=== param_processor ===
--- src/rtl/param_processor.sv ---
// Multi-cycle bus-based processor: one shared bus feeds the register file, A and IR.
// Eight opcodes (mv, mvi, add, sub, and, or, mvnz, nop) fetched from DIN under a Run/Done handshake.
module param_processor #(
    parameter int DW   = 16,
    parameter int NREG = 8
) (
    input  logic          Clock,
    input  logic          Resetn,
    input  logic          Run,
    input  logic [DW-1:0] DIN,
    output logic          Done,
    output logic [DW-1:0] BusWires,
    output logic          Zflag,
    output logic          Cflag
);
    localparam int RB  = $clog2(NREG);
    localparam int IRW = 3 + 2 * RB;

    localparam logic [2:0] OP_MV   = 3'b000;
    localparam logic [2:0] OP_MVI  = 3'b001;
    localparam logic [2:0] OP_ADD  = 3'b010;
    localparam logic [2:0] OP_SUB  = 3'b011;
    localparam logic [2:0] OP_AND  = 3'b100;
    localparam logic [2:0] OP_MVNZ = 3'b110;
    localparam logic [2:0] OP_NOP  = 3'b111;

    typedef enum logic [1:0] {T0, T1, T2, T3} state_t;

    state_t          state_q, state_d;
    logic [IRW-1:0]  ir_q, ir_d;
    logic [DW-1:0]   a_q, a_d;
    logic [DW-1:0]   g_q, g_d;
    logic            z_q, z_d;
    logic            c_q, c_d;
    logic [DW-1:0]   r_q [NREG];
    logic [DW-1:0]   r_d [NREG];

    logic [2:0]      op;
    logic [RB-1:0]   rx, ry;
    logic [NREG-1:0] rin;
    logic [NREG-1:0] sel_r;
    logic            sel_g;
    logic            a_ld;
    logic            g_ld;
    logic [DW-1:0]   bus_or;
    logic [DW:0]     alu_res;

    // Only the decoded fields of the instruction word are kept; upper bits are don't-care.
    assign op = ir_q[2:0];
    assign rx = ir_q[3 +: RB];
    assign ry = ir_q[3 + RB +: RB];

    always_comb begin
        state_d = state_q;
        Done    = 1'b0;
        rin     = '0;
        sel_r   = '0;
        sel_g   = 1'b0;
        a_ld    = 1'b0;
        g_ld    = 1'b0;
        case (state_q)
            T0: begin
                if (Run) state_d = T1;
            end
            T1: begin
                case (op)
                    OP_MV: begin
                        sel_r[ry] = 1'b1;
                        rin[rx]   = 1'b1;
                        Done      = 1'b1;
                    end
                    OP_MVI: begin
                        rin[rx] = 1'b1;
                        Done    = 1'b1;
                    end
                    OP_MVNZ: begin
                        if (!z_q) begin
                            sel_r[ry] = 1'b1;
                            rin[rx]   = 1'b1;
                        end
                        Done = 1'b1;
                    end
                    OP_NOP: begin
                        Done = 1'b1;
                    end
                    default: begin
                        sel_r[rx] = 1'b1;
                        a_ld      = 1'b1;
                    end
                endcase
            end
            T2: begin
                sel_r[ry] = 1'b1;
                g_ld      = 1'b1;
            end
            default: begin
                sel_g   = 1'b1;
                rin[rx] = 1'b1;
                Done    = 1'b1;
            end
        endcase
        if (state_q != T0) begin
            state_d = Done ? T0 : state_t'(state_q + 2'd1);
        end
    end

    // With no source selected the bus defaults to DIN, which also serves mvi.
    always_comb begin
        bus_or = '0;
        for (int i = 0; i < NREG; i++) begin
            if (sel_r[i]) bus_or = bus_or | r_q[i];
        end
        if (sel_g) begin
            BusWires = g_q;
        end else if (|sel_r) begin
            BusWires = bus_or;
        end else begin
            BusWires = DIN;
        end
    end

    // Bit DW holds the carry for add and the borrow for sub (set when A < Ry).
    always_comb begin
        case (op)
            OP_ADD:  alu_res = {1'b0, a_q} + {1'b0, BusWires};
            OP_SUB:  alu_res = {1'b0, a_q} - {1'b0, BusWires};
            OP_AND:  alu_res = {1'b0, a_q & BusWires};
            default: alu_res = {1'b0, a_q | BusWires};
        endcase
    end

    always_comb begin
        ir_d = (state_q == T0) ? DIN[IRW-1:0] : ir_q;
        a_d  = a_ld ? BusWires : a_q;
        g_d  = g_ld ? alu_res[DW-1:0] : g_q;
        z_d  = g_ld ? (alu_res[DW-1:0] == '0) : z_q;
        c_d  = g_ld ? alu_res[DW] : c_q;
        for (int i = 0; i < NREG; i++) begin
            r_d[i] = rin[i] ? BusWires : r_q[i];
        end
    end

    always_ff @(posedge Clock or negedge Resetn) begin
        if (!Resetn) begin
            state_q <= T0;
            ir_q    <= '0;
            a_q     <= '0;
            g_q     <= '0;
            z_q     <= 1'b0;
            c_q     <= 1'b0;
            for (int i = 0; i < NREG; i++) r_q[i] <= '0;
        end else begin
            state_q <= state_d;
            ir_q    <= ir_d;
            a_q     <= a_d;
            g_q     <= g_d;
            z_q     <= z_d;
            c_q     <= c_d;
            for (int i = 0; i < NREG; i++) r_q[i] <= r_d[i];
        end
    end

    assign Zflag = z_q;
    assign Cflag = c_q;

endmodule
--- config.mk ---
export PLATFORM = sky130hd
export DESIGN_NAME = param_processor
export DESIGN_NICKNAME = d
export VERILOG_FILES = /design/src/rtl/param_processor.sv
export SDC_FILE = /design/constraint.sdc
export NUM_CORES = 1
export LEC_CHECK = 0
export CORE_ASPECT_RATIO = 1.1
export CORE_MARGIN = 5
export CORE_UTILIZATION = 30
export CTS_CLUSTER_SIZE = 12
export DETAILED_ROUTE_END_ITERATION = 16
export GPL_TIMING_DRIVEN = 0
export HOLD_SLACK_MARGIN = 0.02
export PLACE_DENSITY = 0.48
export SLEW_MARGIN = 15
export SYNTH_ARGS = -nofsm -noshare
export SYNTH_HDL_FRONTEND = slang
export SYNTH_SLANG_ARGS = --single-unit
--- constraint.sdc ---
create_clock -name Clock -period 17.9 [get_ports Clock]
set_input_delay 3.58 -clock Clock [delete_from_list [all_inputs] [get_ports Clock]]
set_output_delay 3.58 -clock Clock [all_outputs]
set_load 0.01 [all_outputs]
=== flag_ctx_ctrl_flat ===
[config.mk]
export PLATFORM = sky130hd
export DESIGN_NAME = flag_ctx_ctrl_flat
export DESIGN_NICKNAME = d
export VERILOG_FILES = /design/src/rtl/flag_ctx_if.sv /design/src/rtl/flag_ctx_ctrl.sv /design/src/flat_wrapper.sv
export SDC_FILE = /design/constraint.sdc
export NUM_CORES = 1
export LEC_CHECK = 0
export CORE_UTILIZATION = 40
export CTS_CLUSTER_SIZE = 12
export DETAILED_ROUTE_END_ITERATION = 16
export PLACE_DENSITY = 0.65
export REMOVE_ABC_BUFFERS = 1
export SKIP_CTS_REPAIR_TIMING = 1
export SYNTH_ARGS = -nofsm -noshare
export SYNTH_HDL_FRONTEND = slang
export SYNTH_SLANG_ARGS = --single-unit
[constraint.sdc]
create_clock -name clk -period 2.7 [get_ports clk]
set_clock_uncertainty 0.1 [all_clocks]
set_input_delay 0.54 -clock clk [delete_from_list [all_inputs] [get_ports clk]]
set_output_delay 0.54 -clock clk [all_outputs]
set_load 0.1 [all_outputs]
[src/rtl/flag_ctx_if.sv]
// Bundle between the execute stage / interrupt requester (master) and the
// flag/context controller (slave).
interface flag_ctx_if #(
  parameter int DEPTH = 4
) ();
  localparam int NW = $clog2(DEPTH + 1);

  logic          instr_valid;
  logic [4:0]    opcode;
  logic [1:0]    cmp_flags;
  logic          is_rdcsr;
  logic          csr_flag;
  logic          iret;
  logic          irq_req;
  logic          irq_ack;
  logic          stall;
  logic          gt_flag;
  logic          eq_flag;
  logic [NW-1:0] nest_lvl;
  logic          ctx_ovf;
  logic          iret_err;

  modport master (
    output instr_valid, opcode, cmp_flags, is_rdcsr, csr_flag, iret, irq_req,
    input  irq_ack, stall, gt_flag, eq_flag, nest_lvl, ctx_ovf, iret_err
  );

  modport slave (
    input  instr_valid, opcode, cmp_flags, is_rdcsr, csr_flag, iret, irq_req,
    output irq_ack, stall, gt_flag, eq_flag, nest_lvl, ctx_ovf, iret_err
  );
endinterface

[src/rtl/flag_ctx_ctrl.sv]
// GT/EQ condition-flag owner with a LIFO context stack for nested interrupts.
//   state   | meaning
//   RUN     | normal commit; flags updated by CMP/RDCSR, IRET or irq may leave
//   SAVE    | push {gt,eq} at stack[nest_lvl], increment nesting
//   ACK     | one-cycle irq_ack pulse, then back to RUN
//   RESTORE | pop {gt,eq} from stack[nest_lvl-1], decrement nesting
module flag_ctx_ctrl #(
  parameter int         DEPTH   = 4,
  parameter logic [4:0] CMP_OPC = 5'b00101
) (
  input  logic        clk,
  input  logic        rst_n,
  flag_ctx_if.slave   bus
);
  localparam int            NW      = $clog2(DEPTH + 1);
  localparam int            IW      = (DEPTH > 1) ? $clog2(DEPTH) : 1;
  localparam logic [NW-1:0] MAX_LVL = NW'(DEPTH);

  typedef enum logic [1:0] {RUN, SAVE, ACK, RESTORE} state_t;

  state_t        state;
  logic          gt_q;
  logic          eq_q;
  logic [NW-1:0] nest_q;
  logic          irq_ack_q;
  logic          stall_q;
  logic          ctx_ovf_q;
  logic          iret_err_q;
  logic [1:0]    stack [DEPTH];

  logic          is_cmp;
  logic          is_rd;
  logic          is_iret;
  logic          iret_go;
  logic [NW-1:0] nest_dec;
  logic [IW-1:0] push_idx;
  logic [IW-1:0] pop_idx;

  // Rule priority in RUN: CMP, then RDCSR, then IRET.
  always_comb begin
    is_cmp   = bus.instr_valid && (bus.opcode == CMP_OPC);
    is_rd    = bus.instr_valid && !is_cmp && bus.is_rdcsr;
    is_iret  = bus.instr_valid && !is_cmp && !bus.is_rdcsr && bus.iret;
    iret_go  = is_iret && (nest_q != '0);
    nest_dec = nest_q - NW'(1);
    push_idx = nest_q[IW-1:0];
    pop_idx  = nest_dec[IW-1:0];
  end

  always_ff @(posedge clk or negedge rst_n) begin
    if (!rst_n) begin
      state      <= RUN;
      gt_q       <= 1'b0;
      eq_q       <= 1'b0;
      nest_q     <= '0;
      irq_ack_q  <= 1'b0;
      stall_q    <= 1'b0;
      ctx_ovf_q  <= 1'b0;
      iret_err_q <= 1'b0;
      for (int i = 0; i < DEPTH; i++) stack[i] <= 2'b00;
    end else begin
      case (state)
        RUN: begin
          if (is_cmp) begin
            {gt_q, eq_q} <= bus.cmp_flags;
          end else if (is_rd) begin
            gt_q <= bus.csr_flag;
            eq_q <= ~bus.csr_flag;
          end else if (is_iret && (nest_q == '0)) begin
            iret_err_q <= 1'b1;
          end
          // A returning IRET wins over a pending irq; the irq is taken after RESTORE.
          if (iret_go) begin
            state   <= RESTORE;
            stall_q <= 1'b1;
          end else if (bus.irq_req && (nest_q != MAX_LVL)) begin
            state   <= SAVE;
            stall_q <= 1'b1;
          end else if (bus.irq_req) begin
            ctx_ovf_q <= 1'b1;
          end
        end
        SAVE: begin
          stack[push_idx] <= {gt_q, eq_q};
          nest_q          <= nest_q + NW'(1);
          irq_ack_q       <= 1'b1;
          state           <= ACK;
        end
        ACK: begin
          irq_ack_q <= 1'b0;
          stall_q   <= 1'b0;
          state     <= RUN;
        end
        RESTORE: begin
          {gt_q, eq_q} <= stack[pop_idx];
          nest_q       <= nest_dec;
          stall_q      <= 1'b0;
          state        <= RUN;
        end
        default: begin
          state   <= RUN;
          stall_q <= 1'b0;
        end
      endcase
    end
  end

  assign bus.irq_ack  = irq_ack_q;
  assign bus.stall    = stall_q;
  assign bus.gt_flag  = gt_q;
  assign bus.eq_flag  = eq_q;
  assign bus.nest_lvl = nest_q;
  assign bus.ctx_ovf  = ctx_ovf_q;
  assign bus.iret_err = iret_err_q;
endmodule

[src/flat_wrapper.sv]
// flat-port wrapper written by rule: the top's interface ports become plain ports
module flag_ctx_ctrl_flat 
#(
  parameter int         DEPTH   = 4,
  parameter logic [4:0] CMP_OPC = 5'b00101
)
  (clk, rst_n, bus_instr_valid, bus_opcode, bus_cmp_flags, bus_is_rdcsr, bus_csr_flag, bus_iret, bus_irq_req, bus_irq_ack, bus_stall, bus_gt_flag, bus_eq_flag, bus_nest_lvl, bus_ctx_ovf, bus_iret_err);
  flag_ctx_if #(.DEPTH(DEPTH)) bus_i ();
  input  logic clk;
  input  logic rst_n;
  input wire logic [$bits(bus_i.instr_valid)-1:0] bus_instr_valid;
  input wire logic [$bits(bus_i.opcode)-1:0] bus_opcode;
  input wire logic [$bits(bus_i.cmp_flags)-1:0] bus_cmp_flags;
  input wire logic [$bits(bus_i.is_rdcsr)-1:0] bus_is_rdcsr;
  input wire logic [$bits(bus_i.csr_flag)-1:0] bus_csr_flag;
  input wire logic [$bits(bus_i.iret)-1:0] bus_iret;
  input wire logic [$bits(bus_i.irq_req)-1:0] bus_irq_req;
  output wire logic [$bits(bus_i.irq_ack)-1:0] bus_irq_ack;
  output wire logic [$bits(bus_i.stall)-1:0] bus_stall;
  output wire logic [$bits(bus_i.gt_flag)-1:0] bus_gt_flag;
  output wire logic [$bits(bus_i.eq_flag)-1:0] bus_eq_flag;
  output wire logic [$bits(bus_i.nest_lvl)-1:0] bus_nest_lvl;
  output wire logic [$bits(bus_i.ctx_ovf)-1:0] bus_ctx_ovf;
  output wire logic [$bits(bus_i.iret_err)-1:0] bus_iret_err;
  assign bus_i.instr_valid = bus_instr_valid;
  assign bus_i.opcode = bus_opcode;
  assign bus_i.cmp_flags = bus_cmp_flags;
  assign bus_i.is_rdcsr = bus_is_rdcsr;
  assign bus_i.csr_flag = bus_csr_flag;
  assign bus_i.iret = bus_iret;
  assign bus_i.irq_req = bus_irq_req;
  assign bus_irq_ack = bus_i.irq_ack;
  assign bus_stall = bus_i.stall;
  assign bus_gt_flag = bus_i.gt_flag;
  assign bus_eq_flag = bus_i.eq_flag;
  assign bus_nest_lvl = bus_i.nest_lvl;
  assign bus_ctx_ovf = bus_i.ctx_ovf;
  assign bus_iret_err = bus_i.iret_err;
  flag_ctx_ctrl #(.DEPTH(DEPTH), .CMP_OPC(CMP_OPC)) u_core (.clk(clk), .rst_n(rst_n), .bus(bus_i));
endmodule
=== mul_div_secuencial ===
[config.mk]
export PLATFORM = sky130hd
export DESIGN_NAME = mul_div_secuencial
export DESIGN_NICKNAME = d
export VERILOG_FILES = /design/src/rtl/mul_div_secuencial_pkg.sv /design/src/rtl/mul_div_paso.sv /design/src/rtl/mul_div_secuencial.sv
export SDC_FILE = /design/constraint.sdc
export NUM_CORES = 1
export LEC_CHECK = 0
export CORE_MARGIN = 5
export CORE_UTILIZATION = 40
export DETAILED_ROUTE_END_ITERATION = 8
export PLACE_DENSITY = 0.73
export SLEW_MARGIN = 5
export SYNTH_ARGS = -nofsm -noshare
export SYNTH_HDL_FRONTEND = slang
export SYNTH_SLANG_ARGS = --single-unit
export TNS_END_PERCENT = 30
[constraint.sdc]
create_clock -name CLK -period 2.7 [get_ports CLK]
set_input_delay 0.54 -clock CLK [delete_from_list [all_inputs] [get_ports CLK]]
set_output_delay 0.54 -clock CLK [all_outputs]
set_load 0.02 [all_outputs]
[src/rtl/mul_div_secuencial_pkg.sv]
// Shared encodings for the iterative multiply/divide unit: operation select,
// FSM state codes and the datapath mode derived from the operation.
package mul_div_pkg;

  localparam logic [1:0] OP_MUL   = 2'b00;
  localparam logic [1:0] OP_MULHU = 2'b01;
  localparam logic [1:0] OP_DIVU  = 2'b10;
  localparam logic [1:0] OP_REMU  = 2'b11;

  localparam logic [1:0] ST_IDLE = 2'b00;
  localparam logic [1:0] ST_RUN  = 2'b01;
  localparam logic [1:0] ST_DONE = 2'b10;

  typedef enum logic {
    MODE_MUL = 1'b0,
    MODE_DIV = 1'b1
  } mode_e;

  // Op[1] splits multiply from divide; Op[0] picks the high/low accumulator half.
  function automatic logic op_is_div(input logic [1:0] op);
    return op[1];
  endfunction

  function automatic logic op_takes_high(input logic [1:0] op);
    return op[0];
  endfunction

endpackage

[src/rtl/mul_div_paso.sv]
// One combinational iteration of the shift-add multiplier or the restoring
// divider, operating on the 2*WIDTH-bit accumulator.
module mul_div_paso
  import mul_div_pkg::*;
#(
  parameter int WIDTH = 32
) (
  input  logic [2*WIDTH-1:0] acc_i,
  input  logic [WIDTH-1:0]   b_i,
  input  logic               mode_i,
  output logic [2*WIDTH-1:0] acc_o
);

  logic [WIDTH:0]   mul_sum;
  logic [WIDTH:0]   rem_sh;
  logic [WIDTH-1:0] rem_sub;
  logic             borrow;

  always_comb begin
    mul_sum = {1'b0, acc_i[2*WIDTH-1:WIDTH]} + {1'b0, (acc_i[0] ? b_i : {WIDTH{1'b0}})};

    // Partial remainder stays below B, so after the shift it fits in WIDTH+1
    // bits and the difference, when non-negative, fits in WIDTH bits.
    rem_sh  = acc_i[2*WIDTH-1:WIDTH-1];
    borrow  = (rem_sh < {1'b0, b_i});
    rem_sub = rem_sh[WIDTH-1:0] - b_i;

    if (mode_i == 1'(MODE_DIV)) begin
      acc_o = {(borrow ? rem_sh[WIDTH-1:0] : rem_sub), acc_i[WIDTH-2:0], ~borrow};
    end else begin
      acc_o = {mul_sum, acc_i[WIDTH-1:1]};
    end
  end

endmodule

[src/rtl/mul_div_secuencial.sv]
// Iterative MUL/MULHU/DIVU/REMU unit with register-file write-back port.
// Optional MULDIV_DIV0_FAST_EN: divide by zero skips the RUN iterations.
//
// state   | meaning
// --------+----------------------------------------------------------
// IDLE    | waiting for Start; operands and destination latched on accept
// RUN     | one datapath iteration per cycle, counter 0..WIDTH-1
// DONE    | result selected from accumulator, Done/Write_En issued next
module mul_div_secuencial
  import mul_div_pkg::*;
#(
  parameter int WIDTH  = 32,
  parameter int ADDR_W = 5
) (
  input  logic              CLK,
  input  logic              RST_N,
  input  logic              Start,
  input  logic [1:0]        Op,
  input  logic [WIDTH-1:0]  Info_A,
  input  logic [WIDTH-1:0]  Info_B,
  input  logic [ADDR_W-1:0] Add_Dest_In,
  output logic              Busy,
  output logic              Done,
  output logic [WIDTH-1:0]  Result,
  output logic [ADDR_W-1:0] Add_Dest,
  output logic              Write_En
);

  localparam int CNT_W = (WIDTH > 1) ? $clog2(WIDTH) : 1;
  localparam logic [CNT_W-1:0] CNT_LAST = CNT_W'(WIDTH - 1);

  logic [1:0]         state_q, state_d;
  logic [CNT_W-1:0]   cnt_q, cnt_d;
  logic [1:0]         op_q, op_d;
  logic [WIDTH-1:0]   b_q, b_d;
  logic [2*WIDTH-1:0] acc_q, acc_d;
  logic [ADDR_W-1:0]  dest_q, dest_d;
  logic [WIDTH-1:0]   result_q, result_d;
  logic               busy_q, busy_d;
  logic               done_q, done_d;
  logic               we_q, we_d;

  logic [2*WIDTH-1:0] acc_step;
  logic               fast_div0;

  mul_div_paso #(
    .WIDTH(WIDTH)
  ) u_paso (
    .acc_i (acc_q),
    .b_i   (b_q),
    .mode_i(op_is_div(op_q)),
    .acc_o (acc_step)
  );

`ifdef MULDIV_DIV0_FAST_EN
  assign fast_div0 = op_is_div(Op) && (Info_B == {WIDTH{1'b0}});
`else
  assign fast_div0 = 1'b0;
`endif

  always_comb begin
    state_d  = state_q;
    cnt_d    = cnt_q;
    op_d     = op_q;
    b_d      = b_q;
    acc_d    = acc_q;
    dest_d   = dest_q;
    result_d = result_q;
    busy_d   = busy_q;
    done_d   = 1'b0;
    we_d     = 1'b0;

    case (state_q)
      ST_IDLE: begin
        if (Start) begin
          op_d   = Op;
          b_d    = Info_B;
          dest_d = Add_Dest_In;
          cnt_d  = '0;
          busy_d = 1'b1;
          if (fast_div0) begin
            // Preload the final divide-by-zero image: remainder = A, quotient = all ones.
            acc_d   = {Info_A, {WIDTH{1'b1}}};
            state_d = ST_DONE;
          end else begin
            acc_d   = {{WIDTH{1'b0}}, Info_A};
            state_d = ST_RUN;
          end
        end
      end
      ST_RUN: begin
        acc_d = acc_step;
        cnt_d = cnt_q + 1'b1;
        if (cnt_q == CNT_LAST) begin
          state_d = ST_DONE;
        end
      end
      ST_DONE: begin
        result_d = op_takes_high(op_q) ? acc_q[2*WIDTH-1:WIDTH] : acc_q[WIDTH-1:0];
        done_d   = 1'b1;
        we_d     = (dest_q != {ADDR_W{1'b0}});
        busy_d   = 1'b0;
        state_d  = ST_IDLE;
      end
      default: begin
        busy_d  = 1'b0;
        state_d = ST_IDLE;
      end
    endcase
  end

  always_ff @(posedge CLK or negedge RST_N) begin
    if (!RST_N) begin
      state_q  <= ST_IDLE;
      cnt_q    <= '0;
      op_q     <= OP_MUL;
      b_q      <= '0;
      acc_q    <= '0;
      dest_q   <= '0;
      result_q <= '0;
      busy_q   <= 1'b0;
      done_q   <= 1'b0;
      we_q     <= 1'b0;
    end else begin
      state_q  <= state_d;
      cnt_q    <= cnt_d;
      op_q     <= op_d;
      b_q      <= b_d;
      acc_q    <= acc_d;
      dest_q   <= dest_d;
      result_q <= result_d;
      busy_q   <= busy_d;
      done_q   <= done_d;
      we_q     <= we_d;
    end
  end

  assign Busy     = busy_q;
  assign Done     = done_q;
  assign Result   = result_q;
  assign Add_Dest = dest_q;
  assign Write_En = we_q;

endmodule

=== ham_ram_ctrl ===
$ cat src/rtl/ham_ram_ctrl.sv
`default_nettype none
// ============================================================================
//  Module      : ham_ram_ctrl
//  Description : Two-requester round-robin controller for a Hamming(12,8)
//                protected word array with single-bit correction.
//  Revision    : 1.0
// ============================================================================
module ham_ram_ctrl #(
    parameter int ADDR_W = 4
) (
    input  logic                  i_clk,
    input  logic                  i_rst_n,
    input  logic [1:0]            i_req_valid,
    input  logic [1:0]            i_req_we,
    input  logic [2*ADDR_W-1:0]   i_req_addr,
    input  logic [15:0]           i_req_wdata,
    output logic [1:0]            o_req_ready,
    output logic [1:0]            o_wack,
    output logic [1:0]            o_rvalid,
    output logic [7:0]            o_rdata,
    output logic                  o_err_corr,
    output logic                  o_err_bad,
    input  logic                  i_inj_en,
    input  logic [3:0]            i_inj_bit,
    output logic [11:0]           o_last_code
);

    localparam int         DEPTH     = 2 ** ADDR_W;
    localparam logic [2:0] C_ST_IDLE = 3'd0;
    localparam logic [2:0] C_ST_ENC  = 3'd1;
    localparam logic [2:0] C_ST_WR   = 3'd2;
    localparam logic [2:0] C_ST_RD   = 3'd3;
    localparam logic [2:0] C_ST_DEC  = 3'd4;

    logic [2:0]        state_q, state_d;
    logic              pref_q;
    logic              sel_q;
    logic [ADDR_W-1:0] addr_q;
    logic [7:0]        wdata_q;
    logic              inj_q;
    logic [3:0]        inj_bit_q;
    logic [11:0]       code_q;
    logic [11:0]       last_code_q;
    logic [7:0]        rdata_q;
    logic              corr_q;
    logic              bad_q;
    logic [1:0]        rvalid_q;
    logic [11:0]       mem_q [DEPTH];

    logic              w_gnt_idx;
    logic              w_gnt_we;
    logic              w_take;
    logic [11:0]       w_enc;
    logic [11:0]       w_inj_mask;
    logic [3:0]        w_syn;
    logic [11:0]       w_fix;
    logic [7:0]        w_dec_data;
    logic              w_corr;
    logic              w_bad;

    // Contention goes to the preferred requester; a lone requester always wins.
    always_comb begin
        if (i_req_valid == 2'b11) begin
            w_gnt_idx = pref_q;
        end else begin
            w_gnt_idx = i_req_valid[1];
        end
        w_gnt_we = w_gnt_idx ? i_req_we[1] : i_req_we[0];
        w_take   = (state_q == C_ST_IDLE) && (|i_req_valid);
    end

    always_ff @(posedge i_clk or negedge i_rst_n) begin
        if (!i_rst_n) begin
            state_q <= C_ST_IDLE;
        end else begin
            state_q <= state_d;
        end
    end

    always_comb begin
        state_d = state_q;
        case (state_q)
            C_ST_IDLE: if (w_take) state_d = w_gnt_we ? C_ST_ENC : C_ST_RD;
            C_ST_ENC:  state_d = C_ST_WR;
            C_ST_WR:   state_d = C_ST_IDLE;
            C_ST_RD:   state_d = C_ST_DEC;
            C_ST_DEC:  state_d = C_ST_IDLE;
            default:   state_d = C_ST_IDLE;
        endcase
    end

    always_comb begin
        o_req_ready = 2'b00;
        o_wack      = 2'b00;
        if (w_take) begin
            o_req_ready = w_gnt_idx ? 2'b10 : 2'b01;
        end
        if (state_q == C_ST_WR) begin
            o_wack = {sel_q, ~sel_q};
        end
    end

    always_comb begin
        w_enc[0]   = wdata_q[0] ^ wdata_q[1] ^ wdata_q[3] ^ wdata_q[4] ^ wdata_q[6];
        w_enc[1]   = wdata_q[0] ^ wdata_q[2] ^ wdata_q[3] ^ wdata_q[5] ^ wdata_q[6];
        w_enc[2]   = wdata_q[0];
        w_enc[3]   = wdata_q[1] ^ wdata_q[2] ^ wdata_q[3] ^ wdata_q[7];
        w_enc[6:4] = wdata_q[3:1];
        w_enc[7]   = wdata_q[4] ^ wdata_q[5] ^ wdata_q[6] ^ wdata_q[7];
        w_enc[11:8] = wdata_q[7:4];
        w_inj_mask = inj_q ? (12'b1 << inj_bit_q) : 12'b0;
    end

    // Syndrome masks select the codeword bits whose Hamming position has bit k set.
    always_comb begin
        w_syn[0] = ^(code_q & 12'h555);
        w_syn[1] = ^(code_q & 12'h666);
        w_syn[2] = ^(code_q & 12'h878);
        w_syn[3] = ^(code_q & 12'hF80);
        w_corr   = (w_syn != 4'd0) && (w_syn <= 4'd12);
        w_bad    = (w_syn >= 4'd13);
        w_fix    = code_q;
        if (w_corr) begin
            w_fix = code_q ^ (12'b1 << (w_syn - 4'd1));
        end
        w_dec_data = {w_fix[11:8], w_fix[6:4], w_fix[2]};
    end

    always_ff @(posedge i_clk or negedge i_rst_n) begin
        if (!i_rst_n) begin
            pref_q      <= 1'b0;
            sel_q       <= 1'b0;
            addr_q      <= '0;
            wdata_q     <= 8'h00;
            inj_q       <= 1'b0;
            inj_bit_q   <= 4'd0;
            code_q      <= 12'h000;
            last_code_q <= 12'h000;
            rdata_q     <= 8'h00;
            corr_q      <= 1'b0;
            bad_q       <= 1'b0;
            rvalid_q    <= 2'b00;
        end else begin
            rvalid_q <= 2'b00;
            if (w_take) begin
                pref_q    <= ~w_gnt_idx;
                sel_q     <= w_gnt_idx;
                addr_q    <= w_gnt_idx ? i_req_addr[2*ADDR_W-1:ADDR_W] : i_req_addr[ADDR_W-1:0];
                wdata_q   <= w_gnt_idx ? i_req_wdata[15:8] : i_req_wdata[7:0];
                inj_q     <= i_inj_en && (i_inj_bit < 4'd12);
                inj_bit_q <= i_inj_bit;
            end
            case (state_q)
                C_ST_ENC: code_q <= w_enc ^ w_inj_mask;
                C_ST_WR:  last_code_q <= code_q;
                C_ST_RD:  code_q <= mem_q[addr_q];
                C_ST_DEC: begin
                    rdata_q  <= w_dec_data;
                    corr_q   <= w_corr;
                    bad_q    <= w_bad;
                    rvalid_q <= {sel_q, ~sel_q};
                end
                default: ;
            endcase
        end
    end

    // Array has no reset; contents survive controller reset.
    always_ff @(posedge i_clk) begin
        if (state_q == C_ST_WR) begin
            mem_q[addr_q] <= code_q;
        end
    end

    assign o_rvalid    = rvalid_q;
    assign o_rdata     = rdata_q;
    assign o_err_corr  = corr_q;
    assign o_err_bad   = bad_q;
    assign o_last_code = last_code_q;

endmodule
`default_nettype wire

$ cat config.mk
export PLATFORM = sky130hd
export DESIGN_NAME = ham_ram_ctrl
export DESIGN_NICKNAME = d
export VERILOG_FILES = /design/src/rtl/ham_ram_ctrl.sv
export SDC_FILE = /design/constraint.sdc
export NUM_CORES = 1
export LEC_CHECK = 0
export CORE_ASPECT_RATIO = 0.8
export CORE_MARGIN = 2
export CORE_UTILIZATION = 40
export CTS_BUF_LIST = sky130_fd_sc_hd__clkbuf_2
export DETAILED_ROUTE_END_ITERATION = 16
export GPL_TIMING_DRIVEN = 0
export SLEW_MARGIN = 20
export SYNTH_ARGS = -nofsm -noshare
export SYNTH_HDL_FRONTEND = slang
export SYNTH_SLANG_ARGS = --single-unit
$ cat constraint.sdc
create_clock -name i_clk -period 4.5 [get_ports i_clk]
set_input_delay 0.9 -clock i_clk [delete_from_list [all_inputs] [get_ports i_clk]]
set_output_delay 0.9 -clock i_clk [all_outputs]
set_load 0.005 [all_outputs]
### Signal wires on met4, ham_ram_ctrl

(2 px per um) Supply wires on this layer in grey.
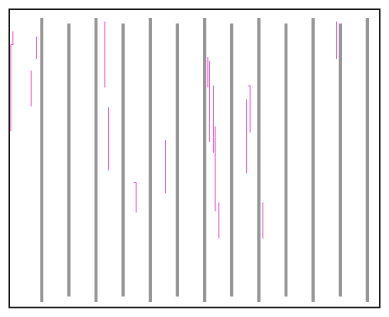
9 nets have wire on it. The layer holds 1.7% of the routed length. The longest straight run is 43.0 um.
Routed WL: 24.8 mm
Via Count: 6168

==> impl_metrics.json, ham_ram_ctrl <==
{
  "outcome": "finished clean",
  "n_clock_buffer": 86,
  "worst_setup_hold_path_clk_slew_ns": 0.11,
  "cts_setup_buffers": 0,
  "hold_violations": 0,
  "track_usage_pct": 18.6,
  "buffers_excl_clock": 100,
  "edf_count": 192,
  "period_used_pct": 94.6,
  "holdCritPathClass": "input port to asynchronous set/reset pin",
  "sh_seq_area_pct": 59.4,
  "synth.most_common_cell": "edfxtp_1",
  "overflow": 0,
  "synthArstFlopShare_pct": 23.2,
  "numClockSinks": 250,
  "n_fill_cell": 2156,
  "buffer_area_share_pct": 6.61,
  "numCtsBuffers": 58,
  "ff_latch_area_sq_um": 7220,
  "dominant-cell-class": "sequential cells",
  "wl_per_cell_um": 21.6,
  "r2r_start": "addr_q[3]",
  "h-tree-depth": 2,
  "tool_warnings": 26,
  "avgSynthCellArea_sq_um": 16.7,
  "instances_no_fill": 1150,
  "rrSetupSlack_ns": 1.06,
  "io_buffers": 62,
  "worst_slack_ns": 0.243,
  "nNetsFinal": 788,
  "crit_fanout": 10,
  "setup_viol": 0,
  "post_cts_resized": 1,
  "postSynthSeqShare_pct": 69.2
}
-- ham_ram_ctrl: sequential cells by signal, summed over array words and instances (netlist names), 2 cells and up --
| register | flops |
|---|---|
| code_q | 12 |
| mem_q | 192 |
| addr_q | 4 |
| o_rvalid | 2 |
| o_last_code | 12 |
| wdata_q | 8 |
| o_rdata | 8 |
| state_q | 3 |
| inj_bit_q | 4 |
-- ham_ram_ctrl: worst max-delay path: stages (launching register included) --
cell and delay, ns:
dfrtp_1 0.52, clkinv_1 0.35, nor3_4 0.55, clkbuf_2 0.40
and2_1 0.17, clkdlybuf4s50_1 0.50
-- ham_ram_ctrl: kinds of logic after synthesis --
family / Yosys count / share of synthesized area, %
muxes: 66 / 12.0
buffers and inverters: 52 / 1.97
and+or+nand+nor: 135 / 6.41
xor gates and xnor gates: 42 / 4.52
AOI/OAI and AO/OA: 80 / 5.75
DFF: 250 / 69.2
adders and majority gates: 1 / 0.120
### Signal wires on met4, mul_div_secuencial

(3 px per um) Supply wires on this layer in grey.
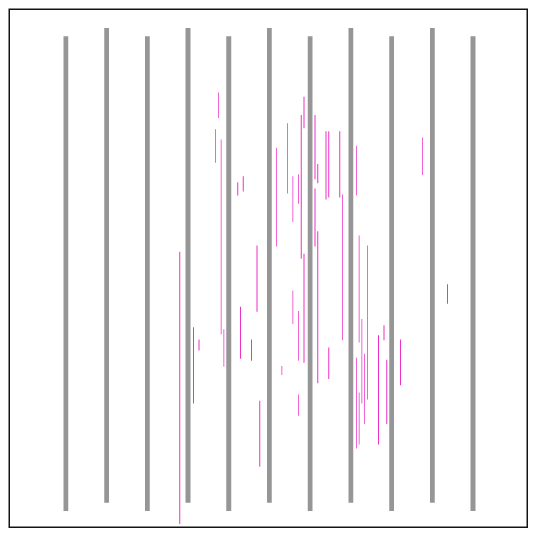
The layer holds 2.7% of the routed length. The longest straight run is 90.4 um. The wires run mostly vertical. 35 nets have wire on it.
Via Count: 11159
Routed WL: 37.1 mm

==> impl_metrics.json, mul_div_secuencial <==
{
  "top_layer_used": "met4",
  "yosys_area_sq_um": 10500,
  "clockBufferDepth": 2,
  "synthCells": 1274,
  "crit_buf_inv": 1,
  "globalplace.congestion": 0.951,
  "drc_errors": 0,
  "area_leaders": "dfrtp_1, nand2_1, ha_1",
  "ys_top_logic_family": "AND-OR/OR-AND gates",
  "crit_fanout": 7,
  "crit_path_end_kind": "flip-flop",
  "clkLatencyLatePin_ns": 0.44,
  "ys_top_cells_by_count": "nand2_1, dfrtp_1, o21ai_0",
  "path_depth": 12,
  "hold_ws_ns": 0.00938,
  "syn_nets": 1416,
  "die_h_um": 172,
  "rows": 59,
  "tool_warnings": 31,
  "fin_worst_skew_ns": 0.0108,
  "synthArstFlopShare_pct": 100,
  "grtUsageMet3_pct": 3.68,
  "setup_viol": 28,
  "violations": "negative setup slack",
  "synthFlopType": "dfrtp_1",
  "hold_violations": 0,
  "period_used_pct": 113,
  "r2r_start": "acc_q[0]",
  "ctsHoldBuffers": 0,
  "outcome": "finished with violations",
  "mux_area_share_pct": 4.33,
  "holdCritPathClass": "input port to asynchronous set/reset pin",
  "n_fill_cell": 2168,
  "via_per_inst": 5.66,
  "worstRegToRegCells": 12,
  "ys_cells": 1274,
  "numClockSinks": 145,
  "worst_slack_ns": -0.340,
  "lay_top_count": "buf_4",
  "top_usage_layer": "met2"
}
-- mul_div_secuencial: per-stage QoR --
step | worst slack, ns | std cells | cell area, sq um | setup TNS [ns]
CTS | -0.270 | 1960 | 15000 | -3.36
finish | -0.340 | 1971 | 15500 | -4.56
global route | -0.456 | 1971 | 15500 | -8.07
global placement | -0.492 | 1914 | 13900 | -10.59
detailed placement | -0.610 | 1914 | 13900 | -12.87
floorplan | -0.114 | 1274 | 10500 | -0.353
-- mul_div_secuencial: final cells by class --
type / count / area, sq um / area share [%]
clock buffers: 18 / 429 / 2.76
repair buffers: 404 / 3470 / 22.3
well taps: 335 / 419 / 2.70
flip-flops and latches: 145 / 3630 / 23.4
clock inverters: 14 / 170 / 1.10
inverters: 50 / 188 / 1.21
multi-input cells: 1005 / 7230 / 46.6
-- mul_div_secuencial: timing repair --
action                                  4_1_cts  5_1_grt
endpoints found under the setup margin       33       33
gates resized                                81       86
gates cloned                                  2        1
pin swaps                                    29       49
buffers inserted                             12       11
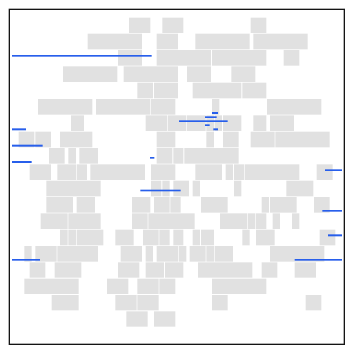
*M3 wires, flag_ctx_ctrl_flat*
(6 px per um) Cells faint in the background.
The longest straight run is 23.0 um. 13 nets have wire on it. The layer carries 69.6 um of wire. The layer holds 3.0% of the routed length.
Via Count: 832
met3 usage: 3.02%
Routed WL: 2.30 mm

==> impl_metrics.json, flag_ctx_ctrl_flat <==
{
  "outcome": "finished clean",
  "wl_per_cell_um": 14.7,
  "tns_ns": 0,
  "final_util_pct": 51.3,
  "largest_reg_flops": 8,
  "dp_slack_ns": 0.276,
  "hold_path_end": "u_core.bus.ctx_ovf",
  "ys_ff": 19,
  "rrSetupSlack_ns": 0.64,
  "ff_latch_area_sq_um": 475,
  "synthAoiAreaFrac_pct": 14.9,
  "ys_cells": 101,
  "lay_top_count": "dfrtp_1",
  "dp_hpwl_mm": 1.82,
  "clockBufferDepth": 2,
  "grt_use_met1_pct": 20.2,
  "worstPathRequired_ns": 2.79,
  "instances_no_fill": 156,
  "worst_slack_ns": 0.601,
  "sh_seq_area_pct": 33.9,
  "die_h_um": 55.6,
  "core_area_sq_um": 2730,
  "wl_met2_mm": 1.21,
  "holdCritPathClass": "flip-flop to flip-flop",
  "synthCells": 101,
  "cts_tree": "done",
  "cts_root_buf": "clkbuf_4",
  "regMostFlops": "u_core.stack",
  "io_buffers": 22,
  "track_usage_pct": 16.7,
  "max_freq_mhz": 476,
  "drt_iter0_drc": 6,
  "finalMaxSlewViolations": 0,
  "crit_path_end": "u_core.state[0]"
}
==> flag_ctx_ctrl_flat: cells in the mapped netlist (2+ instances only) <==
cell      number  area (sq um)
buf_2          2          10.0
a22o_1         3          26.3
nor2_1         7          26.3
dfrtp_1       19           475
o21ai_1        3          15.0
mux2_2         8          90.1
mux2_4         2          30.0
and3b_1        2          17.5
nand2_1        6          22.5
mux2i_1        2          20.0
o21ai_0        2          10.0
ha_1          10           125
a211oi_1       2          15.0
inv_1          8          30.0
==> flag_ctx_ctrl_flat: worst max-delay path, cell delays in order <==
cell	delay, ns
clkdlybuf4s50_1	0.46
or3b_1	0.47
o211ai_4	0.24
and2_4	0.19
mux2_4	0.30
==> flag_ctx_ctrl_flat: cells by family after synthesis <==
group | count (synthesis)
compound gates | 20
xor+xnor | 2
fa+ha+maj | 10
buf+inv | 12
flops | 19
mux | 13
simple gates | 25
### Metal 1, param_processor

(3 px per um) Supply wires on this layer in grey. Cells faint in the background.
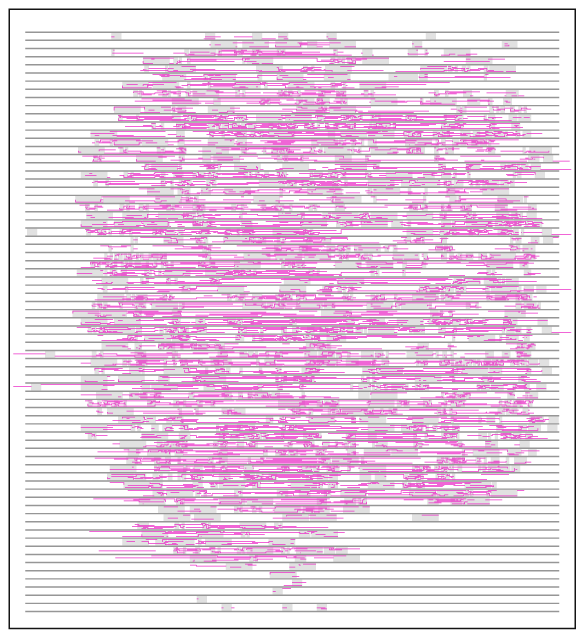
The layer holds 43% of the routed length. The layer carries 19400 um of wire. The longest straight run is 73.1 um. 1217 nets have wire on it. The wires run mostly horizontal.
Via Count: 9865
Routed WL: 45.3 mm
met1 Use GR: 31.3%

### Signal wires on met4, param_processor

(2 px per um) Supply wires on this layer in grey.
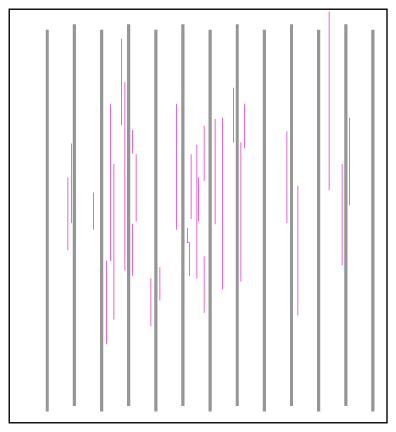
25 nets have wire on it. The layer holds 3.0% of the routed length. The layer carries 1350 um of wire. The longest straight run is 93.8 um. The wires run mostly vertical.

==> impl_metrics.json, param_processor <==
{
  "tap_cells": 438,
  "max_freq_mhz": 100,
  "crit_buf_inv": 4,
  "io_buffers": 37,
  "numCtsBuffers": 17,
  "die_x_um": 188,
  "logic_area_sq_um": 5660,
  "fin_area_sq_um": 12000,
  "path_depth": 8,
  "globalplace.congestion": 0.962,
  "synth.most_common_cell": "nand2_1",
  "buffer_area_share_pct": 6.62,
  "clockBufferDepth": 2,
  "rows": 71,
  "top_cell_area_share_pct": 41.3,
  "grt_max_degree": 95,
  "nNetsFinal": 1286,
  "worstPathRequired_ns": 14.32,
  "dominant-cell-class": "logic gates",
  "area_growth_pct": 14.5,
  "numSequentialCells": 173,
  "synthAdderAreaFrac_pct": 3.06,
  "postSynthSeqShare_pct": 41.3,
  "core_area_sq_um": 34400,
  "outcome": "finished clean",
  "ff_latch_area_sq_um": 4330,
  "n_clock_buffer": 17,
  "overflow": 0,
  "setup_viol": 0,
  "mux_area_share_pct": 6.58,
  "dp_hpwl_mm": 33.2,
  "hold_ws_ns": 0.486
}
==> param_processor: cell usage in the layout, fill, tap and decap left out, types with 6 or more instances in the layout <==
cell and n:
nand2_1 198, dfrtp_1 173, o21ai_0 152, clkbuf_1 82
nor2_1 46, a21oi_1 45, mux2_2 40, clkdlybuf4s50_1 36
nand3_1 28, inv_1 24, ha_1 24, and3_1 20
xnor2_1 20, clkbuf_16 17, mux2i_1 16, and2_1 15
nor2b_1 15, a22oi_1 14, nor3_1 14, a31oi_1 14
a222oi_1 12, o21a_1 12, nand4_1 12, a221oi_1 11
o31ai_1 10, a211oi_1 10, o221ai_1 9, o22ai_1 9
a22o_1 9, a21o_1 9, nand2b_1 8, a221o_1 8
buf_1 7, buf_2 6, o21bai_1 6, xor2_1 6
inv_6 6

==> gallery <==
Routed metal, one colour a layer.
Plate I
(8 px per um) Two of the layers only.
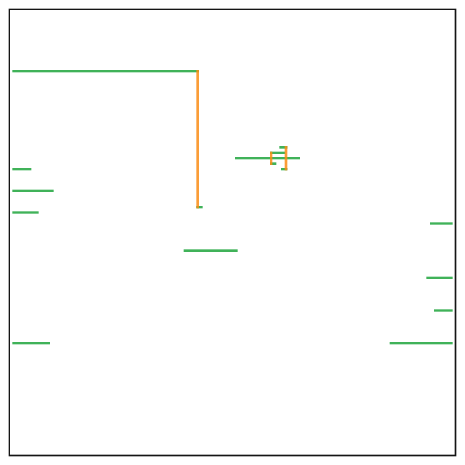
Plate II
(2 px per um) Two of the layers only.
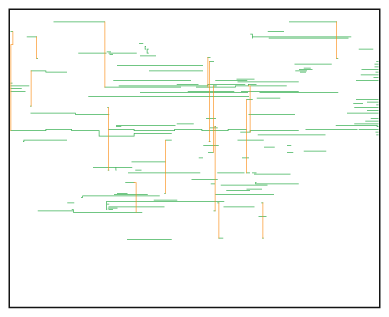
Plate III
(3 px per um) Two of the layers only.
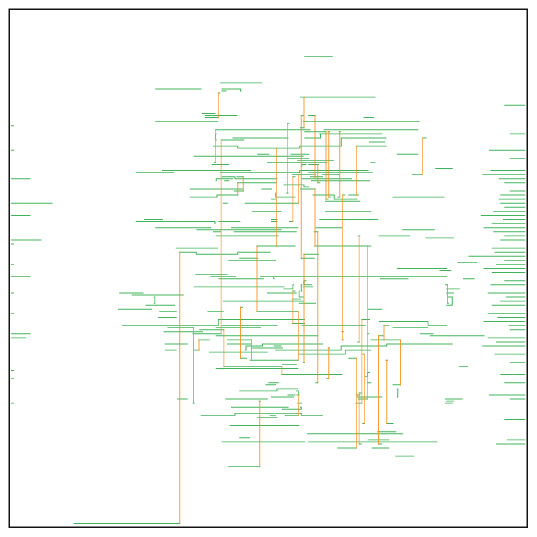
Plate IV
(2 px per um) Two of the layers only.
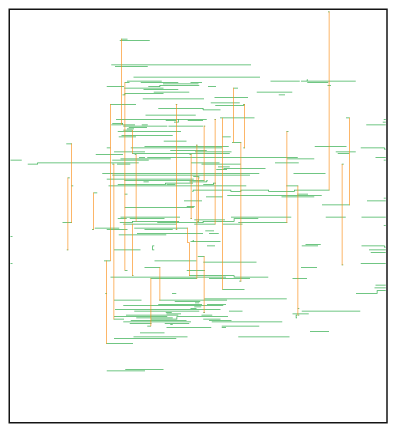
Of these, largest die: Plate IV
Of these, least wire: Plate I
Plate IV is param_processor.
Plate II is ham_ram_ctrl.
Plate III is mul_div_secuencial.
Plate I is flag_ctx_ctrl_flat.

Key to Plate II:
Green stands for metal 3, wire length 1930 um. Orange stands for metal 4, wire length 431 um.


=== frac_clken_gen ===
<file path="config.mk">
export PLATFORM = sky130hd
export DESIGN_NAME = frac_clken_gen
export DESIGN_NICKNAME = d
export VERILOG_FILES = /design/src/rtl/frac_clken_gen.sv
export SDC_FILE = /design/constraint.sdc
export NUM_CORES = 1
export LEC_CHECK = 0
export CELL_PAD_IN_SITES_DETAIL_PLACEMENT = 1
export CELL_PAD_IN_SITES_GLOBAL_PLACEMENT = 2
export CORE_MARGIN = 2
export CORE_UTILIZATION = 38
export DETAILED_ROUTE_END_ITERATION = 8
export GPL_TIMING_DRIVEN = 0
export PLACE_DENSITY = 0.83
export RECOVER_POWER = 100
export SLEW_MARGIN = 10
export SYNTH_ARGS = -nofsm -noshare
export SYNTH_HDL_FRONTEND = slang
export SYNTH_SLANG_ARGS = --single-unit
</file>
<file path="constraint.sdc">
create_clock -name clk -period 4.55 [get_ports clk]
set_input_delay 0.455 -clock clk [delete_from_list [all_inputs] [get_ports clk]]
set_output_delay 0.455 -clock clk [all_outputs]
set_load 0.005 [all_outputs]
</file>
<file path="src/rtl/frac_clken_gen.sv">
// Fractional clock-enable generator.
// Each channel runs a phase accumulator; the carry out of acc + inc becomes a
// one-cycle tick, and sq_out toggles on every tick. Increment updates are
// staged in a shadow register and applied on a carry edge so the output phase
// stays continuous across frequency changes.
module frac_clken_gen #(
    parameter int NUM_CH = 2,
    parameter int ACC_W  = 24,
    parameter logic [ACC_W-1:0] DEFAULT_INC = 24'h333333,
    localparam int CH_W = (NUM_CH > 1) ? $clog2(NUM_CH) : 1
) (
    input  logic              clk,
    input  logic              rst,
    input  logic [NUM_CH-1:0] run,
    input  logic              cfg_valid,
    input  logic [CH_W-1:0]   cfg_ch,
    input  logic [ACC_W-1:0]  cfg_inc,
    output logic              cfg_ready,
    output logic [NUM_CH-1:0] tick,
    output logic [NUM_CH-1:0] sq_out
);

    logic [ACC_W-1:0]  acc    [NUM_CH];
    logic [ACC_W-1:0]  inc    [NUM_CH];
    logic [ACC_W-1:0]  shadow [NUM_CH];
    logic [ACC_W:0]    sum    [NUM_CH];
    logic [NUM_CH-1:0] pending;
    logic [NUM_CH-1:0] run_d;
    logic [NUM_CH-1:0] ch_hit;
    logic [NUM_CH-1:0] cfg_wr;

    // Address decode; an out-of-range channel hits nothing, so it reads ready
    // and the write falls on the floor.
    always_comb begin
        ch_hit = '0;
        for (int i = 0; i < NUM_CH; i++) begin
            if (cfg_ch == CH_W'(i)) begin
                ch_hit[i] = 1'b1;
            end
        end
        cfg_ready = ~|(ch_hit & pending);
        cfg_wr    = (cfg_valid ? ch_hit : '0) & ~pending;
    end

    // Per-channel (ACC_W+1)-bit sum; the top bit is the carry that makes a tick.
    always_comb begin
        for (int i = 0; i < NUM_CH; i++) begin
            sum[i] = {1'b0, acc[i]} + {1'b0, inc[i]};
        end
    end

    // Accumulator, tick/square outputs and the shadow-increment handshake.
    always_ff @(posedge clk or posedge rst) begin
        if (rst) begin
            for (int i = 0; i < NUM_CH; i++) begin
                acc[i]    <= '0;
                inc[i]    <= DEFAULT_INC;
                shadow[i] <= DEFAULT_INC;
            end
            pending <= '0;
            run_d   <= '0;
            tick    <= '0;
            sq_out  <= '0;
        end else begin
            for (int i = 0; i < NUM_CH; i++) begin
                run_d[i] <= run[i];
                tick[i]  <= 1'b0;
                if (run[i] && run_d[i]) begin
                    acc[i]  <= sum[i][ACC_W-1:0];
                    tick[i] <= sum[i][ACC_W];
                    if (sum[i][ACC_W]) begin
                        sq_out[i] <= ~sq_out[i];
                    end
                end else if (run[i]) begin
                    // Rising run: restart from phase zero, first add happens next edge.
                    acc[i] <= '0;
                end
                // The add on the applying edge still uses the old increment.
                if (pending[i] && (!run[i] || (run_d[i] && sum[i][ACC_W]))) begin
                    inc[i]     <= shadow[i];
                    pending[i] <= 1'b0;
                end else if (cfg_wr[i]) begin
                    shadow[i]  <= cfg_inc;
                    pending[i] <= 1'b1;
                end
            end
        end
    end

endmodule

</file>
=== branch_target_table ===
===== src/rtl/branch_target_table.sv =====
// Writable branch-target lookup table: DEPTH entries of {valid, target}, swept clear
// after reset/Clear, with a registered one-cycle lookup and write-first bypass.
module branch_target_table #(
    parameter int ADDR_W = 4,
    parameter int TGT_W  = 10,
    parameter int DEPTH  = 2**ADDR_W
) (
    input  logic              Clk,
    input  logic              Reset,
    input  logic              Clear,
    input  logic              WrEn,
    input  logic [ADDR_W-1:0] WrAddr,
    input  logic [TGT_W-1:0]  WrData,
    input  logic              RdEn,
    input  logic [ADDR_W-1:0] RdAddr,
    output logic              Ready,
    output logic              RdValid,
    output logic [TGT_W-1:0]  Target,
    output logic              Hit
);

    typedef enum logic {INIT, RUN} state_e;

    localparam logic [ADDR_W-1:0] LAST    = ADDR_W'(DEPTH - 1);
    localparam logic [ADDR_W:0]   DEPTH_W = (ADDR_W + 1)'(DEPTH);

    state_e              state_q, state_d;
    logic [ADDR_W-1:0]   cnt_q, cnt_d;
    logic [TGT_W-1:0]    mem_q [DEPTH];
    logic                vld_q [DEPTH];
    logic                rdvalid_q, hit_q, hit_d;
    logic [TGT_W-1:0]    tgt_q, tgt_d;

    logic                in_run, wr_fire, rd_fire, byp;
    logic                rd_vld;
    logic [TGT_W-1:0]    rd_data;

    assign in_run  = (state_q == RUN);
    assign wr_fire = in_run && !Reset && !Clear && WrEn && ({1'b0, WrAddr} < DEPTH_W);
    assign rd_fire = in_run && !Reset && !Clear && RdEn;
    assign byp     = wr_fire && (WrAddr == RdAddr);

    always_comb begin
        state_d = state_q;
        cnt_d   = cnt_q;
        case (state_q)
            INIT: begin
                if (Clear) begin
                    cnt_d = '0;
                end else if (cnt_q == LAST) begin
                    state_d = RUN;
                    cnt_d   = '0;
                end else begin
                    cnt_d = cnt_q + 1'b1;
                end
            end
            RUN: begin
                if (Clear) begin
                    state_d = INIT;
                    cnt_d   = '0;
                end
            end
            default: begin
                state_d = INIT;
                cnt_d   = '0;
            end
        endcase
    end

    always_ff @(posedge Clk) begin
        if (Reset) begin
            state_q <= INIT;
            cnt_q   <= '0;
        end else begin
            state_q <= state_d;
            cnt_q   <= cnt_d;
        end
    end

    // No reset on storage: the INIT sweep is what clears it.
    always_ff @(posedge Clk) begin
        for (int i = 0; i < DEPTH; i++) begin
            if (!in_run && cnt_q == ADDR_W'(i)) begin
                vld_q[i] <= 1'b0;
                mem_q[i] <= '0;
            end else if (wr_fire && WrAddr == ADDR_W'(i)) begin
                vld_q[i] <= 1'b1;
                mem_q[i] <= WrData;
            end
        end
    end

    // Mux-by-compare keeps out-of-range indices a natural miss.
    always_comb begin
        rd_vld  = 1'b0;
        rd_data = '0;
        for (int i = 0; i < DEPTH; i++) begin
            if (RdAddr == ADDR_W'(i)) begin
                rd_vld  = vld_q[i];
                rd_data = mem_q[i];
            end
        end
        hit_d = byp || rd_vld;
        tgt_d = byp ? WrData : (rd_vld ? rd_data : '0);
    end

    always_ff @(posedge Clk) begin
        if (Reset) begin
            rdvalid_q <= 1'b0;
            hit_q     <= 1'b0;
            tgt_q     <= '0;
        end else begin
            rdvalid_q <= rd_fire;
            if (rd_fire) begin
                hit_q <= hit_d;
                tgt_q <= tgt_d;
            end
        end
    end

    assign Ready   = in_run;
    assign RdValid = rdvalid_q;
    assign Hit     = hit_q;
    assign Target  = tgt_q;

endmodule


===== config.mk =====
export PLATFORM = sky130hd
export DESIGN_NAME = branch_target_table
export DESIGN_NICKNAME = d
export VERILOG_FILES = /design/src/rtl/branch_target_table.sv
export SDC_FILE = /design/constraint.sdc
export NUM_CORES = 1
export LEC_CHECK = 0
export ABC_CLOCK_PERIOD_IN_PS = 3220
export CORE_UTILIZATION = 46
export DETAILED_ROUTE_END_ITERATION = 8
export GPL_ROUTABILITY_DRIVEN = 0
export PLACE_DENSITY = 0.62
export SYNTH_ARGS = -nofsm -noshare
export SYNTH_HDL_FRONTEND = slang
export SYNTH_SLANG_ARGS = --single-unit

===== constraint.sdc =====
create_clock -name Clk -period 3.22 [get_ports Clk]
set_clock_uncertainty 0.2 [all_clocks]
set_input_delay 0.322 -clock Clk [delete_from_list [all_inputs] [get_ports Clk]]
set_output_delay 0.322 -clock Clk [all_outputs]
set_load 0.05 [all_outputs]

=== noc_inject_arbiter_flat ===
**config.mk**
```make
export PLATFORM = sky130hd
export DESIGN_NAME = noc_inject_arbiter_flat
export DESIGN_NICKNAME = d
export VERILOG_FILES = /design/src/rtl/noc_inject_arbiter_if.sv /design/src/rtl/noc_inject_arbiter.sv /design/src/flat_wrapper.sv
export SDC_FILE = /design/constraint.sdc
export NUM_CORES = 1
export LEC_CHECK = 0
export ABC_AREA = 1
export CORE_MARGIN = 2
export CORE_UTILIZATION = 30
export DETAILED_ROUTE_END_ITERATION = 6
export SYNTH_ARGS = -nofsm -noshare
export SYNTH_HDL_FRONTEND = slang
export SYNTH_SLANG_ARGS = --single-unit
```
**constraint.sdc**
```tcl
create_clock -name clk_router -period 9.3 [get_ports clk_router]
set_clock_uncertainty 0.2 [all_clocks]
set_input_delay 0.93 -clock clk_router [delete_from_list [all_inputs] [get_ports clk_router]]
set_output_delay 0.93 -clock clk_router [all_outputs]
set_load 0.05 [all_outputs]
```
**src/rtl/noc_inject_arbiter_if.sv**
```systemverilog
// Shared flit types and the arbiter's requester/router handshake bundle.
// The master side drives requests and router flow control; the slave is the arbiter.
package noc_pkg;
    localparam int VC_NUM = 2;
    localparam int VC_SIZE = 1;
    localparam int TOTAL_PAYLOAD_SIZE = 16;

    typedef enum logic [1:0] {
        HEAD     = 2'b00,
        BODY     = 2'b01,
        TAIL     = 2'b10,
        HEADTAIL = 2'b11
    } flit_label_t;

    typedef struct packed {
        flit_label_t                   label;
        logic [VC_SIZE-1:0]            vc_id;
        logic [TOTAL_PAYLOAD_SIZE-1:0] data;
    } flit_t;
endpackage

interface noc_inject_arbiter_if #(
    parameter int N_REQ = 4
);
    import noc_pkg::*;

    logic [N_REQ-1:0]                    req_valid;
    logic [2*N_REQ-1:0]                  req_label;
    logic [N_REQ*TOTAL_PAYLOAD_SIZE-1:0] req_data;
    logic [N_REQ-1:0]                    req_ready;
    flit_t                               router_data_out;
    logic                                router_valid_out;
    logic [VC_NUM-1:0]                   router_is_on_off_in;
    logic [VC_NUM-1:0]                   router_is_allocatable_in;
    logic [$clog2(N_REQ)-1:0]            grant_id;
    logic                                busy;
    logic                                proto_err;

    modport master (
        output req_valid, req_label, req_data,
        output router_is_on_off_in, router_is_allocatable_in,
        input  req_ready, router_data_out, router_valid_out,
        input  grant_id, busy, proto_err
    );

    modport slave (
        input  req_valid, req_label, req_data,
        input  router_is_on_off_in, router_is_allocatable_in,
        output req_ready, router_data_out, router_valid_out,
        output grant_id, busy, proto_err
    );
endinterface

```
**src/rtl/noc_inject_arbiter.sv**
```systemverilog
// Packet-level round-robin arbiter for one router injection port.
// Grant locks HEAD..TAIL; one idle cycle separates consecutive packets.
module noc_inject_arbiter
    import noc_pkg::*;
#(
    parameter int N_REQ  = 4,
    parameter int VC_OUT = 0
) (
    input logic              clk_router,
    input logic              rst_router,
    noc_inject_arbiter_if.slave inj
);
    localparam int GW = $clog2(N_REQ);
    localparam int P  = TOTAL_PAYLOAD_SIZE;

    typedef enum logic {
        IDLE = 1'b0,
        BUSY = 1'b1
    } state_t;

    state_t      state;
    logic [GW-1:0] last_grant;
    logic        gap;

    flit_label_t lab [N_REQ];
    logic [N_REQ-1:0] cand;
    logic [N_REQ-1:0] stray;
    logic [N_REQ-1:0] ready;
    logic [GW-1:0] win;
    logic [GW-1:0] low;
    logic [GW-1:0] sel;
    logic        have_win;
    logic        have_stray;
    logic        on;
    logic        alloc;
    logic        accept;
    logic        fwd;
    logic        pkt_end;
    flit_label_t sel_lab;
    logic [P-1:0] sel_data;

    logic unused_vc;
    assign unused_vc = ^{inj.router_is_on_off_in, inj.router_is_allocatable_in};

    assign on    = inj.router_is_on_off_in[VC_OUT];
    assign alloc = inj.router_is_allocatable_in[VC_OUT];

    always_comb begin
        for (int i = 0; i < N_REQ; i++) begin
            lab[i]   = flit_label_t'(inj.req_label[2*i +: 2]);
            cand[i]  = inj.req_valid[i] && (lab[i] == HEAD || lab[i] == HEADTAIL);
            stray[i] = inj.req_valid[i] && (lab[i] == BODY || lab[i] == TAIL);
        end
    end

    // Rotating search starting just after the last packet's owner.
    always_comb begin
        have_win = 1'b0;
        win      = '0;
        for (int k = 1; k <= N_REQ; k++) begin
            if (!have_win && cand[(int'(last_grant) + k) % N_REQ]) begin
                have_win = 1'b1;
                win      = GW'((int'(last_grant) + k) % N_REQ);
            end
        end
    end

    always_comb begin
        have_stray = 1'b0;
        low        = '0;
        for (int i = N_REQ - 1; i >= 0; i--) begin
            if (stray[i]) begin
                have_stray = 1'b1;
                low        = GW'(i);
            end
        end
    end

    always_comb begin
        ready = '0;
        sel   = win;
        if (rst_router) begin
            ready = '0;
        end else if (state == BUSY) begin
            sel             = grant_id_q();
            ready[sel]      = on;
        end else if (!gap && have_win) begin
            sel             = win;
            ready[win]      = on & alloc;
        end else if (!gap && have_stray) begin
            sel             = low;
            ready[low]      = 1'b1;
        end
    end

    function automatic logic [GW-1:0] grant_id_q();
        return inj.grant_id;
    endfunction

    assign inj.req_ready = ready;
    assign accept   = |(inj.req_valid & ready);
    assign sel_lab  = lab[sel];
    assign sel_data = inj.req_data[sel*P +: P];
    assign fwd      = accept && ((state == IDLE) ? have_win
                                 : (sel_lab == BODY || sel_lab == TAIL));
    assign pkt_end  = fwd && (sel_lab == HEADTAIL || sel_lab == TAIL);

    always_ff @(posedge clk_router or posedge rst_router) begin
        if (rst_router) begin
            state                 <= IDLE;
            last_grant            <= GW'(N_REQ - 1);
            gap                   <= 1'b0;
            inj.grant_id          <= '0;
            inj.busy              <= 1'b0;
            inj.proto_err         <= 1'b0;
            inj.router_valid_out  <= 1'b0;
            inj.router_data_out   <= '{label: HEADTAIL, vc_id: '0, data: '0};
        end else begin
            inj.proto_err        <= accept & ~fwd;
            inj.router_valid_out <= fwd;
            gap                  <= pkt_end;
            if (fwd) begin
                inj.router_data_out <= '{label: sel_lab,
                                         vc_id: VC_SIZE'(VC_OUT),
                                         data:  sel_data};
            end
            if (fwd && state == IDLE) begin
                inj.grant_id <= win;
                if (sel_lab == HEAD) begin
                    state    <= BUSY;
                    inj.busy <= 1'b1;
                end else begin
                    last_grant <= win;
                end
            end
            if (fwd && state == BUSY && sel_lab == TAIL) begin
                state      <= IDLE;
                inj.busy   <= 1'b0;
                last_grant <= inj.grant_id;
            end
        end
    end
endmodule

```
**src/flat_wrapper.sv**
```systemverilog
// flat-port wrapper written by rule: the top's interface ports become plain ports
module noc_inject_arbiter_flat import noc_pkg::*;
#(
    parameter int N_REQ  = 4,
    parameter int VC_OUT = 0
)
  (clk_router, rst_router, inj_req_valid, inj_req_label, inj_req_data, inj_router_is_on_off_in, inj_router_is_allocatable_in, inj_req_ready, inj_router_data_out, inj_router_valid_out, inj_grant_id, inj_busy, inj_proto_err);
  noc_inject_arbiter_if #(.N_REQ(N_REQ)) inj_i ();
  input logic clk_router;
  input logic rst_router;
  input wire logic [$bits(inj_i.req_valid)-1:0] inj_req_valid;
  input wire logic [$bits(inj_i.req_label)-1:0] inj_req_label;
  input wire logic [$bits(inj_i.req_data)-1:0] inj_req_data;
  input wire logic [$bits(inj_i.router_is_on_off_in)-1:0] inj_router_is_on_off_in;
  input wire logic [$bits(inj_i.router_is_allocatable_in)-1:0] inj_router_is_allocatable_in;
  output wire logic [$bits(inj_i.req_ready)-1:0] inj_req_ready;
  output wire logic [$bits(inj_i.router_data_out)-1:0] inj_router_data_out;
  output wire logic [$bits(inj_i.router_valid_out)-1:0] inj_router_valid_out;
  output wire logic [$bits(inj_i.grant_id)-1:0] inj_grant_id;
  output wire logic [$bits(inj_i.busy)-1:0] inj_busy;
  output wire logic [$bits(inj_i.proto_err)-1:0] inj_proto_err;
  assign inj_i.req_valid = inj_req_valid;
  assign inj_i.req_label = inj_req_label;
  assign inj_i.req_data = inj_req_data;
  assign inj_i.router_is_on_off_in = inj_router_is_on_off_in;
  assign inj_i.router_is_allocatable_in = inj_router_is_allocatable_in;
  assign inj_req_ready = inj_i.req_ready;
  assign inj_router_data_out = inj_i.router_data_out;
  assign inj_router_valid_out = inj_i.router_valid_out;
  assign inj_grant_id = inj_i.grant_id;
  assign inj_busy = inj_i.busy;
  assign inj_proto_err = inj_i.proto_err;
  noc_inject_arbiter #(.N_REQ(N_REQ), .VC_OUT(VC_OUT)) u_core (.clk_router(clk_router), .rst_router(rst_router), .inj(inj_i));
endmodule
```
=== pw_lockout_ctrl ===
--- config.mk ---
export PLATFORM = sky130hd
export DESIGN_NAME = pw_lockout_ctrl
export DESIGN_NICKNAME = d
export VERILOG_FILES = /design/src/rtl/pw_lockout_ctrl.sv
export SDC_FILE = /design/constraint.sdc
export NUM_CORES = 1
export LEC_CHECK = 0
export CAP_MARGIN = 0
export CORE_UTILIZATION = 41
export DETAILED_ROUTE_END_ITERATION = 10
export GPL_ROUTABILITY_DRIVEN = 0
export GPL_TIMING_DRIVEN = 0
export PLACE_DENSITY = 0.81
export SYNTH_ARGS = -nofsm -noshare
export SYNTH_HDL_FRONTEND = slang
export SYNTH_SLANG_ARGS = --single-unit
--- constraint.sdc ---
create_clock -name clk -period 1.78 [get_ports clk]
set_input_delay 0.534 -clock clk [delete_from_list [all_inputs] [get_ports clk]]
set_output_delay 0.534 -clock clk [all_outputs]
set_load 0.05 [all_outputs]
--- src/rtl/pw_lockout_ctrl.sv ---
// Password-check controller: opens the lock on a code match and enters a timed lockout
// after MAX_TRIES consecutive mismatches. Define LOCKOUT_ESCALATE_EN for doubling lockouts.
module pw_lockout_ctrl #(
  parameter int PW_WIDTH       = 16,
  parameter int MAX_TRIES      = 3,
  parameter int LOCKOUT_CYCLES = 1000,
  parameter int UNLOCK_CYCLES  = 500
) (
  input  logic                           clk,
  input  logic                           reset,
  input  logic [PW_WIDTH-1:0]            pw_in,
  input  logic [PW_WIDTH-1:0]            password,
  input  logic                           enb_cmp,
  input  logic                           rst_out,
  input  logic                           lock_req,
  output logic                           enb_lock,
  output logic                           gen_stop,
  output logic                           match_p,
  output logic                           err_p,
  output logic [$clog2(MAX_TRIES+1)-1:0] err_cnt
);

  localparam logic [1:0] IDLE    = 2'd0;
  localparam logic [1:0] OPEN    = 2'd1;
  localparam logic [1:0] LOCKOUT = 2'd2;

  localparam int CW       = $clog2(MAX_TRIES + 1);
  localparam int BASE_MAX = (UNLOCK_CYCLES > LOCKOUT_CYCLES) ? UNLOCK_CYCLES : LOCKOUT_CYCLES;
`ifdef LOCKOUT_ESCALATE_EN
  localparam int TW = $clog2(BASE_MAX + 1) + 3;
`else
  localparam int TW = $clog2(BASE_MAX + 1);
`endif

  localparam logic [TW-1:0] UNLOCK_LOAD = TW'(UNLOCK_CYCLES - 1);
  localparam logic [CW-1:0] LAST_TRY    = CW'(MAX_TRIES - 1);

  logic [1:0]    state, state_d;
  logic [TW-1:0] timer, timer_d;
  logic [TW-1:0] lock_load;
  logic [CW-1:0] err_cnt_d;
  logic          match_d, err_d;
  logic          enb_cmp_q;
  logic          attempt;
  logic          pw_match;

  assign attempt  = enb_cmp & ~enb_cmp_q;
  assign pw_match = (pw_in == password);

`ifdef LOCKOUT_ESCALATE_EN
  logic [1:0] lvl, lvl_d;
  logic       lock_enter;

  // Lockout length doubles per level; the level is sampled before it is bumped.
  assign lock_load  = (TW'(LOCKOUT_CYCLES) << lvl) - TW'(1);
  assign lock_enter = (state == IDLE) && (state_d == LOCKOUT);

  always_comb begin
    lvl_d = lvl;
    if (rst_out || match_d) begin
      lvl_d = 2'd0;
    end else if (lock_enter && (lvl != 2'd3)) begin
      lvl_d = lvl + 2'd1;
    end
  end

  always_ff @(posedge clk or posedge reset) begin
    if (reset) begin
      lvl <= 2'd0;
    end else begin
      lvl <= lvl_d;
    end
  end
`else
  assign lock_load = TW'(LOCKOUT_CYCLES - 1);
`endif

  always_comb begin
    // NOTE: every signal gets a default before the case so no path leaves it unassigned,
    // which would otherwise infer a latch.
    state_d   = state;
    timer_d   = timer;
    err_cnt_d = err_cnt;
    match_d   = 1'b0;
    err_d     = 1'b0;

    case (state)
      IDLE: begin
        if (rst_out) begin
          err_cnt_d = '0;
        end else if (attempt) begin
          if (pw_match) begin
            state_d   = OPEN;
            err_cnt_d = '0;
            match_d   = 1'b1;
            timer_d   = UNLOCK_LOAD;
          end else if (err_cnt == LAST_TRY) begin
            state_d   = LOCKOUT;
            err_cnt_d = '0;
            err_d     = 1'b1;
            timer_d   = lock_load;
          end else begin
            err_cnt_d = err_cnt + CW'(1);
            err_d     = 1'b1;
          end
        end
      end

      OPEN: begin
        if (rst_out || lock_req) begin
          state_d = IDLE;
          timer_d = '0;
        end else if (timer == '0) begin
          state_d = IDLE;
        end else begin
          timer_d = timer - TW'(1);
        end
      end

      LOCKOUT: begin
        if (rst_out) begin
          state_d   = IDLE;
          timer_d   = '0;
          err_cnt_d = '0;
        end else if (timer == '0) begin
          state_d   = IDLE;
          err_cnt_d = '0;
        end else begin
          timer_d = timer - TW'(1);
        end
      end

      default: begin
        state_d   = IDLE;
        timer_d   = '0;
        err_cnt_d = '0;
      end
    endcase
  end

  // Outputs are decoded from next-state so they line up with the state register.
  always_ff @(posedge clk or posedge reset) begin
    if (reset) begin
      state     <= IDLE;
      timer     <= '0;
      enb_cmp_q <= 1'b0;
      enb_lock  <= 1'b0;
      gen_stop  <= 1'b0;
      match_p   <= 1'b0;
      err_p     <= 1'b0;
      err_cnt   <= '0;
    end else begin
      // NOTE: non-blocking assignments so every flop samples pre-edge values.
      state     <= state_d;
      timer     <= timer_d;
      enb_cmp_q <= enb_cmp;
      enb_lock  <= (state_d == OPEN);
      gen_stop  <= (state_d == LOCKOUT);
      match_p   <= match_d;
      err_p     <= err_d;
      err_cnt   <= err_cnt_d;
    end
  end

endmodule

=== chunked_seq_adder ===
`src/rtl/chunked_seq_adder.sv`:
```
// Module: chunked_seq_adder
// Multi-cycle add/subtract unit: adds CHUNK bits per clock with a registered carry between chunks.
module chunked_seq_adder #(
    parameter int WIDTH = 16,
    parameter int CHUNK = 4
) (
    input  logic             clk,
    input  logic             rst,
    input  logic             start,
    input  logic [WIDTH-1:0] byte_A,
    input  logic [WIDTH-1:0] byte_B,
    input  logic             carry_in,
    input  logic             sub_mode,
    output logic             busy,
    output logic             done,
    output logic [WIDTH-1:0] byte_out,
    output logic             carry_out,
    output logic             overflow
);

    localparam int STEPS = WIDTH / CHUNK;
    localparam int IDX_W = (STEPS > 1) ? $clog2(STEPS) : 1;
    localparam logic [IDX_W-1:0] LAST_IDX = IDX_W'(STEPS - 1);

    typedef enum logic [1:0] {
        IDLE,
        RUN,
        DONE
    } state_t;

    state_t state;
    state_t state_next;

    logic [WIDTH-1:0] a_reg;
    logic [WIDTH-1:0] b_reg;
    logic [WIDTH-1:0] partial;
    logic             carry_reg;
    logic [IDX_W-1:0] idx;

    logic [CHUNK-1:0] a_chunk;
    logic [CHUNK-1:0] b_chunk;
    logic [CHUNK:0]   chunk_sum;
    logic [WIDTH-1:0] completed;
    logic             last_step;
    logic             accept;
    logic             msb_carry_in;

    // Operands shift right one chunk per step, so the active chunk is always
    // the low CHUNK bits; sums enter the partial result from the top and
    // reach their final position after the last step.
    assign a_chunk      = a_reg[CHUNK-1:0];
    assign b_chunk      = b_reg[CHUNK-1:0];
    assign chunk_sum    = {1'b0, a_chunk} + {1'b0, b_chunk} + {{CHUNK{1'b0}}, carry_reg};
    assign completed    = (partial >> CHUNK) | (WIDTH'(chunk_sum[CHUNK-1:0]) << (WIDTH - CHUNK));
    assign last_step    = (idx == LAST_IDX);
    assign accept       = start && (state != RUN);
    assign msb_carry_in = a_chunk[CHUNK-1] ^ b_chunk[CHUNK-1] ^ chunk_sum[CHUNK-1];

    assign busy = (state == RUN);
    assign done = (state == DONE);

    always_comb begin
        state_next = state;
        case (state)
            IDLE:    state_next = start ? RUN : IDLE;
            RUN:     state_next = last_step ? DONE : RUN;
            DONE:    state_next = start ? RUN : IDLE;
            default: state_next = IDLE;
        endcase
    end

    // Datapath and result registers; results only move on the completing edge.
    always_ff @(posedge clk) begin
        if (rst) begin
            state     <= IDLE;
            idx       <= '0;
            a_reg     <= '0;
            b_reg     <= '0;
            partial   <= '0;
            carry_reg <= 1'b0;
            byte_out  <= '0;
            carry_out <= 1'b0;
            overflow  <= 1'b0;
        end else begin
            state <= state_next;
            if (accept) begin
                a_reg     <= byte_A;
                b_reg     <= sub_mode ? ~byte_B : byte_B;
                carry_reg <= sub_mode | carry_in;
                idx       <= '0;
                partial   <= '0;
            end else if (state == RUN) begin
                a_reg     <= a_reg >> CHUNK;
                b_reg     <= b_reg >> CHUNK;
                partial   <= completed;
                carry_reg <= chunk_sum[CHUNK];
                idx       <= last_step ? '0 : idx + IDX_W'(1);
                if (last_step) begin
                    byte_out  <= completed;
                    carry_out <= chunk_sum[CHUNK];
                    overflow  <= chunk_sum[CHUNK] ^ msb_carry_in;
                end
            end
        end
    end

endmodule

```
`config.mk`:
```
export PLATFORM = sky130hd
export DESIGN_NAME = chunked_seq_adder
export DESIGN_NICKNAME = d
export VERILOG_FILES = /design/src/rtl/chunked_seq_adder.sv
export SDC_FILE = /design/constraint.sdc
export NUM_CORES = 1
export LEC_CHECK = 0
export ABC_AREA = 1
export CORE_MARGIN = 2
export CORE_UTILIZATION = 50
export CTS_BUF_LIST = sky130_fd_sc_hd__clkbuf_4 sky130_fd_sc_hd__clkbuf_8 sky130_fd_sc_hd__clkbuf_16
export CTS_CLUSTER_SIZE = 14
export DETAILED_ROUTE_END_ITERATION = 8
export GPL_ROUTABILITY_DRIVEN = 0
export PLACE_DENSITY_LB_ADDON = 0.1
export RECOVER_POWER = 100
export SYNTH_ARGS = -nofsm -noshare
export SYNTH_HDL_FRONTEND = slang
export SYNTH_SLANG_ARGS = --single-unit
```
`constraint.sdc`:
```
create_clock -name clk -period 5 [get_ports clk]
set_input_delay 1.25 -clock clk [delete_from_list [all_inputs] [get_ports clk]]
set_output_delay 1.25 -clock clk [all_outputs]
set_load 0.005 [all_outputs]
```

==> layout pictures side by side <==
Metal 1.
shot_01.png
(6 px per um) Supply wires on this layer in grey. Cells faint in the background.
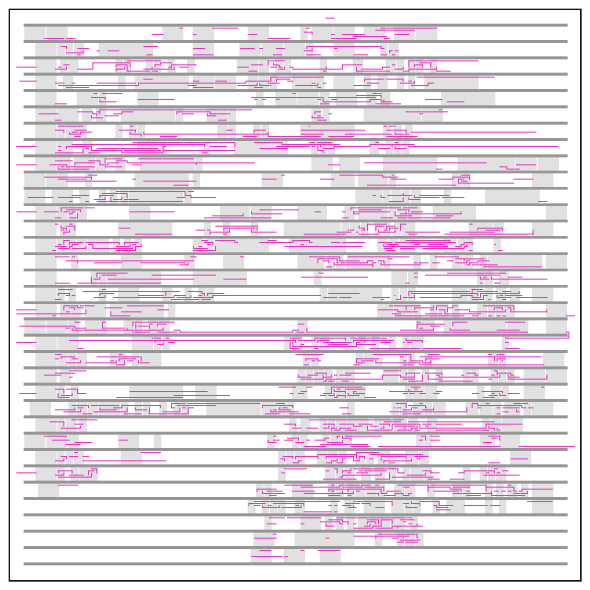
shot_02.png
(6 px per um) Supply wires on this layer in grey. Cells faint in the background.
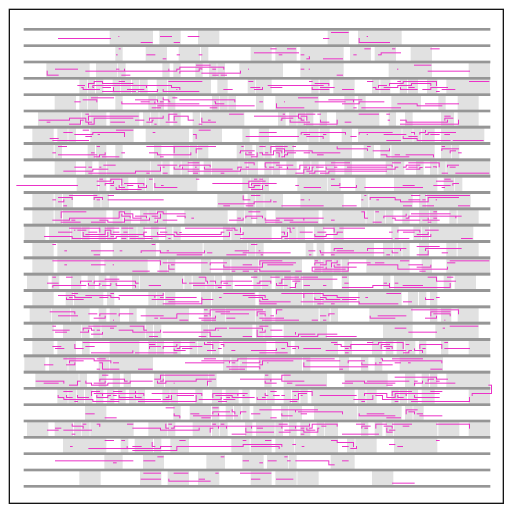
shot_03.png
(4 px per um) Supply wires on this layer in grey. Cells faint in the background.
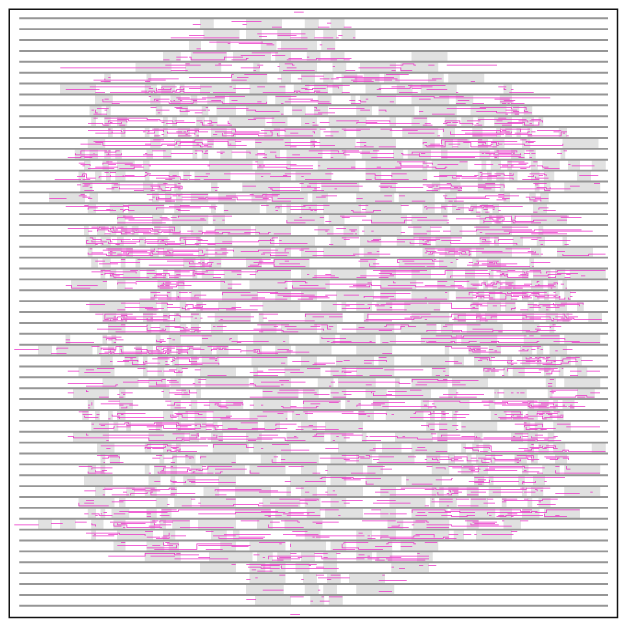
shot_04.png
(4 px per um) Supply wires on this layer in grey. Cells faint in the background.
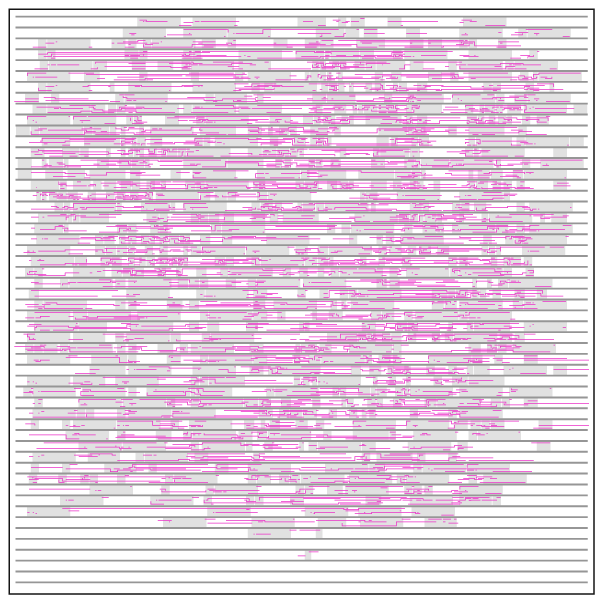
shot_05.png
(10 px per um) Supply wires on this layer in grey. Cells faint in the background.
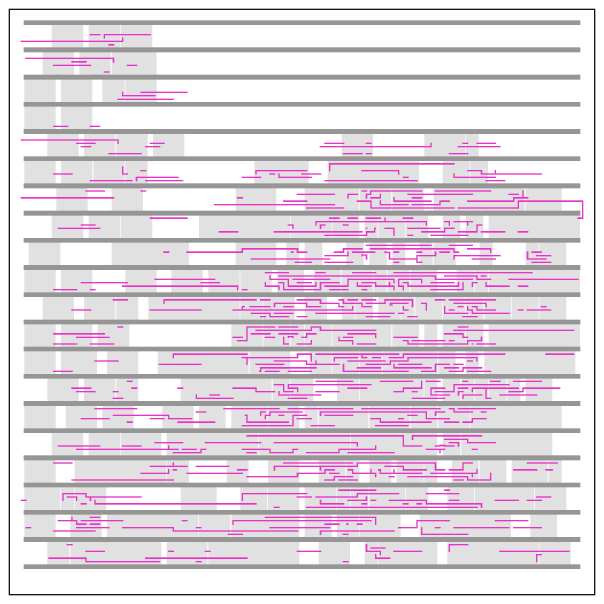
The one with the smallest die is shot_05.png.
| picture | from |
|---|---|
| shot_04.png | branch_target_table |
| shot_02.png | chunked_seq_adder |
| shot_03.png | frac_clken_gen |
| shot_01.png | noc_inject_arbiter_flat |
| shot_05.png | pw_lockout_ctrl |

Key to shot_01.png:
The layer holds 42% of the routed length. The layer carries 3340 um of wire. 504 nets have wire on it. The longest straight run is 37.7 um. The wires run mostly horizontal.

### Routed metal, one colour a layer, noc_inject_arbiter_flat

(4 px per um) Two of the layers only.
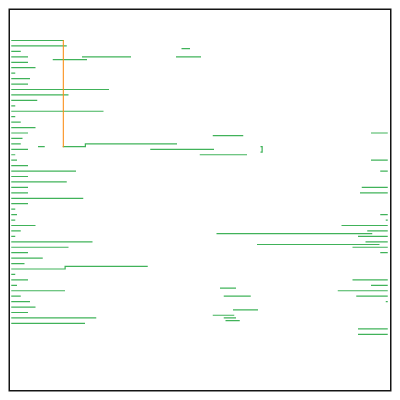
Green stands for metal 3, wire length 677 um. Orange stands for metal 4, wire length 26.5 um.
Routed WL: 7.87 mm
Total GRT Usage: 17.6%
Avg WL per Cell: 12.8 um
Via Count: 2909

==> impl_metrics.json, noc_inject_arbiter_flat <==
{
  "synthArstFlopShare_pct": 100,
  "p_switching_mw": 0.836,
  "dominant-cell-class": "logic gates",
  "numCtsBuffers": 3,
  "num-nonclk-inverters": 39,
  "rsz0062_at_grt": "no",
  "outcome": "finished clean",
  "ys_sh_xor_pct": 1.11,
  "overflow": 0,
  "drtPass1Iterations": 4,
  "grt_pass1_wl_mm": 12.6,
  "mux_area_share_pct": 0,
  "worstPathRequired_ns": 9.31,
  "grtUsageMet3_pct": 4.66,
  "n_antenna_cell": 0,
  "n_clock_buffer": 4,
  "ff_latch_area_sq_um": 656,
  "cp_common_cell": "nand2_1",
  "io_buffers": 106
}
noc_inject_arbiter_flat: flip-flops by register name, summed over array words and instances (netlist names):
name,count
u_core.inj.router_valid_out,1
u_core.last_grant,2
u_core.gap,1
u_core.inj.proto_err,1
u_core.inj.grant_id,2
u_core.inj.router_data_out,18
u_core.inj.busy,1
noc_inject_arbiter_flat: cells in the mapped netlist (2+ instances only):
cell | count | area share, %
a21boi_0 | 2 | 0.60
a21oi_1 | 13 | 2.6
buf_2 | 2 | 0.40
buf_4 | 8 | 2.4
buf_6 | 3 | 1.4
clkbuf_1 | 2 | 0.30
dfrtp_1 | 22 | 22
dfstp_2 | 4 | 4.2
ha_1 | 3 | 1.5
inv_1 | 34 | 5.1
inv_2 | 4 | 0.60
nand2_1 | 127 | 19
nand2_2 | 4 | 1.0
nand3_1 | 35 | 7.0
nand3_2 | 2 | 0.81
nand4_1 | 4 | 1.0
nor2_1 | 62 | 9.4
nor2_2 | 5 | 1.3
nor3_1 | 3 | 0.60
o211ai_1 | 3 | 0.91
o21ai_0 | 45 | 9.1
o21ai_1 | 11 | 2.2
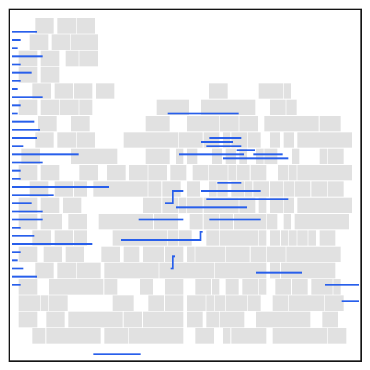
*M3 wires, pw_lockout_ctrl*
(6 px per um) Cells faint in the background.
The layer carries 270 um of wire. The longest straight run is 15.9 um. The wires run mostly horizontal. The layer holds 7.6% of the routed length.
Via Count: 1370
met3 usage: 5.05%
Routed WL: 3.55 mm

==> impl_metrics.json, pw_lockout_ctrl <==
{
  "grt_use_met1_pct": 25.7,
  "ys_top_cells_by_count": "dfrtp_1, xnor2_1, nor2_1",
  "max-cap-violations": 0,
  "placedCellCount": 227,
  "dp_slack_ns": -0.900,
  "holdCritPathClass": "flip-flop to flip-flop",
  "rsz0062_at_grt": "yes",
  "crit_fanout": 2,
  "p_sw_share_pct": 38.7,
  "logic_area_sq_um": 911,
  "worst_slack_ns": -0.137,
  "ys_ff": 19,
  "track_usage_pct": 21.3,
  "violations": "negative setup slack",
  "worstRegToRegCells": 7,
  "yosys_warnings": 0,
  "crit_path_end": "gen_stop",
  "top_cell_area_share_pct": 36.5,
  "critPathLaunch": "timer[0]",
  "tool_warnings": 29,
  "fp_util_pct": 43.1,
  "dp_hpwl_mm": 2.37,
  "antenna_found_initial": 0,
  "synth.distinct_cells": 42,
  "r2r_start": "timer[0]",
  "path_depth": 7,
  "grt_pass1_vias": 1275,
  "setup_viol": 5,
  "max_freq_mhz": 522,
  "area_leaders": "dfrtp_1, xnor2_1, nor2_1",
  "io_buffers": 41,
  "io_pins": 43,
  "drt_iter0_drc": 91,
  "drc_errors": 0,
  "clockBufferDepth": 2,
  "outcome": "finished with violations"
}
pw_lockout_ctrl: flip-flops by register name, indices dropped and copies added (netlist names):
register,cells
enb_cmp_q,1
gen_stop,1
state,2
enb_lock,1
timer,10
err_p,1
match_p,1
err_cnt,2
pw_lockout_ctrl: routing by layer:
layer  up-vias  part of all wire (%)
li1        642                     -
met1       656                    42
met2        70                    50
met3         2                   7.6
met4         0                  0.62
met5         -                     0
pw_lockout_ctrl: logic make-up after synthesis:
logic type | synth area share (%)
flops | 36.5
compound gates | 24.5
buf+inv | 2.40
simple gates | 25.0
fa+ha+maj | 0.960
xor+xnor | 10.7
pw_lockout_ctrl: area by class of cell:
type / instances / share of cell area (%)
Multi-Input combinational cell: 115 / 45.8
Tap cell: 44 / 2.77
Clock buffer: 4 / 1.32
Inverter: 4 / 0.756
Buffer: 3 / 1.01
Timing Repair Buffer: 55 / 24.4
Sequential cell: 19 / 23.9
pw_lockout_ctrl: power groups by stage:
stage	logic, mW	clock network [mW]	registers (mW)
2_1_floorplan	0.405	0	0.612
3_3_place_gp	0.570	0	0.613
3_5_place_dp	0.595	0	0.623
4_1_cts	0.684	0.223	0.615
5_1_grt	0.856	0.239	0.631
6_report	0.791	0.218	0.624
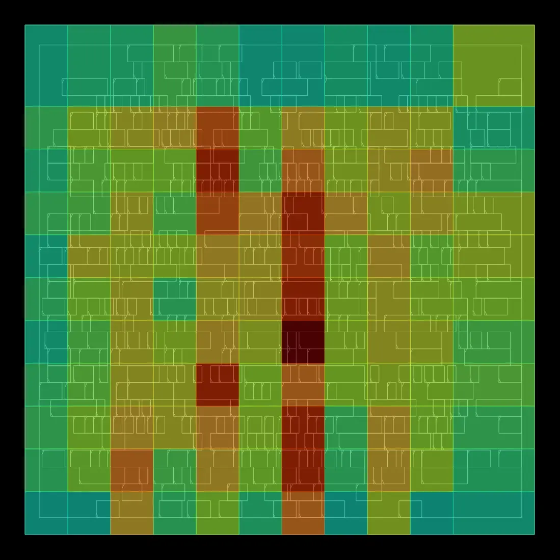
*Routing congestion map, chunked_seq_adder*
met3 usage: 6.74%
Total GRT Usage: 20.1%
GR Util met2: 36.5%
Avg WL per Cell: 11.1 um
met1 Use GR: 22.3%

### Sequential cells coloured by netlist name, chunked_seq_adder

(6 px per um) Other sequential cells in the stronger grey, the rest of the logic in the fainter grey.
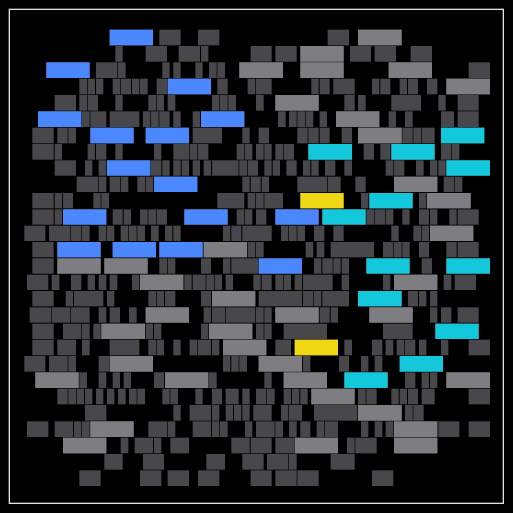
Yellow stands for idx, flops 2. Cyan stands for partial, flops 12. Blue stands for a_reg, flops 16.
register area: 1340 sq um
final core utilization: 63.0%
seq pwr: 0.567 mW
Seq/total area: 36.0%

==> impl_metrics.json, chunked_seq_adder <==
{
  "fin_worst_skew_ns": 0.00935,
  "fp_util_pct": 51.5,
  "cp_slowest_cell": "clkbuf_1",
  "outcome": "finished clean",
  "io_buffers": 56,
  "synthArstFlopShare_pct": 0,
  "critical_path.cell_chain": "dlygate4sd3_1 > clkbuf_1 > inv_1 > clkbuf_1 > nand2_2 > clkinv_2 > nand2_1 > nand2_1",
  "synth.distinct_cells": 29,
  "start_kind": "input port",
  "power.density_nw_per_um2": 295,
  "rsz0062_at_grt": "no",
  "holdCritPathClass": "flip-flop to flip-flop",
  "cts_tree": "done",
  "pwr-share-clk_pct": 35.3,
  "max_freq_mhz": 262,
  "yosysTopAreaCell": "dfxtp_1"
}
[chunked_seq_adder: worst paths after layout]
kind | from | endpoint | slack [ns] | depth (start not counted)
worst min-delay path | partial[14] | partial[10] | 0.45 | 2
worst min register to register | partial[14] | partial[10] | 0.45 | 2
worst max register to register | state[1] | a_reg[1] | 2.97 | 8
worst max-delay path | rst | byte_out[4] | 1.19 | 8
[chunked_seq_adder: cell type report]
type                       instances  area (sq um)  share of cell area (%)
multi-input combinational        292          1400                    37.5
timing repair buffer              58           568                    15.2
clock buffer                      10           138                    3.69
clock inverter                     5          30.0                   0.805
sequential                        67          1340                    36.0
inverter                          41           160                    4.29
tap                               75          93.8                    2.52
[chunked_seq_adder: stage by stage]
step | instance area, sq um | std cells
floorplan | 3050 | 419
global placement | 3580 | 533
finish | 3730 | 548
global route | 3730 | 548
CTS | 3750 | 548
detailed placement | 3580 | 533
[chunked_seq_adder: metal layers]
layer | global-route usage, % | part of all wire (%) | vias up
met5 | 0 | 0 | -
met4 | 6.00 | 1.0 | 0
met3 | 6.74 | 4.7 | 8
met2 | 36.5 | 50 | 58
met1 | 22.3 | 44 | 1187
li1 | - | - | 1393
### Signal wires on met4, frac_clken_gen

(3 px per um) Supply wires on this layer in grey.
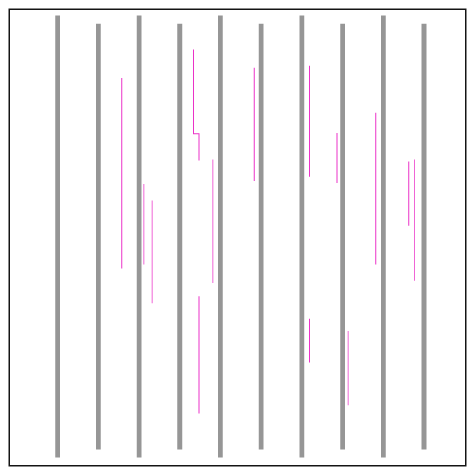
The layer carries 483 um of wire. The wires run mostly vertical. 10 nets have wire on it. The longest straight run is 63.2 um. The layer holds 2.3% of the routed length.
Routed WL: 20.6 mm
Via Count: 5861

### Routing congestion map, frac_clken_gen

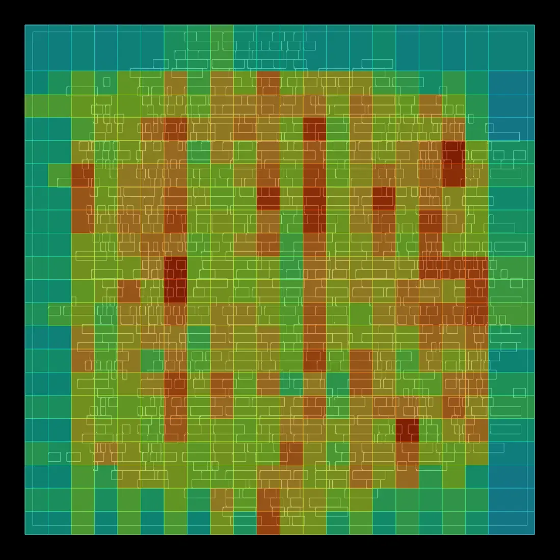
met3 usage: 3.47%
final core utilization: 43.8%
Total GRT Usage: 19.2%
GR Util met2: 34.3%
Avg WL per Cell: 19.4 um

==> impl_metrics.json, frac_clken_gen <==
{
  "r2r_start": "inc[24]",
  "drt_iter0_drc": 198,
  "worst_pin_slew_ns": 1.68,
  "fp_util_pct": 38.3,
  "p_comb_share_pct": 46.5,
  "critPathLaunch": "inc[24]",
  "cp_top_family": "AND-OR/OR-AND gates",
  "post_cts_resized": 0,
  "worst_slack_ns": 0.934,
  "num-nonclk-inverters": 26,
  "synthArstFlopShare_pct": 100,
  "grt_pass1_wl_mm": 33.9,
  "max-cap-violations": 1,
  "n_clock_buffer": 23,
  "cts_setup_buffers": 0,
  "worst_setup_hold_path_clk_slew_ns": 0.06,
  "violations": "max-capacitance violations, max-slew violations",
  "critical_path.cell_chain": "ha_1 > inv_1 > fa_1 > and2b_1 > o2111ai_1 > a21oi_1 > o21ai_0 > a21oi_1 > o21ai_2 > clkbuf_1 > mux2_2",
  "min_period_ns": 3.62,
  "die_x_um": 152,
  "n_antenna_cell": 0,
  "dpl_cell_area_sq_um": 9010,
  "dp_hpwl_mm": 15.2,
  "dp_slack_ns": 1.16,
  "cp_slowest_cell": "o21ai_0",
  "outcome": "finished with violations",
  "postSynthSeqShare_pct": 46.6,
  "setup_viol": 0,
  "finalMaxSlewViolations": 69,
  "fin_worst_skew_ns": 0.00693,
  "p_comb_mw": 3.36,
  "io_buffers": 34,
  "hold_violations": 0,
  "crit_fanout": 10
}
-- frac_clken_gen: logic make-up after synthesis --
group / count (synthesis) / share of synthesized area, %
muxes: 98 / 14.2
xor gates and xnor gates: 28 / 2.96
buffers and inverters: 52 / 3.02
AOI/OAI and AO/OA: 202 / 17.4
and+or+nand+nor: 133 / 8.08
DFF: 152 / 46.6
adders and majority gates: 50 / 7.73
-- frac_clken_gen: final timing paths --
path                        endpoint  depth (start not counted)  slack, ns
setup / recovery             inc[27]                         11       0.93
setup reg to reg             inc[27]                         11       0.93
hold / removal             sq_out[1]                          1       0.46
hold reg to reg            sq_out[1]                          1       0.46
max in group asynchronous    tick[1]                          3       1.91
min in group asynchronous    acc[37]                          2       0.58
-- frac_clken_gen: layer usage --
metal | global-route usage (%) | share of wire, %
met4 | 7.13 | 2.3
met5 | 0 | 0
met1 | 23.1 | 44
met3 | 3.47 | 1.8
met2 | 34.3 | 51
-- frac_clken_gen: registers in the layout, indices dropped and copies added, names as in the netlist --
signal	cells
pending	2
run_d	2
inc	48
tick	2
acc	48
sq_out	2
shadow	48
### Routing congestion map, branch_target_table

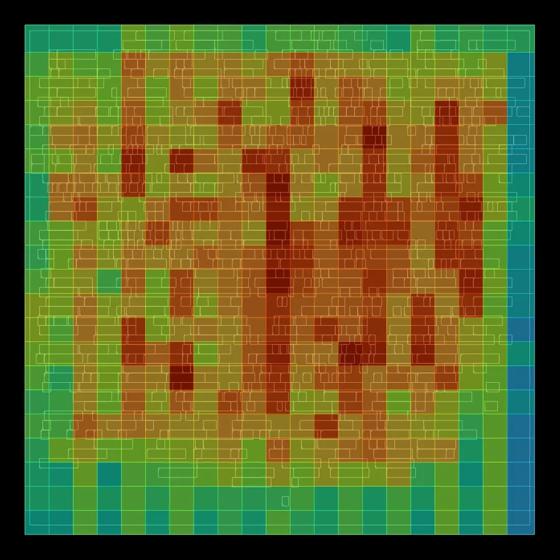
gr busiest metal: met2
met1 Use GR: 37.5%
GR Util met2: 40.4%
final core utilization: 53.5%
Avg WL per Cell: 24.7 um

==> impl_metrics.json, branch_target_table <==
{
  "path_depth": 6,
  "p_comb_mw": 0.391,
  "critical_path.cell_chain": "clkdlybuf4s50_1 > nor2_1 > nand3_1 > or3_1 > nor3_1 > o21bai_1",
  "crit_path_end_kind": "flip-flop",
  "tap_cells": 270,
  "core_area_sq_um": 20200,
  "nNetsFinal": 852,
  "worstPathRequired_ns": 3.08,
  "outcome": "finished clean",
  "p_total_mw": 5.15,
  "numSequentialCells": 193,
  "setup_viol": 0,
  "power.share.sequential_pct": 52.8,
  "numClockSinks": 193,
  "lay_top_count": "edfxtp_1",
  "period_used_pct": 78.3,
  "yosys_warnings": 0,
  "overflow": 0,
  "sequentialPower_mw": 2.72,
  "p_switching_mw": 1.22
}
-- branch_target_table: sequential cells by signal, indices dropped and copies added (netlist names) --
name	cells
mem_q	160
vld_q	16
Target	10
cnt_q	4
Hit	1
RdValid	1
Ready	1
-- branch_target_table: metal layers --
| layer | part of all wire [%] | GRT usage [%] | routed length (um) |
|---|---|---|---|
| met1 | 43 | 37.5 | 11800 |
| met2 | 45 | 40.4 | 12300 |
| met3 | 8.2 | 5.27 | 2250 |
| met4 | 3.7 | 10.9 | 1020 |
| met5 | 0.048 | 0 | 13 |
-- branch_target_table: final timing paths --
kind / start / end
setup reg to reg: Ready / mem_q[0][2]
hold / removal: vld_q[1][0] / vld_q[1][0]
setup / recovery: Reset / mem_q[0][2]
hold reg to reg: vld_q[1][0] / vld_q[1][0]
-- branch_target_table: through the flow --
stage / setup slack (ns) / cells / utilization, %
3_3_place_gp: 0.294 / 1076 / 50.8
6_report: 0.698 / 1108 / 53.5
3_5_place_dp: 0.269 / 1076 / 50.8
2_1_floorplan: 0.384 / 790 / -
5_1_grt: 0.560 / 1108 / 53.5
4_1_cts: 0.709 / 1108 / 53.5

=== fifo_wr_arbiter ===
### Routing congestion map, fifo_wr_arbiter

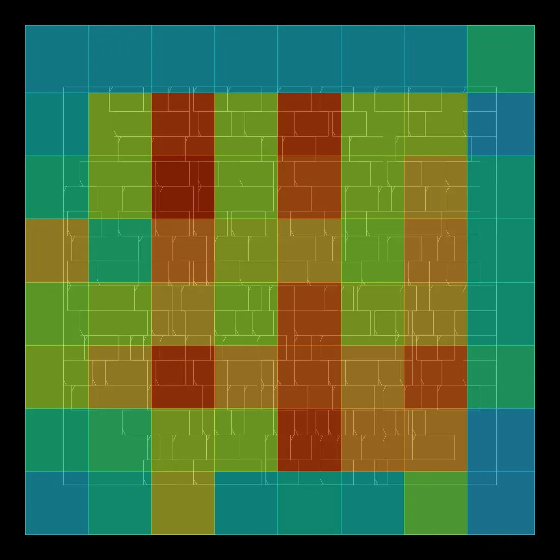

[src/rtl/fifo_wr_arbiter.sv]
// Round-robin arbiter sharing the FIFO write port among NUM_REQ valid/accept producers.
// Optional stall counter (stall_cnt/stall_clr) enabled by defining FIFO_ARB_STALL_CNT_EN.
module fifo_wr_arbiter #(
    parameter int NUM_REQ   = 4,
    parameter int DATA_W    = 8,
    parameter int MAX_BURST = 4
) (
    input  logic                        clk,
    input  logic                        reset,
    input  logic [NUM_REQ-1:0]          req,
    input  logic [NUM_REQ*DATA_W-1:0]   req_data,
    output logic [NUM_REQ-1:0]          gnt,
    input  logic                        fifo_full,
    output logic                        fifo_wr,
    output logic [DATA_W-1:0]           fifo_data,
    output logic [$clog2(NUM_REQ)-1:0]  owner,
    output logic                        busy
`ifdef FIFO_ARB_STALL_CNT_EN
    ,
    input  logic                        stall_clr,
    output logic [15:0]                 stall_cnt
`endif
);

    localparam int OW = $clog2(NUM_REQ);
    localparam int BW = $clog2(MAX_BURST + 1);

    typedef enum logic {IDLE, GRANT} state_t;

    state_t        state;
    logic [OW-1:0] rr_ptr;
    logic [BW-1:0] burst_cnt;
    logic [OW-1:0] next_ptr;
    logic          xfer;
    logic          exit_grant;

    // First requester at or after p, wrapping; scanned downward so the nearest one wins.
    function automatic logic [OW-1:0] pick(input logic [NUM_REQ-1:0] r, input logic [OW-1:0] p);
        logic [OW-1:0] w;
        int            idx;
        w = p;
        for (int i = NUM_REQ - 1; i >= 0; i--) begin
            idx = (int'(p) + i) % NUM_REQ;
            if (r[idx]) w = OW'(idx);
        end
        return w;
    endfunction

    assign xfer       = (state == GRANT) && req[owner] && !fifo_full && !reset;
    assign exit_grant = (xfer && (burst_cnt == BW'(MAX_BURST - 1))) || !req[owner];
    assign next_ptr   = (owner == OW'(NUM_REQ - 1)) ? '0 : owner + OW'(1);
    assign busy       = (state == GRANT);
    assign fifo_wr    = xfer;
    assign fifo_data  = reset ? '0 : req_data[owner*DATA_W +: DATA_W];

    always_comb begin
        gnt = '0;
        if (xfer) gnt[owner] = 1'b1;
    end

    always_ff @(posedge clk) begin
        if (reset) begin
            state     <= IDLE;
            owner     <= '0;
            rr_ptr    <= '0;
            burst_cnt <= '0;
        end else begin
            case (state)
                IDLE: begin
                    if (|req) begin
                        owner     <= pick(req, rr_ptr);
                        burst_cnt <= '0;
                        state     <= GRANT;
                    end
                end
                GRANT: begin
                    if (xfer) burst_cnt <= burst_cnt + BW'(1);
                    // Handover is zero-bubble: the new winner is chosen in the exit cycle.
                    if (exit_grant) begin
                        rr_ptr <= next_ptr;
                        if (|req) begin
                            owner     <= pick(req, next_ptr);
                            burst_cnt <= '0;
                        end else begin
                            state <= IDLE;
                        end
                    end
                end
                default: state <= IDLE;
            endcase
        end
    end

`ifdef FIFO_ARB_STALL_CNT_EN
    always_ff @(posedge clk) begin
        if (reset || stall_clr) begin
            stall_cnt <= '0;
        end else if ((state == GRANT) && req[owner] && fifo_full && (stall_cnt != 16'hFFFF)) begin
            stall_cnt <= stall_cnt + 16'd1;
        end
    end
`endif

endmodule

[config.mk]
export PLATFORM = sky130hd
export DESIGN_NAME = fifo_wr_arbiter
export DESIGN_NICKNAME = d
export VERILOG_FILES = /design/src/rtl/fifo_wr_arbiter.sv
export SDC_FILE = /design/constraint.sdc
export NUM_CORES = 1
export LEC_CHECK = 0
export ABC_CLOCK_PERIOD_IN_PS = 3800
export CORE_MARGIN = 4
export CORE_UTILIZATION = 39
export DETAILED_ROUTE_END_ITERATION = 7
export GPL_TIMING_DRIVEN = 0
export MAX_ROUTING_LAYER = met4
export PLACE_DENSITY_LB_ADDON = 0.2
export SETUP_SLACK_MARGIN = 0.5
export SLEW_MARGIN = 20
export SYNTH_ARGS = -nofsm -noshare
export SYNTH_HDL_FRONTEND = slang
export SYNTH_SLANG_ARGS = --single-unit
export TNS_END_PERCENT = 50
[constraint.sdc]
create_clock -name clk -period 3.8 [get_ports clk]
set_clock_uncertainty 0.15 [all_clocks]
set_input_delay 0.57 -clock clk [delete_from_list [all_inputs] [get_ports clk]]
set_output_delay 0.57 -clock clk [all_outputs]
set_load 0.05 [all_outputs]
=== pc_sequencer_flat ===
[config.mk]
export PLATFORM = sky130hd
export DESIGN_NAME = pc_sequencer_flat
export DESIGN_NICKNAME = d
export VERILOG_FILES = /design/src/rtl/mips_pkg.sv /design/src/rtl/pc_sequencer_if.sv /design/src/rtl/next_pc_calc.sv /design/src/rtl/pc_sequencer.sv /design/src/flat_wrapper.sv
export SDC_FILE = /design/constraint.sdc
export NUM_CORES = 1
export LEC_CHECK = 0
export ABC_AREA = 1
export CELL_PAD_IN_SITES_DETAIL_PLACEMENT = 1
export CELL_PAD_IN_SITES_GLOBAL_PLACEMENT = 1
export CORE_UTILIZATION = 35
export CTS_CLUSTER_SIZE = 14
export DETAILED_ROUTE_END_ITERATION = 10
export PLACE_DENSITY_LB_ADDON = 0.1
export SETUP_SLACK_MARGIN = 0.05
export SLEW_MARGIN = 20
export SYNTH_ARGS = -nofsm -noshare
export SYNTH_HDL_FRONTEND = slang
export SYNTH_HIERARCHICAL = 1
export SYNTH_SLANG_ARGS = --single-unit
export TNS_END_PERCENT = 30
[constraint.sdc]
create_clock -name clock -period 3.61 [get_ports clock]
set_clock_uncertainty 0.1 [all_clocks]
set_input_delay 0.361 -clock clock [delete_from_list [all_inputs] [get_ports clock]]
set_output_delay 0.361 -clock clock [all_outputs]
set_load 0.05 [all_outputs]
[src/rtl/mips_pkg.sv]
// Shared MIPS definitions for the fetch/PC sequencer.
//   - Opcode and funct encodings decoded by the next-PC logic.
//   - pc_state_t: the sequencer states FETCH / EXEC / HALT.
package mips_pkg;
  localparam logic [5:0] OP_RTYPE = 6'h00;
  localparam logic [5:0] OP_J     = 6'h02;
  localparam logic [5:0] OP_JAL   = 6'h03;
  localparam logic [5:0] OP_BEQ   = 6'h04;
  localparam logic [5:0] OP_BNE   = 6'h05;
  localparam logic [5:0] FUNCT_JR = 6'h08;

  typedef enum logic [1:0] {
    FETCH = 2'd0,
    EXEC  = 2'd1,
    HALT  = 2'd2
  } pc_state_t;
endpackage

[src/rtl/pc_sequencer_if.sv]
// Bus bundle between pc_sequencer and its environment.
//   Instruction memory side: imem_req/imem_addr out, imem_ready/imem_data in.
//   Execute side: instr_valid/instr/pc out, ex_done/branch_taken/rs_content in.
//   Status: link_valid/link_addr (JAL return), retire_count, trap.
// master = the sequencer, slave = memory + execute path.
interface pc_sequencer_if #(
  parameter int ADDR_W = 32
);
  logic              imem_req;
  logic [ADDR_W-1:0] imem_addr;
  logic              imem_ready;
  logic [31:0]       imem_data;
  logic              instr_valid;
  logic [31:0]       instr;
  logic [ADDR_W-1:0] pc;
  logic              ex_done;
  logic              branch_taken;
  logic [31:0]       rs_content;
  logic              link_valid;
  logic [ADDR_W-1:0] link_addr;
  logic [31:0]       retire_count;
  logic              trap;

  modport master (
    output imem_req, imem_addr, instr_valid, instr, pc,
           link_valid, link_addr, retire_count, trap,
    input  imem_ready, imem_data, ex_done, branch_taken, rs_content
  );

  modport slave (
    input  imem_req, imem_addr, instr_valid, instr, pc,
           link_valid, link_addr, retire_count, trap,
    output imem_ready, imem_data, ex_done, branch_taken, rs_content
  );
endinterface

[src/rtl/next_pc_calc.sv]
// Combinational next-PC computation for the instruction in EXEC.
//   in : pc, instr, branch_taken, rs_content
//   out: next_pc, is_jal (link pulse request), misaligned (JR trap)
// Priority: J/JAL > JR > taken branch > sequential. All arithmetic wraps.
module next_pc_calc
  import mips_pkg::*;
#(
  parameter int ADDR_W    = 32,
  parameter bit BYTE_ADDR = 1'b0
) (
  input  logic [ADDR_W-1:0] pc,
  input  logic [31:0]       instr,
  input  logic              branch_taken,
  input  logic [31:0]       rs_content,
  output logic [ADDR_W-1:0] next_pc,
  output logic              is_jal,
  output logic              misaligned
);
  localparam logic [ADDR_W-1:0] STEP = BYTE_ADDR ? ADDR_W'(4) : ADDR_W'(1);

  logic [5:0]        opcode;
  logic [5:0]        funct;
  logic [15:0]       imm;
  logic [25:0]       target;
  logic [ADDR_W-1:0] seq;
  logic [ADDR_W-1:0] jump_pc;
  logic [ADDR_W-1:0] br_off;

  assign opcode = instr[31:26];
  assign funct  = instr[5:0];
  assign imm    = instr[15:0];
  assign target = instr[25:0];
  assign seq    = pc + STEP;

  // Jump region bits come from seq, not pc, so a jump in the last slot of a
  // region lands in the following region.
  generate
    if (BYTE_ADDR) begin : g_byte
      if (ADDR_W > 28) begin : g_hi
        assign jump_pc = {seq[ADDR_W-1:28], target, 2'b00};
      end else begin : g_nohi
        assign jump_pc = {target, 2'b00};
      end
      assign br_off = {{(ADDR_W-18){imm[15]}}, imm, 2'b00};
    end else begin : g_word
      assign jump_pc = {seq[ADDR_W-1:26], target};
      assign br_off  = {{(ADDR_W-16){imm[15]}}, imm};
    end
  endgenerate

  always_comb begin
    next_pc    = seq;
    is_jal     = 1'b0;
    misaligned = 1'b0;
    if (opcode == OP_J || opcode == OP_JAL) begin
      next_pc = jump_pc;
      is_jal  = (opcode == OP_JAL);
    end else if (opcode == OP_RTYPE && funct == FUNCT_JR) begin
      if (BYTE_ADDR && rs_content[1:0] != 2'b00) begin
        // PC stays put; the top turns this into a trap and HALT.
        next_pc    = pc;
        misaligned = 1'b1;
      end else begin
        next_pc = ADDR_W'(rs_content);
      end
    end else if (branch_taken) begin
      next_pc = seq + br_off;
    end
  end
endmodule

[src/rtl/pc_sequencer.sv]
// Multi-cycle fetch/PC sequencer.
//   clock, reset : single clock, synchronous active-high reset
//   bus (master) : imem request/ready port, EXEC handshake (ex_done,
//                  branch_taken, rs_content), JAL link pulse,
//                  retire counter and sticky misaligned-target trap.
// FETCH holds imem_addr until imem_ready, EXEC waits for ex_done, HALT is
// terminal until reset.
module pc_sequencer
  import mips_pkg::*;
#(
  parameter int                ADDR_W       = 32,
  parameter logic [ADDR_W-1:0] RESET_VECTOR = '0,
  parameter bit                BYTE_ADDR    = 1'b0
) (
  input logic           clock,
  input logic           reset,
  pc_sequencer_if.master bus
);
  localparam logic [ADDR_W-1:0] STEP = BYTE_ADDR ? ADDR_W'(4) : ADDR_W'(1);

  pc_state_t         state, state_nxt;
  logic [ADDR_W-1:0] pc_q;
  logic [31:0]       instr_q;
  logic [31:0]       retire_q;
  logic              trap_q;
  logic              link_q;
  logic [ADDR_W-1:0] link_addr_q;

  logic [ADDR_W-1:0] next_pc;
  logic              is_jal;
  logic              misaligned;
  logic              retire;

  next_pc_calc #(
    .ADDR_W   (ADDR_W),
    .BYTE_ADDR(BYTE_ADDR)
  ) u_next_pc (
    .pc          (pc_q),
    .instr       (instr_q),
    .branch_taken(bus.branch_taken),
    .rs_content  (bus.rs_content),
    .next_pc     (next_pc),
    .is_jal      (is_jal),
    .misaligned  (misaligned)
  );

  always_comb begin
    state_nxt = state;
    case (state)
      FETCH:   if (bus.imem_ready) state_nxt = EXEC;
      EXEC:    if (bus.ex_done) state_nxt = misaligned ? HALT : FETCH;
      HALT:    state_nxt = HALT;
      default: state_nxt = FETCH;
    endcase
  end

  // A misaligned JR does not retire: no PC update, no count, no link.
  assign retire = (state == EXEC) && bus.ex_done && !misaligned;

  always_ff @(posedge clock) begin
    if (reset) begin
      state       <= FETCH;
      pc_q        <= RESET_VECTOR;
      instr_q     <= '0;
      retire_q    <= '0;
      trap_q      <= 1'b0;
      link_q      <= 1'b0;
      link_addr_q <= '0;
    end else begin
      state  <= state_nxt;
      link_q <= 1'b0;
      if (state == FETCH && bus.imem_ready) instr_q <= bus.imem_data;
      if (state == EXEC && bus.ex_done && misaligned) trap_q <= 1'b1;
      if (retire) begin
        pc_q     <= next_pc;
        retire_q <= retire_q + 32'd1;
        link_q   <= is_jal;
        if (is_jal) link_addr_q <= pc_q + STEP;
      end
    end
  end

  assign bus.imem_req     = (state == FETCH);
  assign bus.instr_valid  = (state == EXEC);
  assign bus.imem_addr    = pc_q;
  assign bus.pc           = pc_q;
  assign bus.instr        = instr_q;
  assign bus.link_valid   = link_q;
  assign bus.link_addr    = link_addr_q;
  assign bus.retire_count = retire_q;
  assign bus.trap         = trap_q;
endmodule
[src/flat_wrapper.sv]
// flat-port wrapper written by rule: the top's interface ports become plain ports
module pc_sequencer_flat import mips_pkg::*;
#(
  parameter int                ADDR_W       = 32,
  parameter logic [ADDR_W-1:0] RESET_VECTOR = '0,
  parameter bit                BYTE_ADDR    = 1'b0
)
  (clock, reset, bus_imem_req, bus_imem_addr, bus_instr_valid, bus_instr, bus_pc, bus_link_valid, bus_link_addr, bus_retire_count, bus_trap, bus_imem_ready, bus_imem_data, bus_ex_done, bus_branch_taken, bus_rs_content);
  pc_sequencer_if #(.ADDR_W(ADDR_W)) bus_i ();
  input logic clock;
  input logic reset;
  output wire logic [$bits(bus_i.imem_req)-1:0] bus_imem_req;
  output wire logic [$bits(bus_i.imem_addr)-1:0] bus_imem_addr;
  output wire logic [$bits(bus_i.instr_valid)-1:0] bus_instr_valid;
  output wire logic [$bits(bus_i.instr)-1:0] bus_instr;
  output wire logic [$bits(bus_i.pc)-1:0] bus_pc;
  output wire logic [$bits(bus_i.link_valid)-1:0] bus_link_valid;
  output wire logic [$bits(bus_i.link_addr)-1:0] bus_link_addr;
  output wire logic [$bits(bus_i.retire_count)-1:0] bus_retire_count;
  output wire logic [$bits(bus_i.trap)-1:0] bus_trap;
  input wire logic [$bits(bus_i.imem_ready)-1:0] bus_imem_ready;
  input wire logic [$bits(bus_i.imem_data)-1:0] bus_imem_data;
  input wire logic [$bits(bus_i.ex_done)-1:0] bus_ex_done;
  input wire logic [$bits(bus_i.branch_taken)-1:0] bus_branch_taken;
  input wire logic [$bits(bus_i.rs_content)-1:0] bus_rs_content;
  assign bus_imem_req = bus_i.imem_req;
  assign bus_imem_addr = bus_i.imem_addr;
  assign bus_instr_valid = bus_i.instr_valid;
  assign bus_instr = bus_i.instr;
  assign bus_pc = bus_i.pc;
  assign bus_link_valid = bus_i.link_valid;
  assign bus_link_addr = bus_i.link_addr;
  assign bus_retire_count = bus_i.retire_count;
  assign bus_trap = bus_i.trap;
  assign bus_i.imem_ready = bus_imem_ready;
  assign bus_i.imem_data = bus_imem_data;
  assign bus_i.ex_done = bus_ex_done;
  assign bus_i.branch_taken = bus_branch_taken;
  assign bus_i.rs_content = bus_rs_content;
  pc_sequencer #(.ADDR_W(ADDR_W), .RESET_VECTOR(RESET_VECTOR), .BYTE_ADDR(BYTE_ADDR)) u_core (.clock(clock), .reset(reset), .bus(bus_i));
endmodule
### Signal wires on met4, pc_sequencer_flat

(3 px per um) Supply wires on this layer in grey.
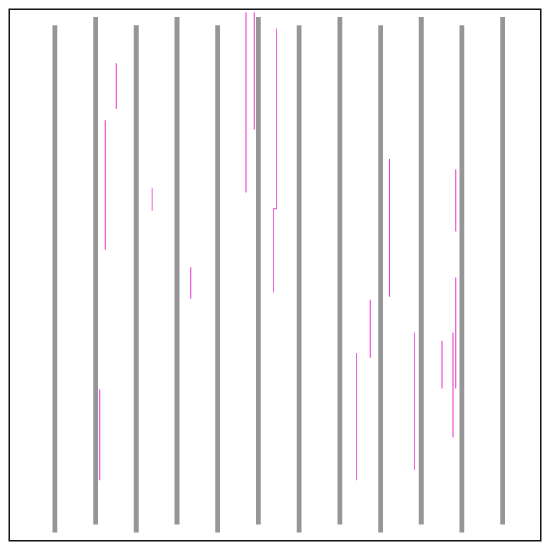
13 nets have wire on it. The wires run mostly vertical. The layer holds 1.2% of the routed length. The longest straight run is 59.9 um.
Routed WL: 44.7 mm
Via Count: 12493

==> impl_metrics.json, pc_sequencer_flat <==
{
  "top_layer_used": "met4",
  "postSynthSeqShare_pct": 24.7,
  "tns_ns": 0,
  "hold_ws_ns": 0.370,
  "dp_hpwl_mm": 35.5,
  "max-cap-violations": 0,
  "sequentialPower_mw": 1.59,
  "worst_setup_hold_path_clk_slew_ns": 0.07,
  "dp_slack_ns": -0.0868,
  "synthFlopType": "dfxtp_1",
  "fp_util_pct": 35.8,
  "die_h_um": 177,
  "outcome": "finished clean",
  "period_used_pct": 94.7,
  "crit_path_end": "u_core/bus.imem_addr[27]",
  "drt_iter0_drc": 717,
  "setup_viol": 0,
  "instances_no_fill": 2465,
  "worst_slack_ns": 0.190,
  "grt_pass1_wl_mm": 68.5,
  "rsz0062_at_grt": "yes",
  "dpl_cell_area_sq_um": 13700,
  "final_util_pct": 49.4,
  "synthAoiAreaFrac_pct": 14.0,
  "simple_gate_share_pct": 39.0,
  "synth.distinct_cells": 45,
  "grt_max_degree": 58,
  "synth.most_common_cell": "nand2_1",
  "worstPathRequired_ns": 3.88
}
-- pc_sequencer_flat: timing repair --
action | in CTS | in global routing
pin swaps | 0 | 13
hold buffers | 0 | 0
hold endpoints to repair | 0 | 0
resized | 9 | 105
buffers inserted | 0 | 4
gates cloned | 0 | 0
endpoints found under the setup margin | 6 | 22
-- pc_sequencer_flat: sequential cells by signal, summed over array words and instances, names as in the netlist --
signal,count
u_core/bus.link_valid,1
u_core/bus.instr,32
u_core/bus.link_addr,32
u_core/bus.trap,1
u_core/bus.imem_addr,32
u_core/state,2
u_core/bus.retire_count,32
-- pc_sequencer_flat: area by class of cell --
type	instances	area, sq um	area share (%)
Multi-Input combinational cell	1338	7020	47.7
Timing Repair Buffer	330	3080	20.9
Sequential cell	132	2680	18.2
Inverter	242	908	6.17
Tap cell	390	488	3.32
Clock buffer	20	447	3.04
Clock inverter	12	95.1	0.646
Antenna cell	1	2.50	0.0170
-- pc_sequencer_flat: layer usage --
layer  vias to the layer above  GRT usage, %
li1                       6191             -
met1                      5967          40.0
met2                       301          46.0
met3                        34          4.12
met4                         0          5.60
met5                         -             0
### Routed metal, one colour a layer, fifo_wr_arbiter

(8 px per um) Two of the layers only.
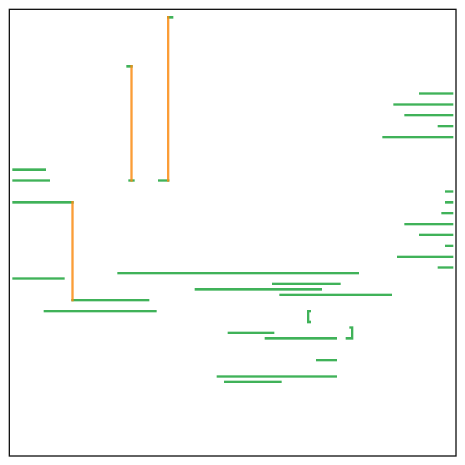
Orange stands for metal 4, wire length 46.9 um. Green stands for metal 3, wire length 206 um.
Total GRT Usage: 19.4%
Via Count: 1010

About 'Routing congestion map' of fifo_wr_arbiter:
final core utilization: 71.4%
gr busiest metal: met2
met1 Use GR: 21.8%
GR Util met2: 35.6%

==> impl_metrics.json, fifo_wr_arbiter <==
{
  "outcome": "finished clean",
  "drtPass1Iterations": 4,
  "crit_path_end_kind": "primary output",
  "power.density_nw_per_um2": 283,
  "synth.most_common_cell": "and2_1",
  "max-cap-violations": 0,
  "edf_count": 0,
  "die_x_um": 55.7,
  "io_pins": 55,
  "dp_slack_ns": 0.222,
  "die_area_sq_um": 3100,
  "die_h_um": 55.7,
  "via_per_inst": 5.58,
  "synthFlopType": "dfxtp_1",
  "ys_top_cells_by_count": "and2_1, inv_1, mux4_2",
  "hold_depth": 1,
  "io_buffers": 54,
  "critPathKind": "flip-flop to primary output",
  "drive_gt1_share_pct": 14.9,
  "core_area_sq_um": 2060,
  "grt_pass1_vias": 1014,
  "placedCellCount": 178,
  "tool_warnings": 31,
  "rows": 16,
  "n_antenna_cell": 0,
  "clockBufferDepth": 2,
  "yosys_warnings": 0,
  "synthCells": 97,
  "period_used_pct": 84.2,
  "drc_errors": 0,
  "hold_violations": 0,
  "crit_buf_inv": 2,
  "lay_top_count": "clkdlybuf4s50_1",
  "hp-start": "burst_cnt[1]",
  "clkLatencyLatePin_ns": 0.25,
  "max_freq_mhz": 312,
  "area_growth_pct": 66.2,
  "leakagePower_nw": 0.624,
  "cp_slowest_cell": "clkdlybuf4s50_1",
  "crit_fanout": 10
}
fifo_wr_arbiter: where the power goes:
part	switching, mW	total (mW)	internal (mW)
combinational	0.130	0.251	0.122
clock	0.0277	0.0638	0.0361
sequential	0.0114	0.102	0.0908
total	0.169	0.417	0.249
fifo_wr_arbiter: layout make-up:
class	count	share of cell area [%]
buffer	3	0.935
clock buffer	3	1.53
inverter	10	2.55
multi-input combinational	76	45.8
sequential	8	10.9
tap	27	2.29
timing repair buffer	54	36.0
fifo_wr_arbiter: repair_timing:
action                                  in CTS  in global routing
gates resized                                4                  7
pin swaps                                    0                  0
gates cloned                                 0                  0
endpoints found under the hold margin        0                  0
endpoints found under the setup margin       5                 11
fifo_wr_arbiter: state kept, by name, indices dropped and copies added (netlist names):
signal	flops
burst_cnt	3
owner	2
rr_ptr	2
busy	1
fifo_wr_arbiter: how the worst max path moves through the flow:
stage,startpoint,to,slack (ns),cells after the start
3_5_place_dp,req[1],gnt[1],0.22,6
2_1_floorplan,owner[0],gnt[0],0.88,4
3_3_place_gp,req[1],gnt[1],0.28,6
6_report,owner[0],fifo_data[6],0.60,4
5_1_grt,owner[0],fifo_data[7],0.47,4
4_1_cts,req[1],gnt[3],0.24,6


## Gallery

Metal 1.
panel A
(3 px per um) Supply wires on this layer in grey. Cells faint in the background.
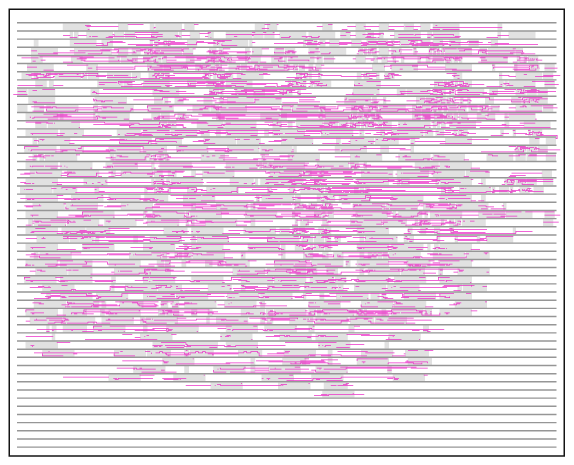
panel B
(3 px per um) Supply wires on this layer in grey. Cells faint in the background.
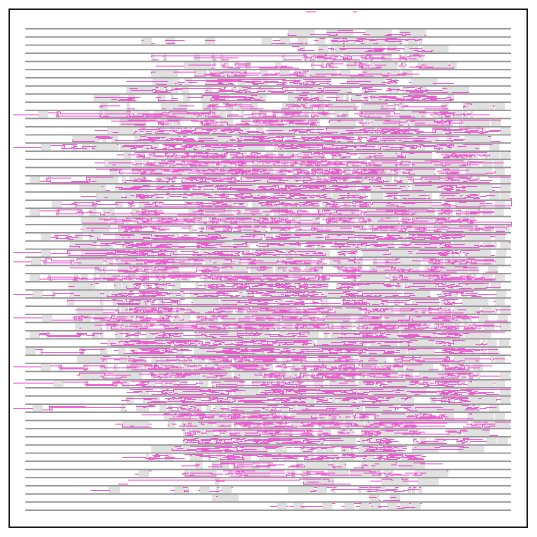
panel C
(10 px per um) Supply wires on this layer in grey. Cells faint in the background.
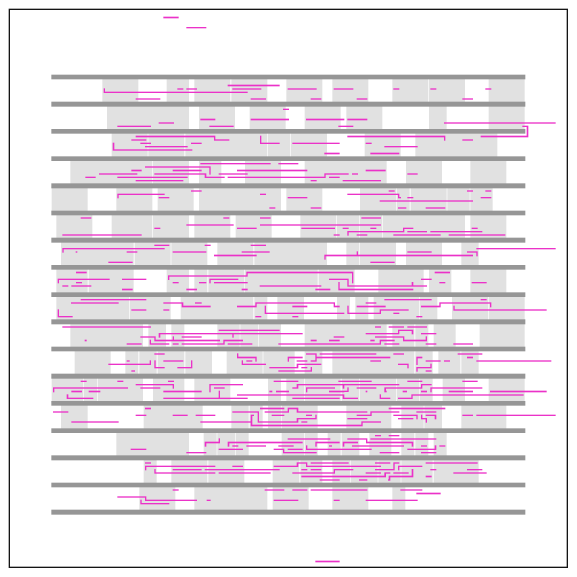
panel D
(10 px per um) Supply wires on this layer in grey. Cells faint in the background.
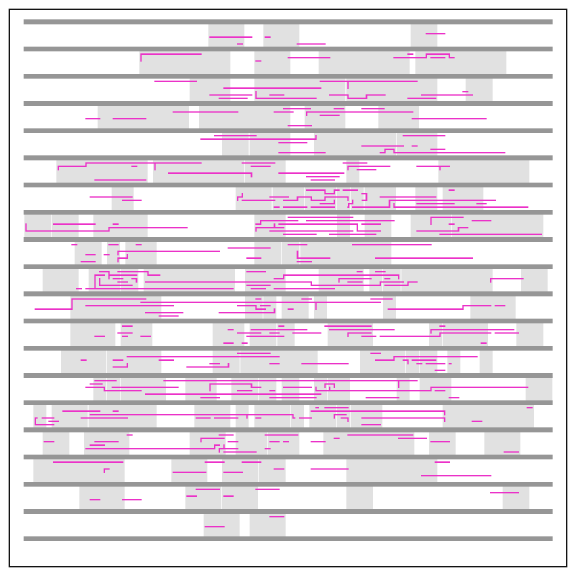
panel E
(3 px per um) Supply wires on this layer in grey. Cells faint in the background.
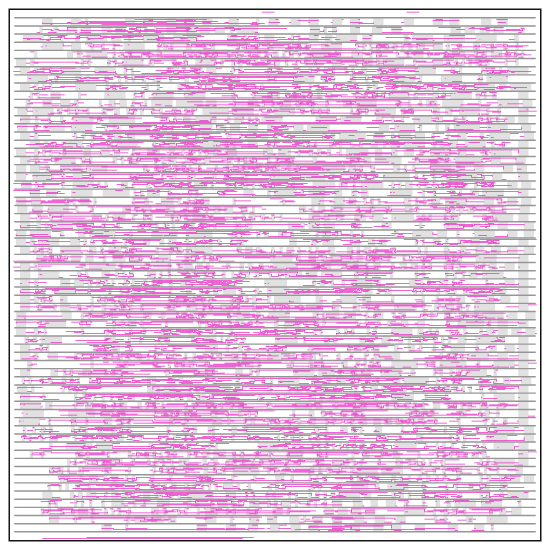
| picture | from |
|---|---|
| panel B | mul_div_secuencial |
| panel E | pc_sequencer_flat |
| panel D | flag_ctx_ctrl_flat |
| panel C | fifo_wr_arbiter |
| panel A | ham_ram_ctrl |

Key to panel E:
The wires run mostly horizontal. The longest straight run is 74.1 um.


## Gallery

Routed metal, one colour a layer.
image #1
(3 px per um) Two of the layers only.
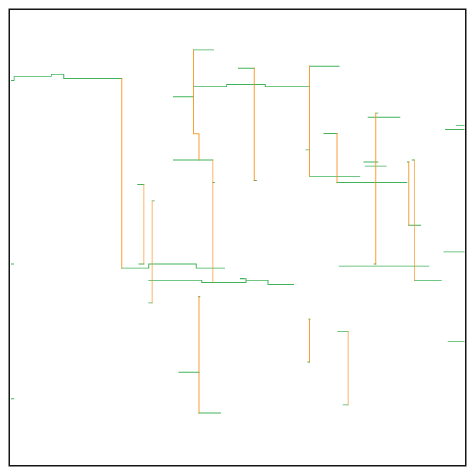
image #2
(3 px per um) Two of the layers only.
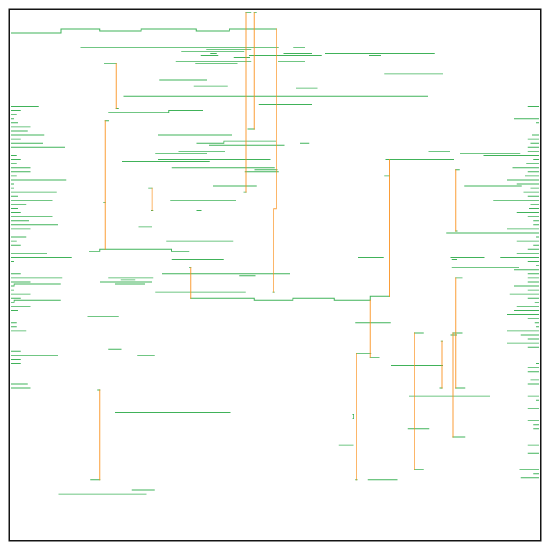
image #3
(3 px per um) Two of the layers only.
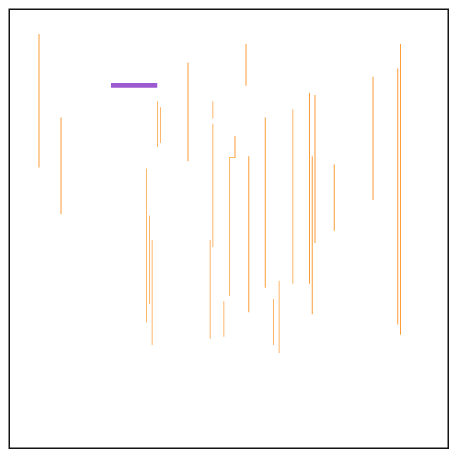
image #4
(6 px per um) Two of the layers only.
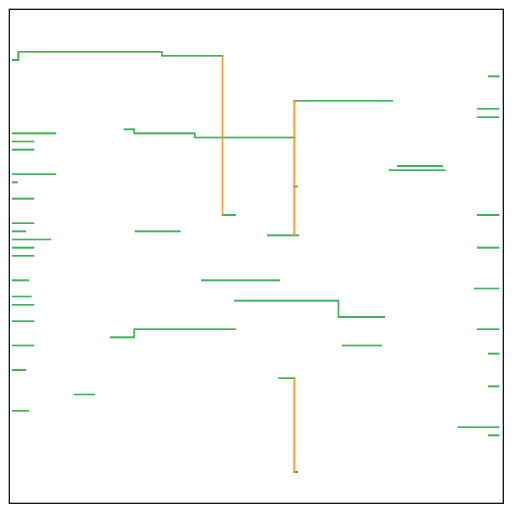
image #5
(8 px per um) Two of the layers only.
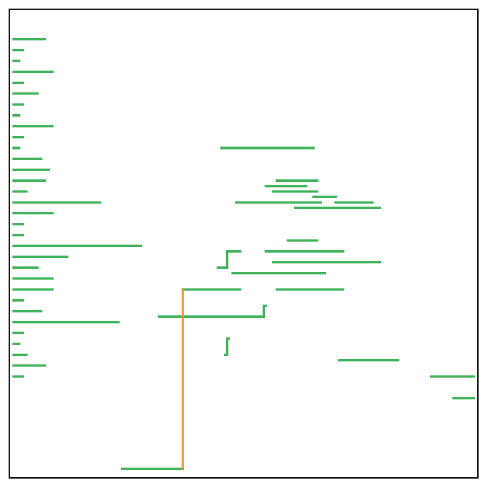
Image #3 comes from branch_target_table.
Image #4 comes from chunked_seq_adder.
Image #5 comes from pw_lockout_ctrl.
Image #1 comes from frac_clken_gen.
Image #2 comes from pc_sequencer_flat.
Of these, smallest die: image #5

Key to image #2:
Orange stands for metal 4, wire length 552 um. Green stands for metal 3, wire length 2120 um.

Power and IR drop assume default switching activity.
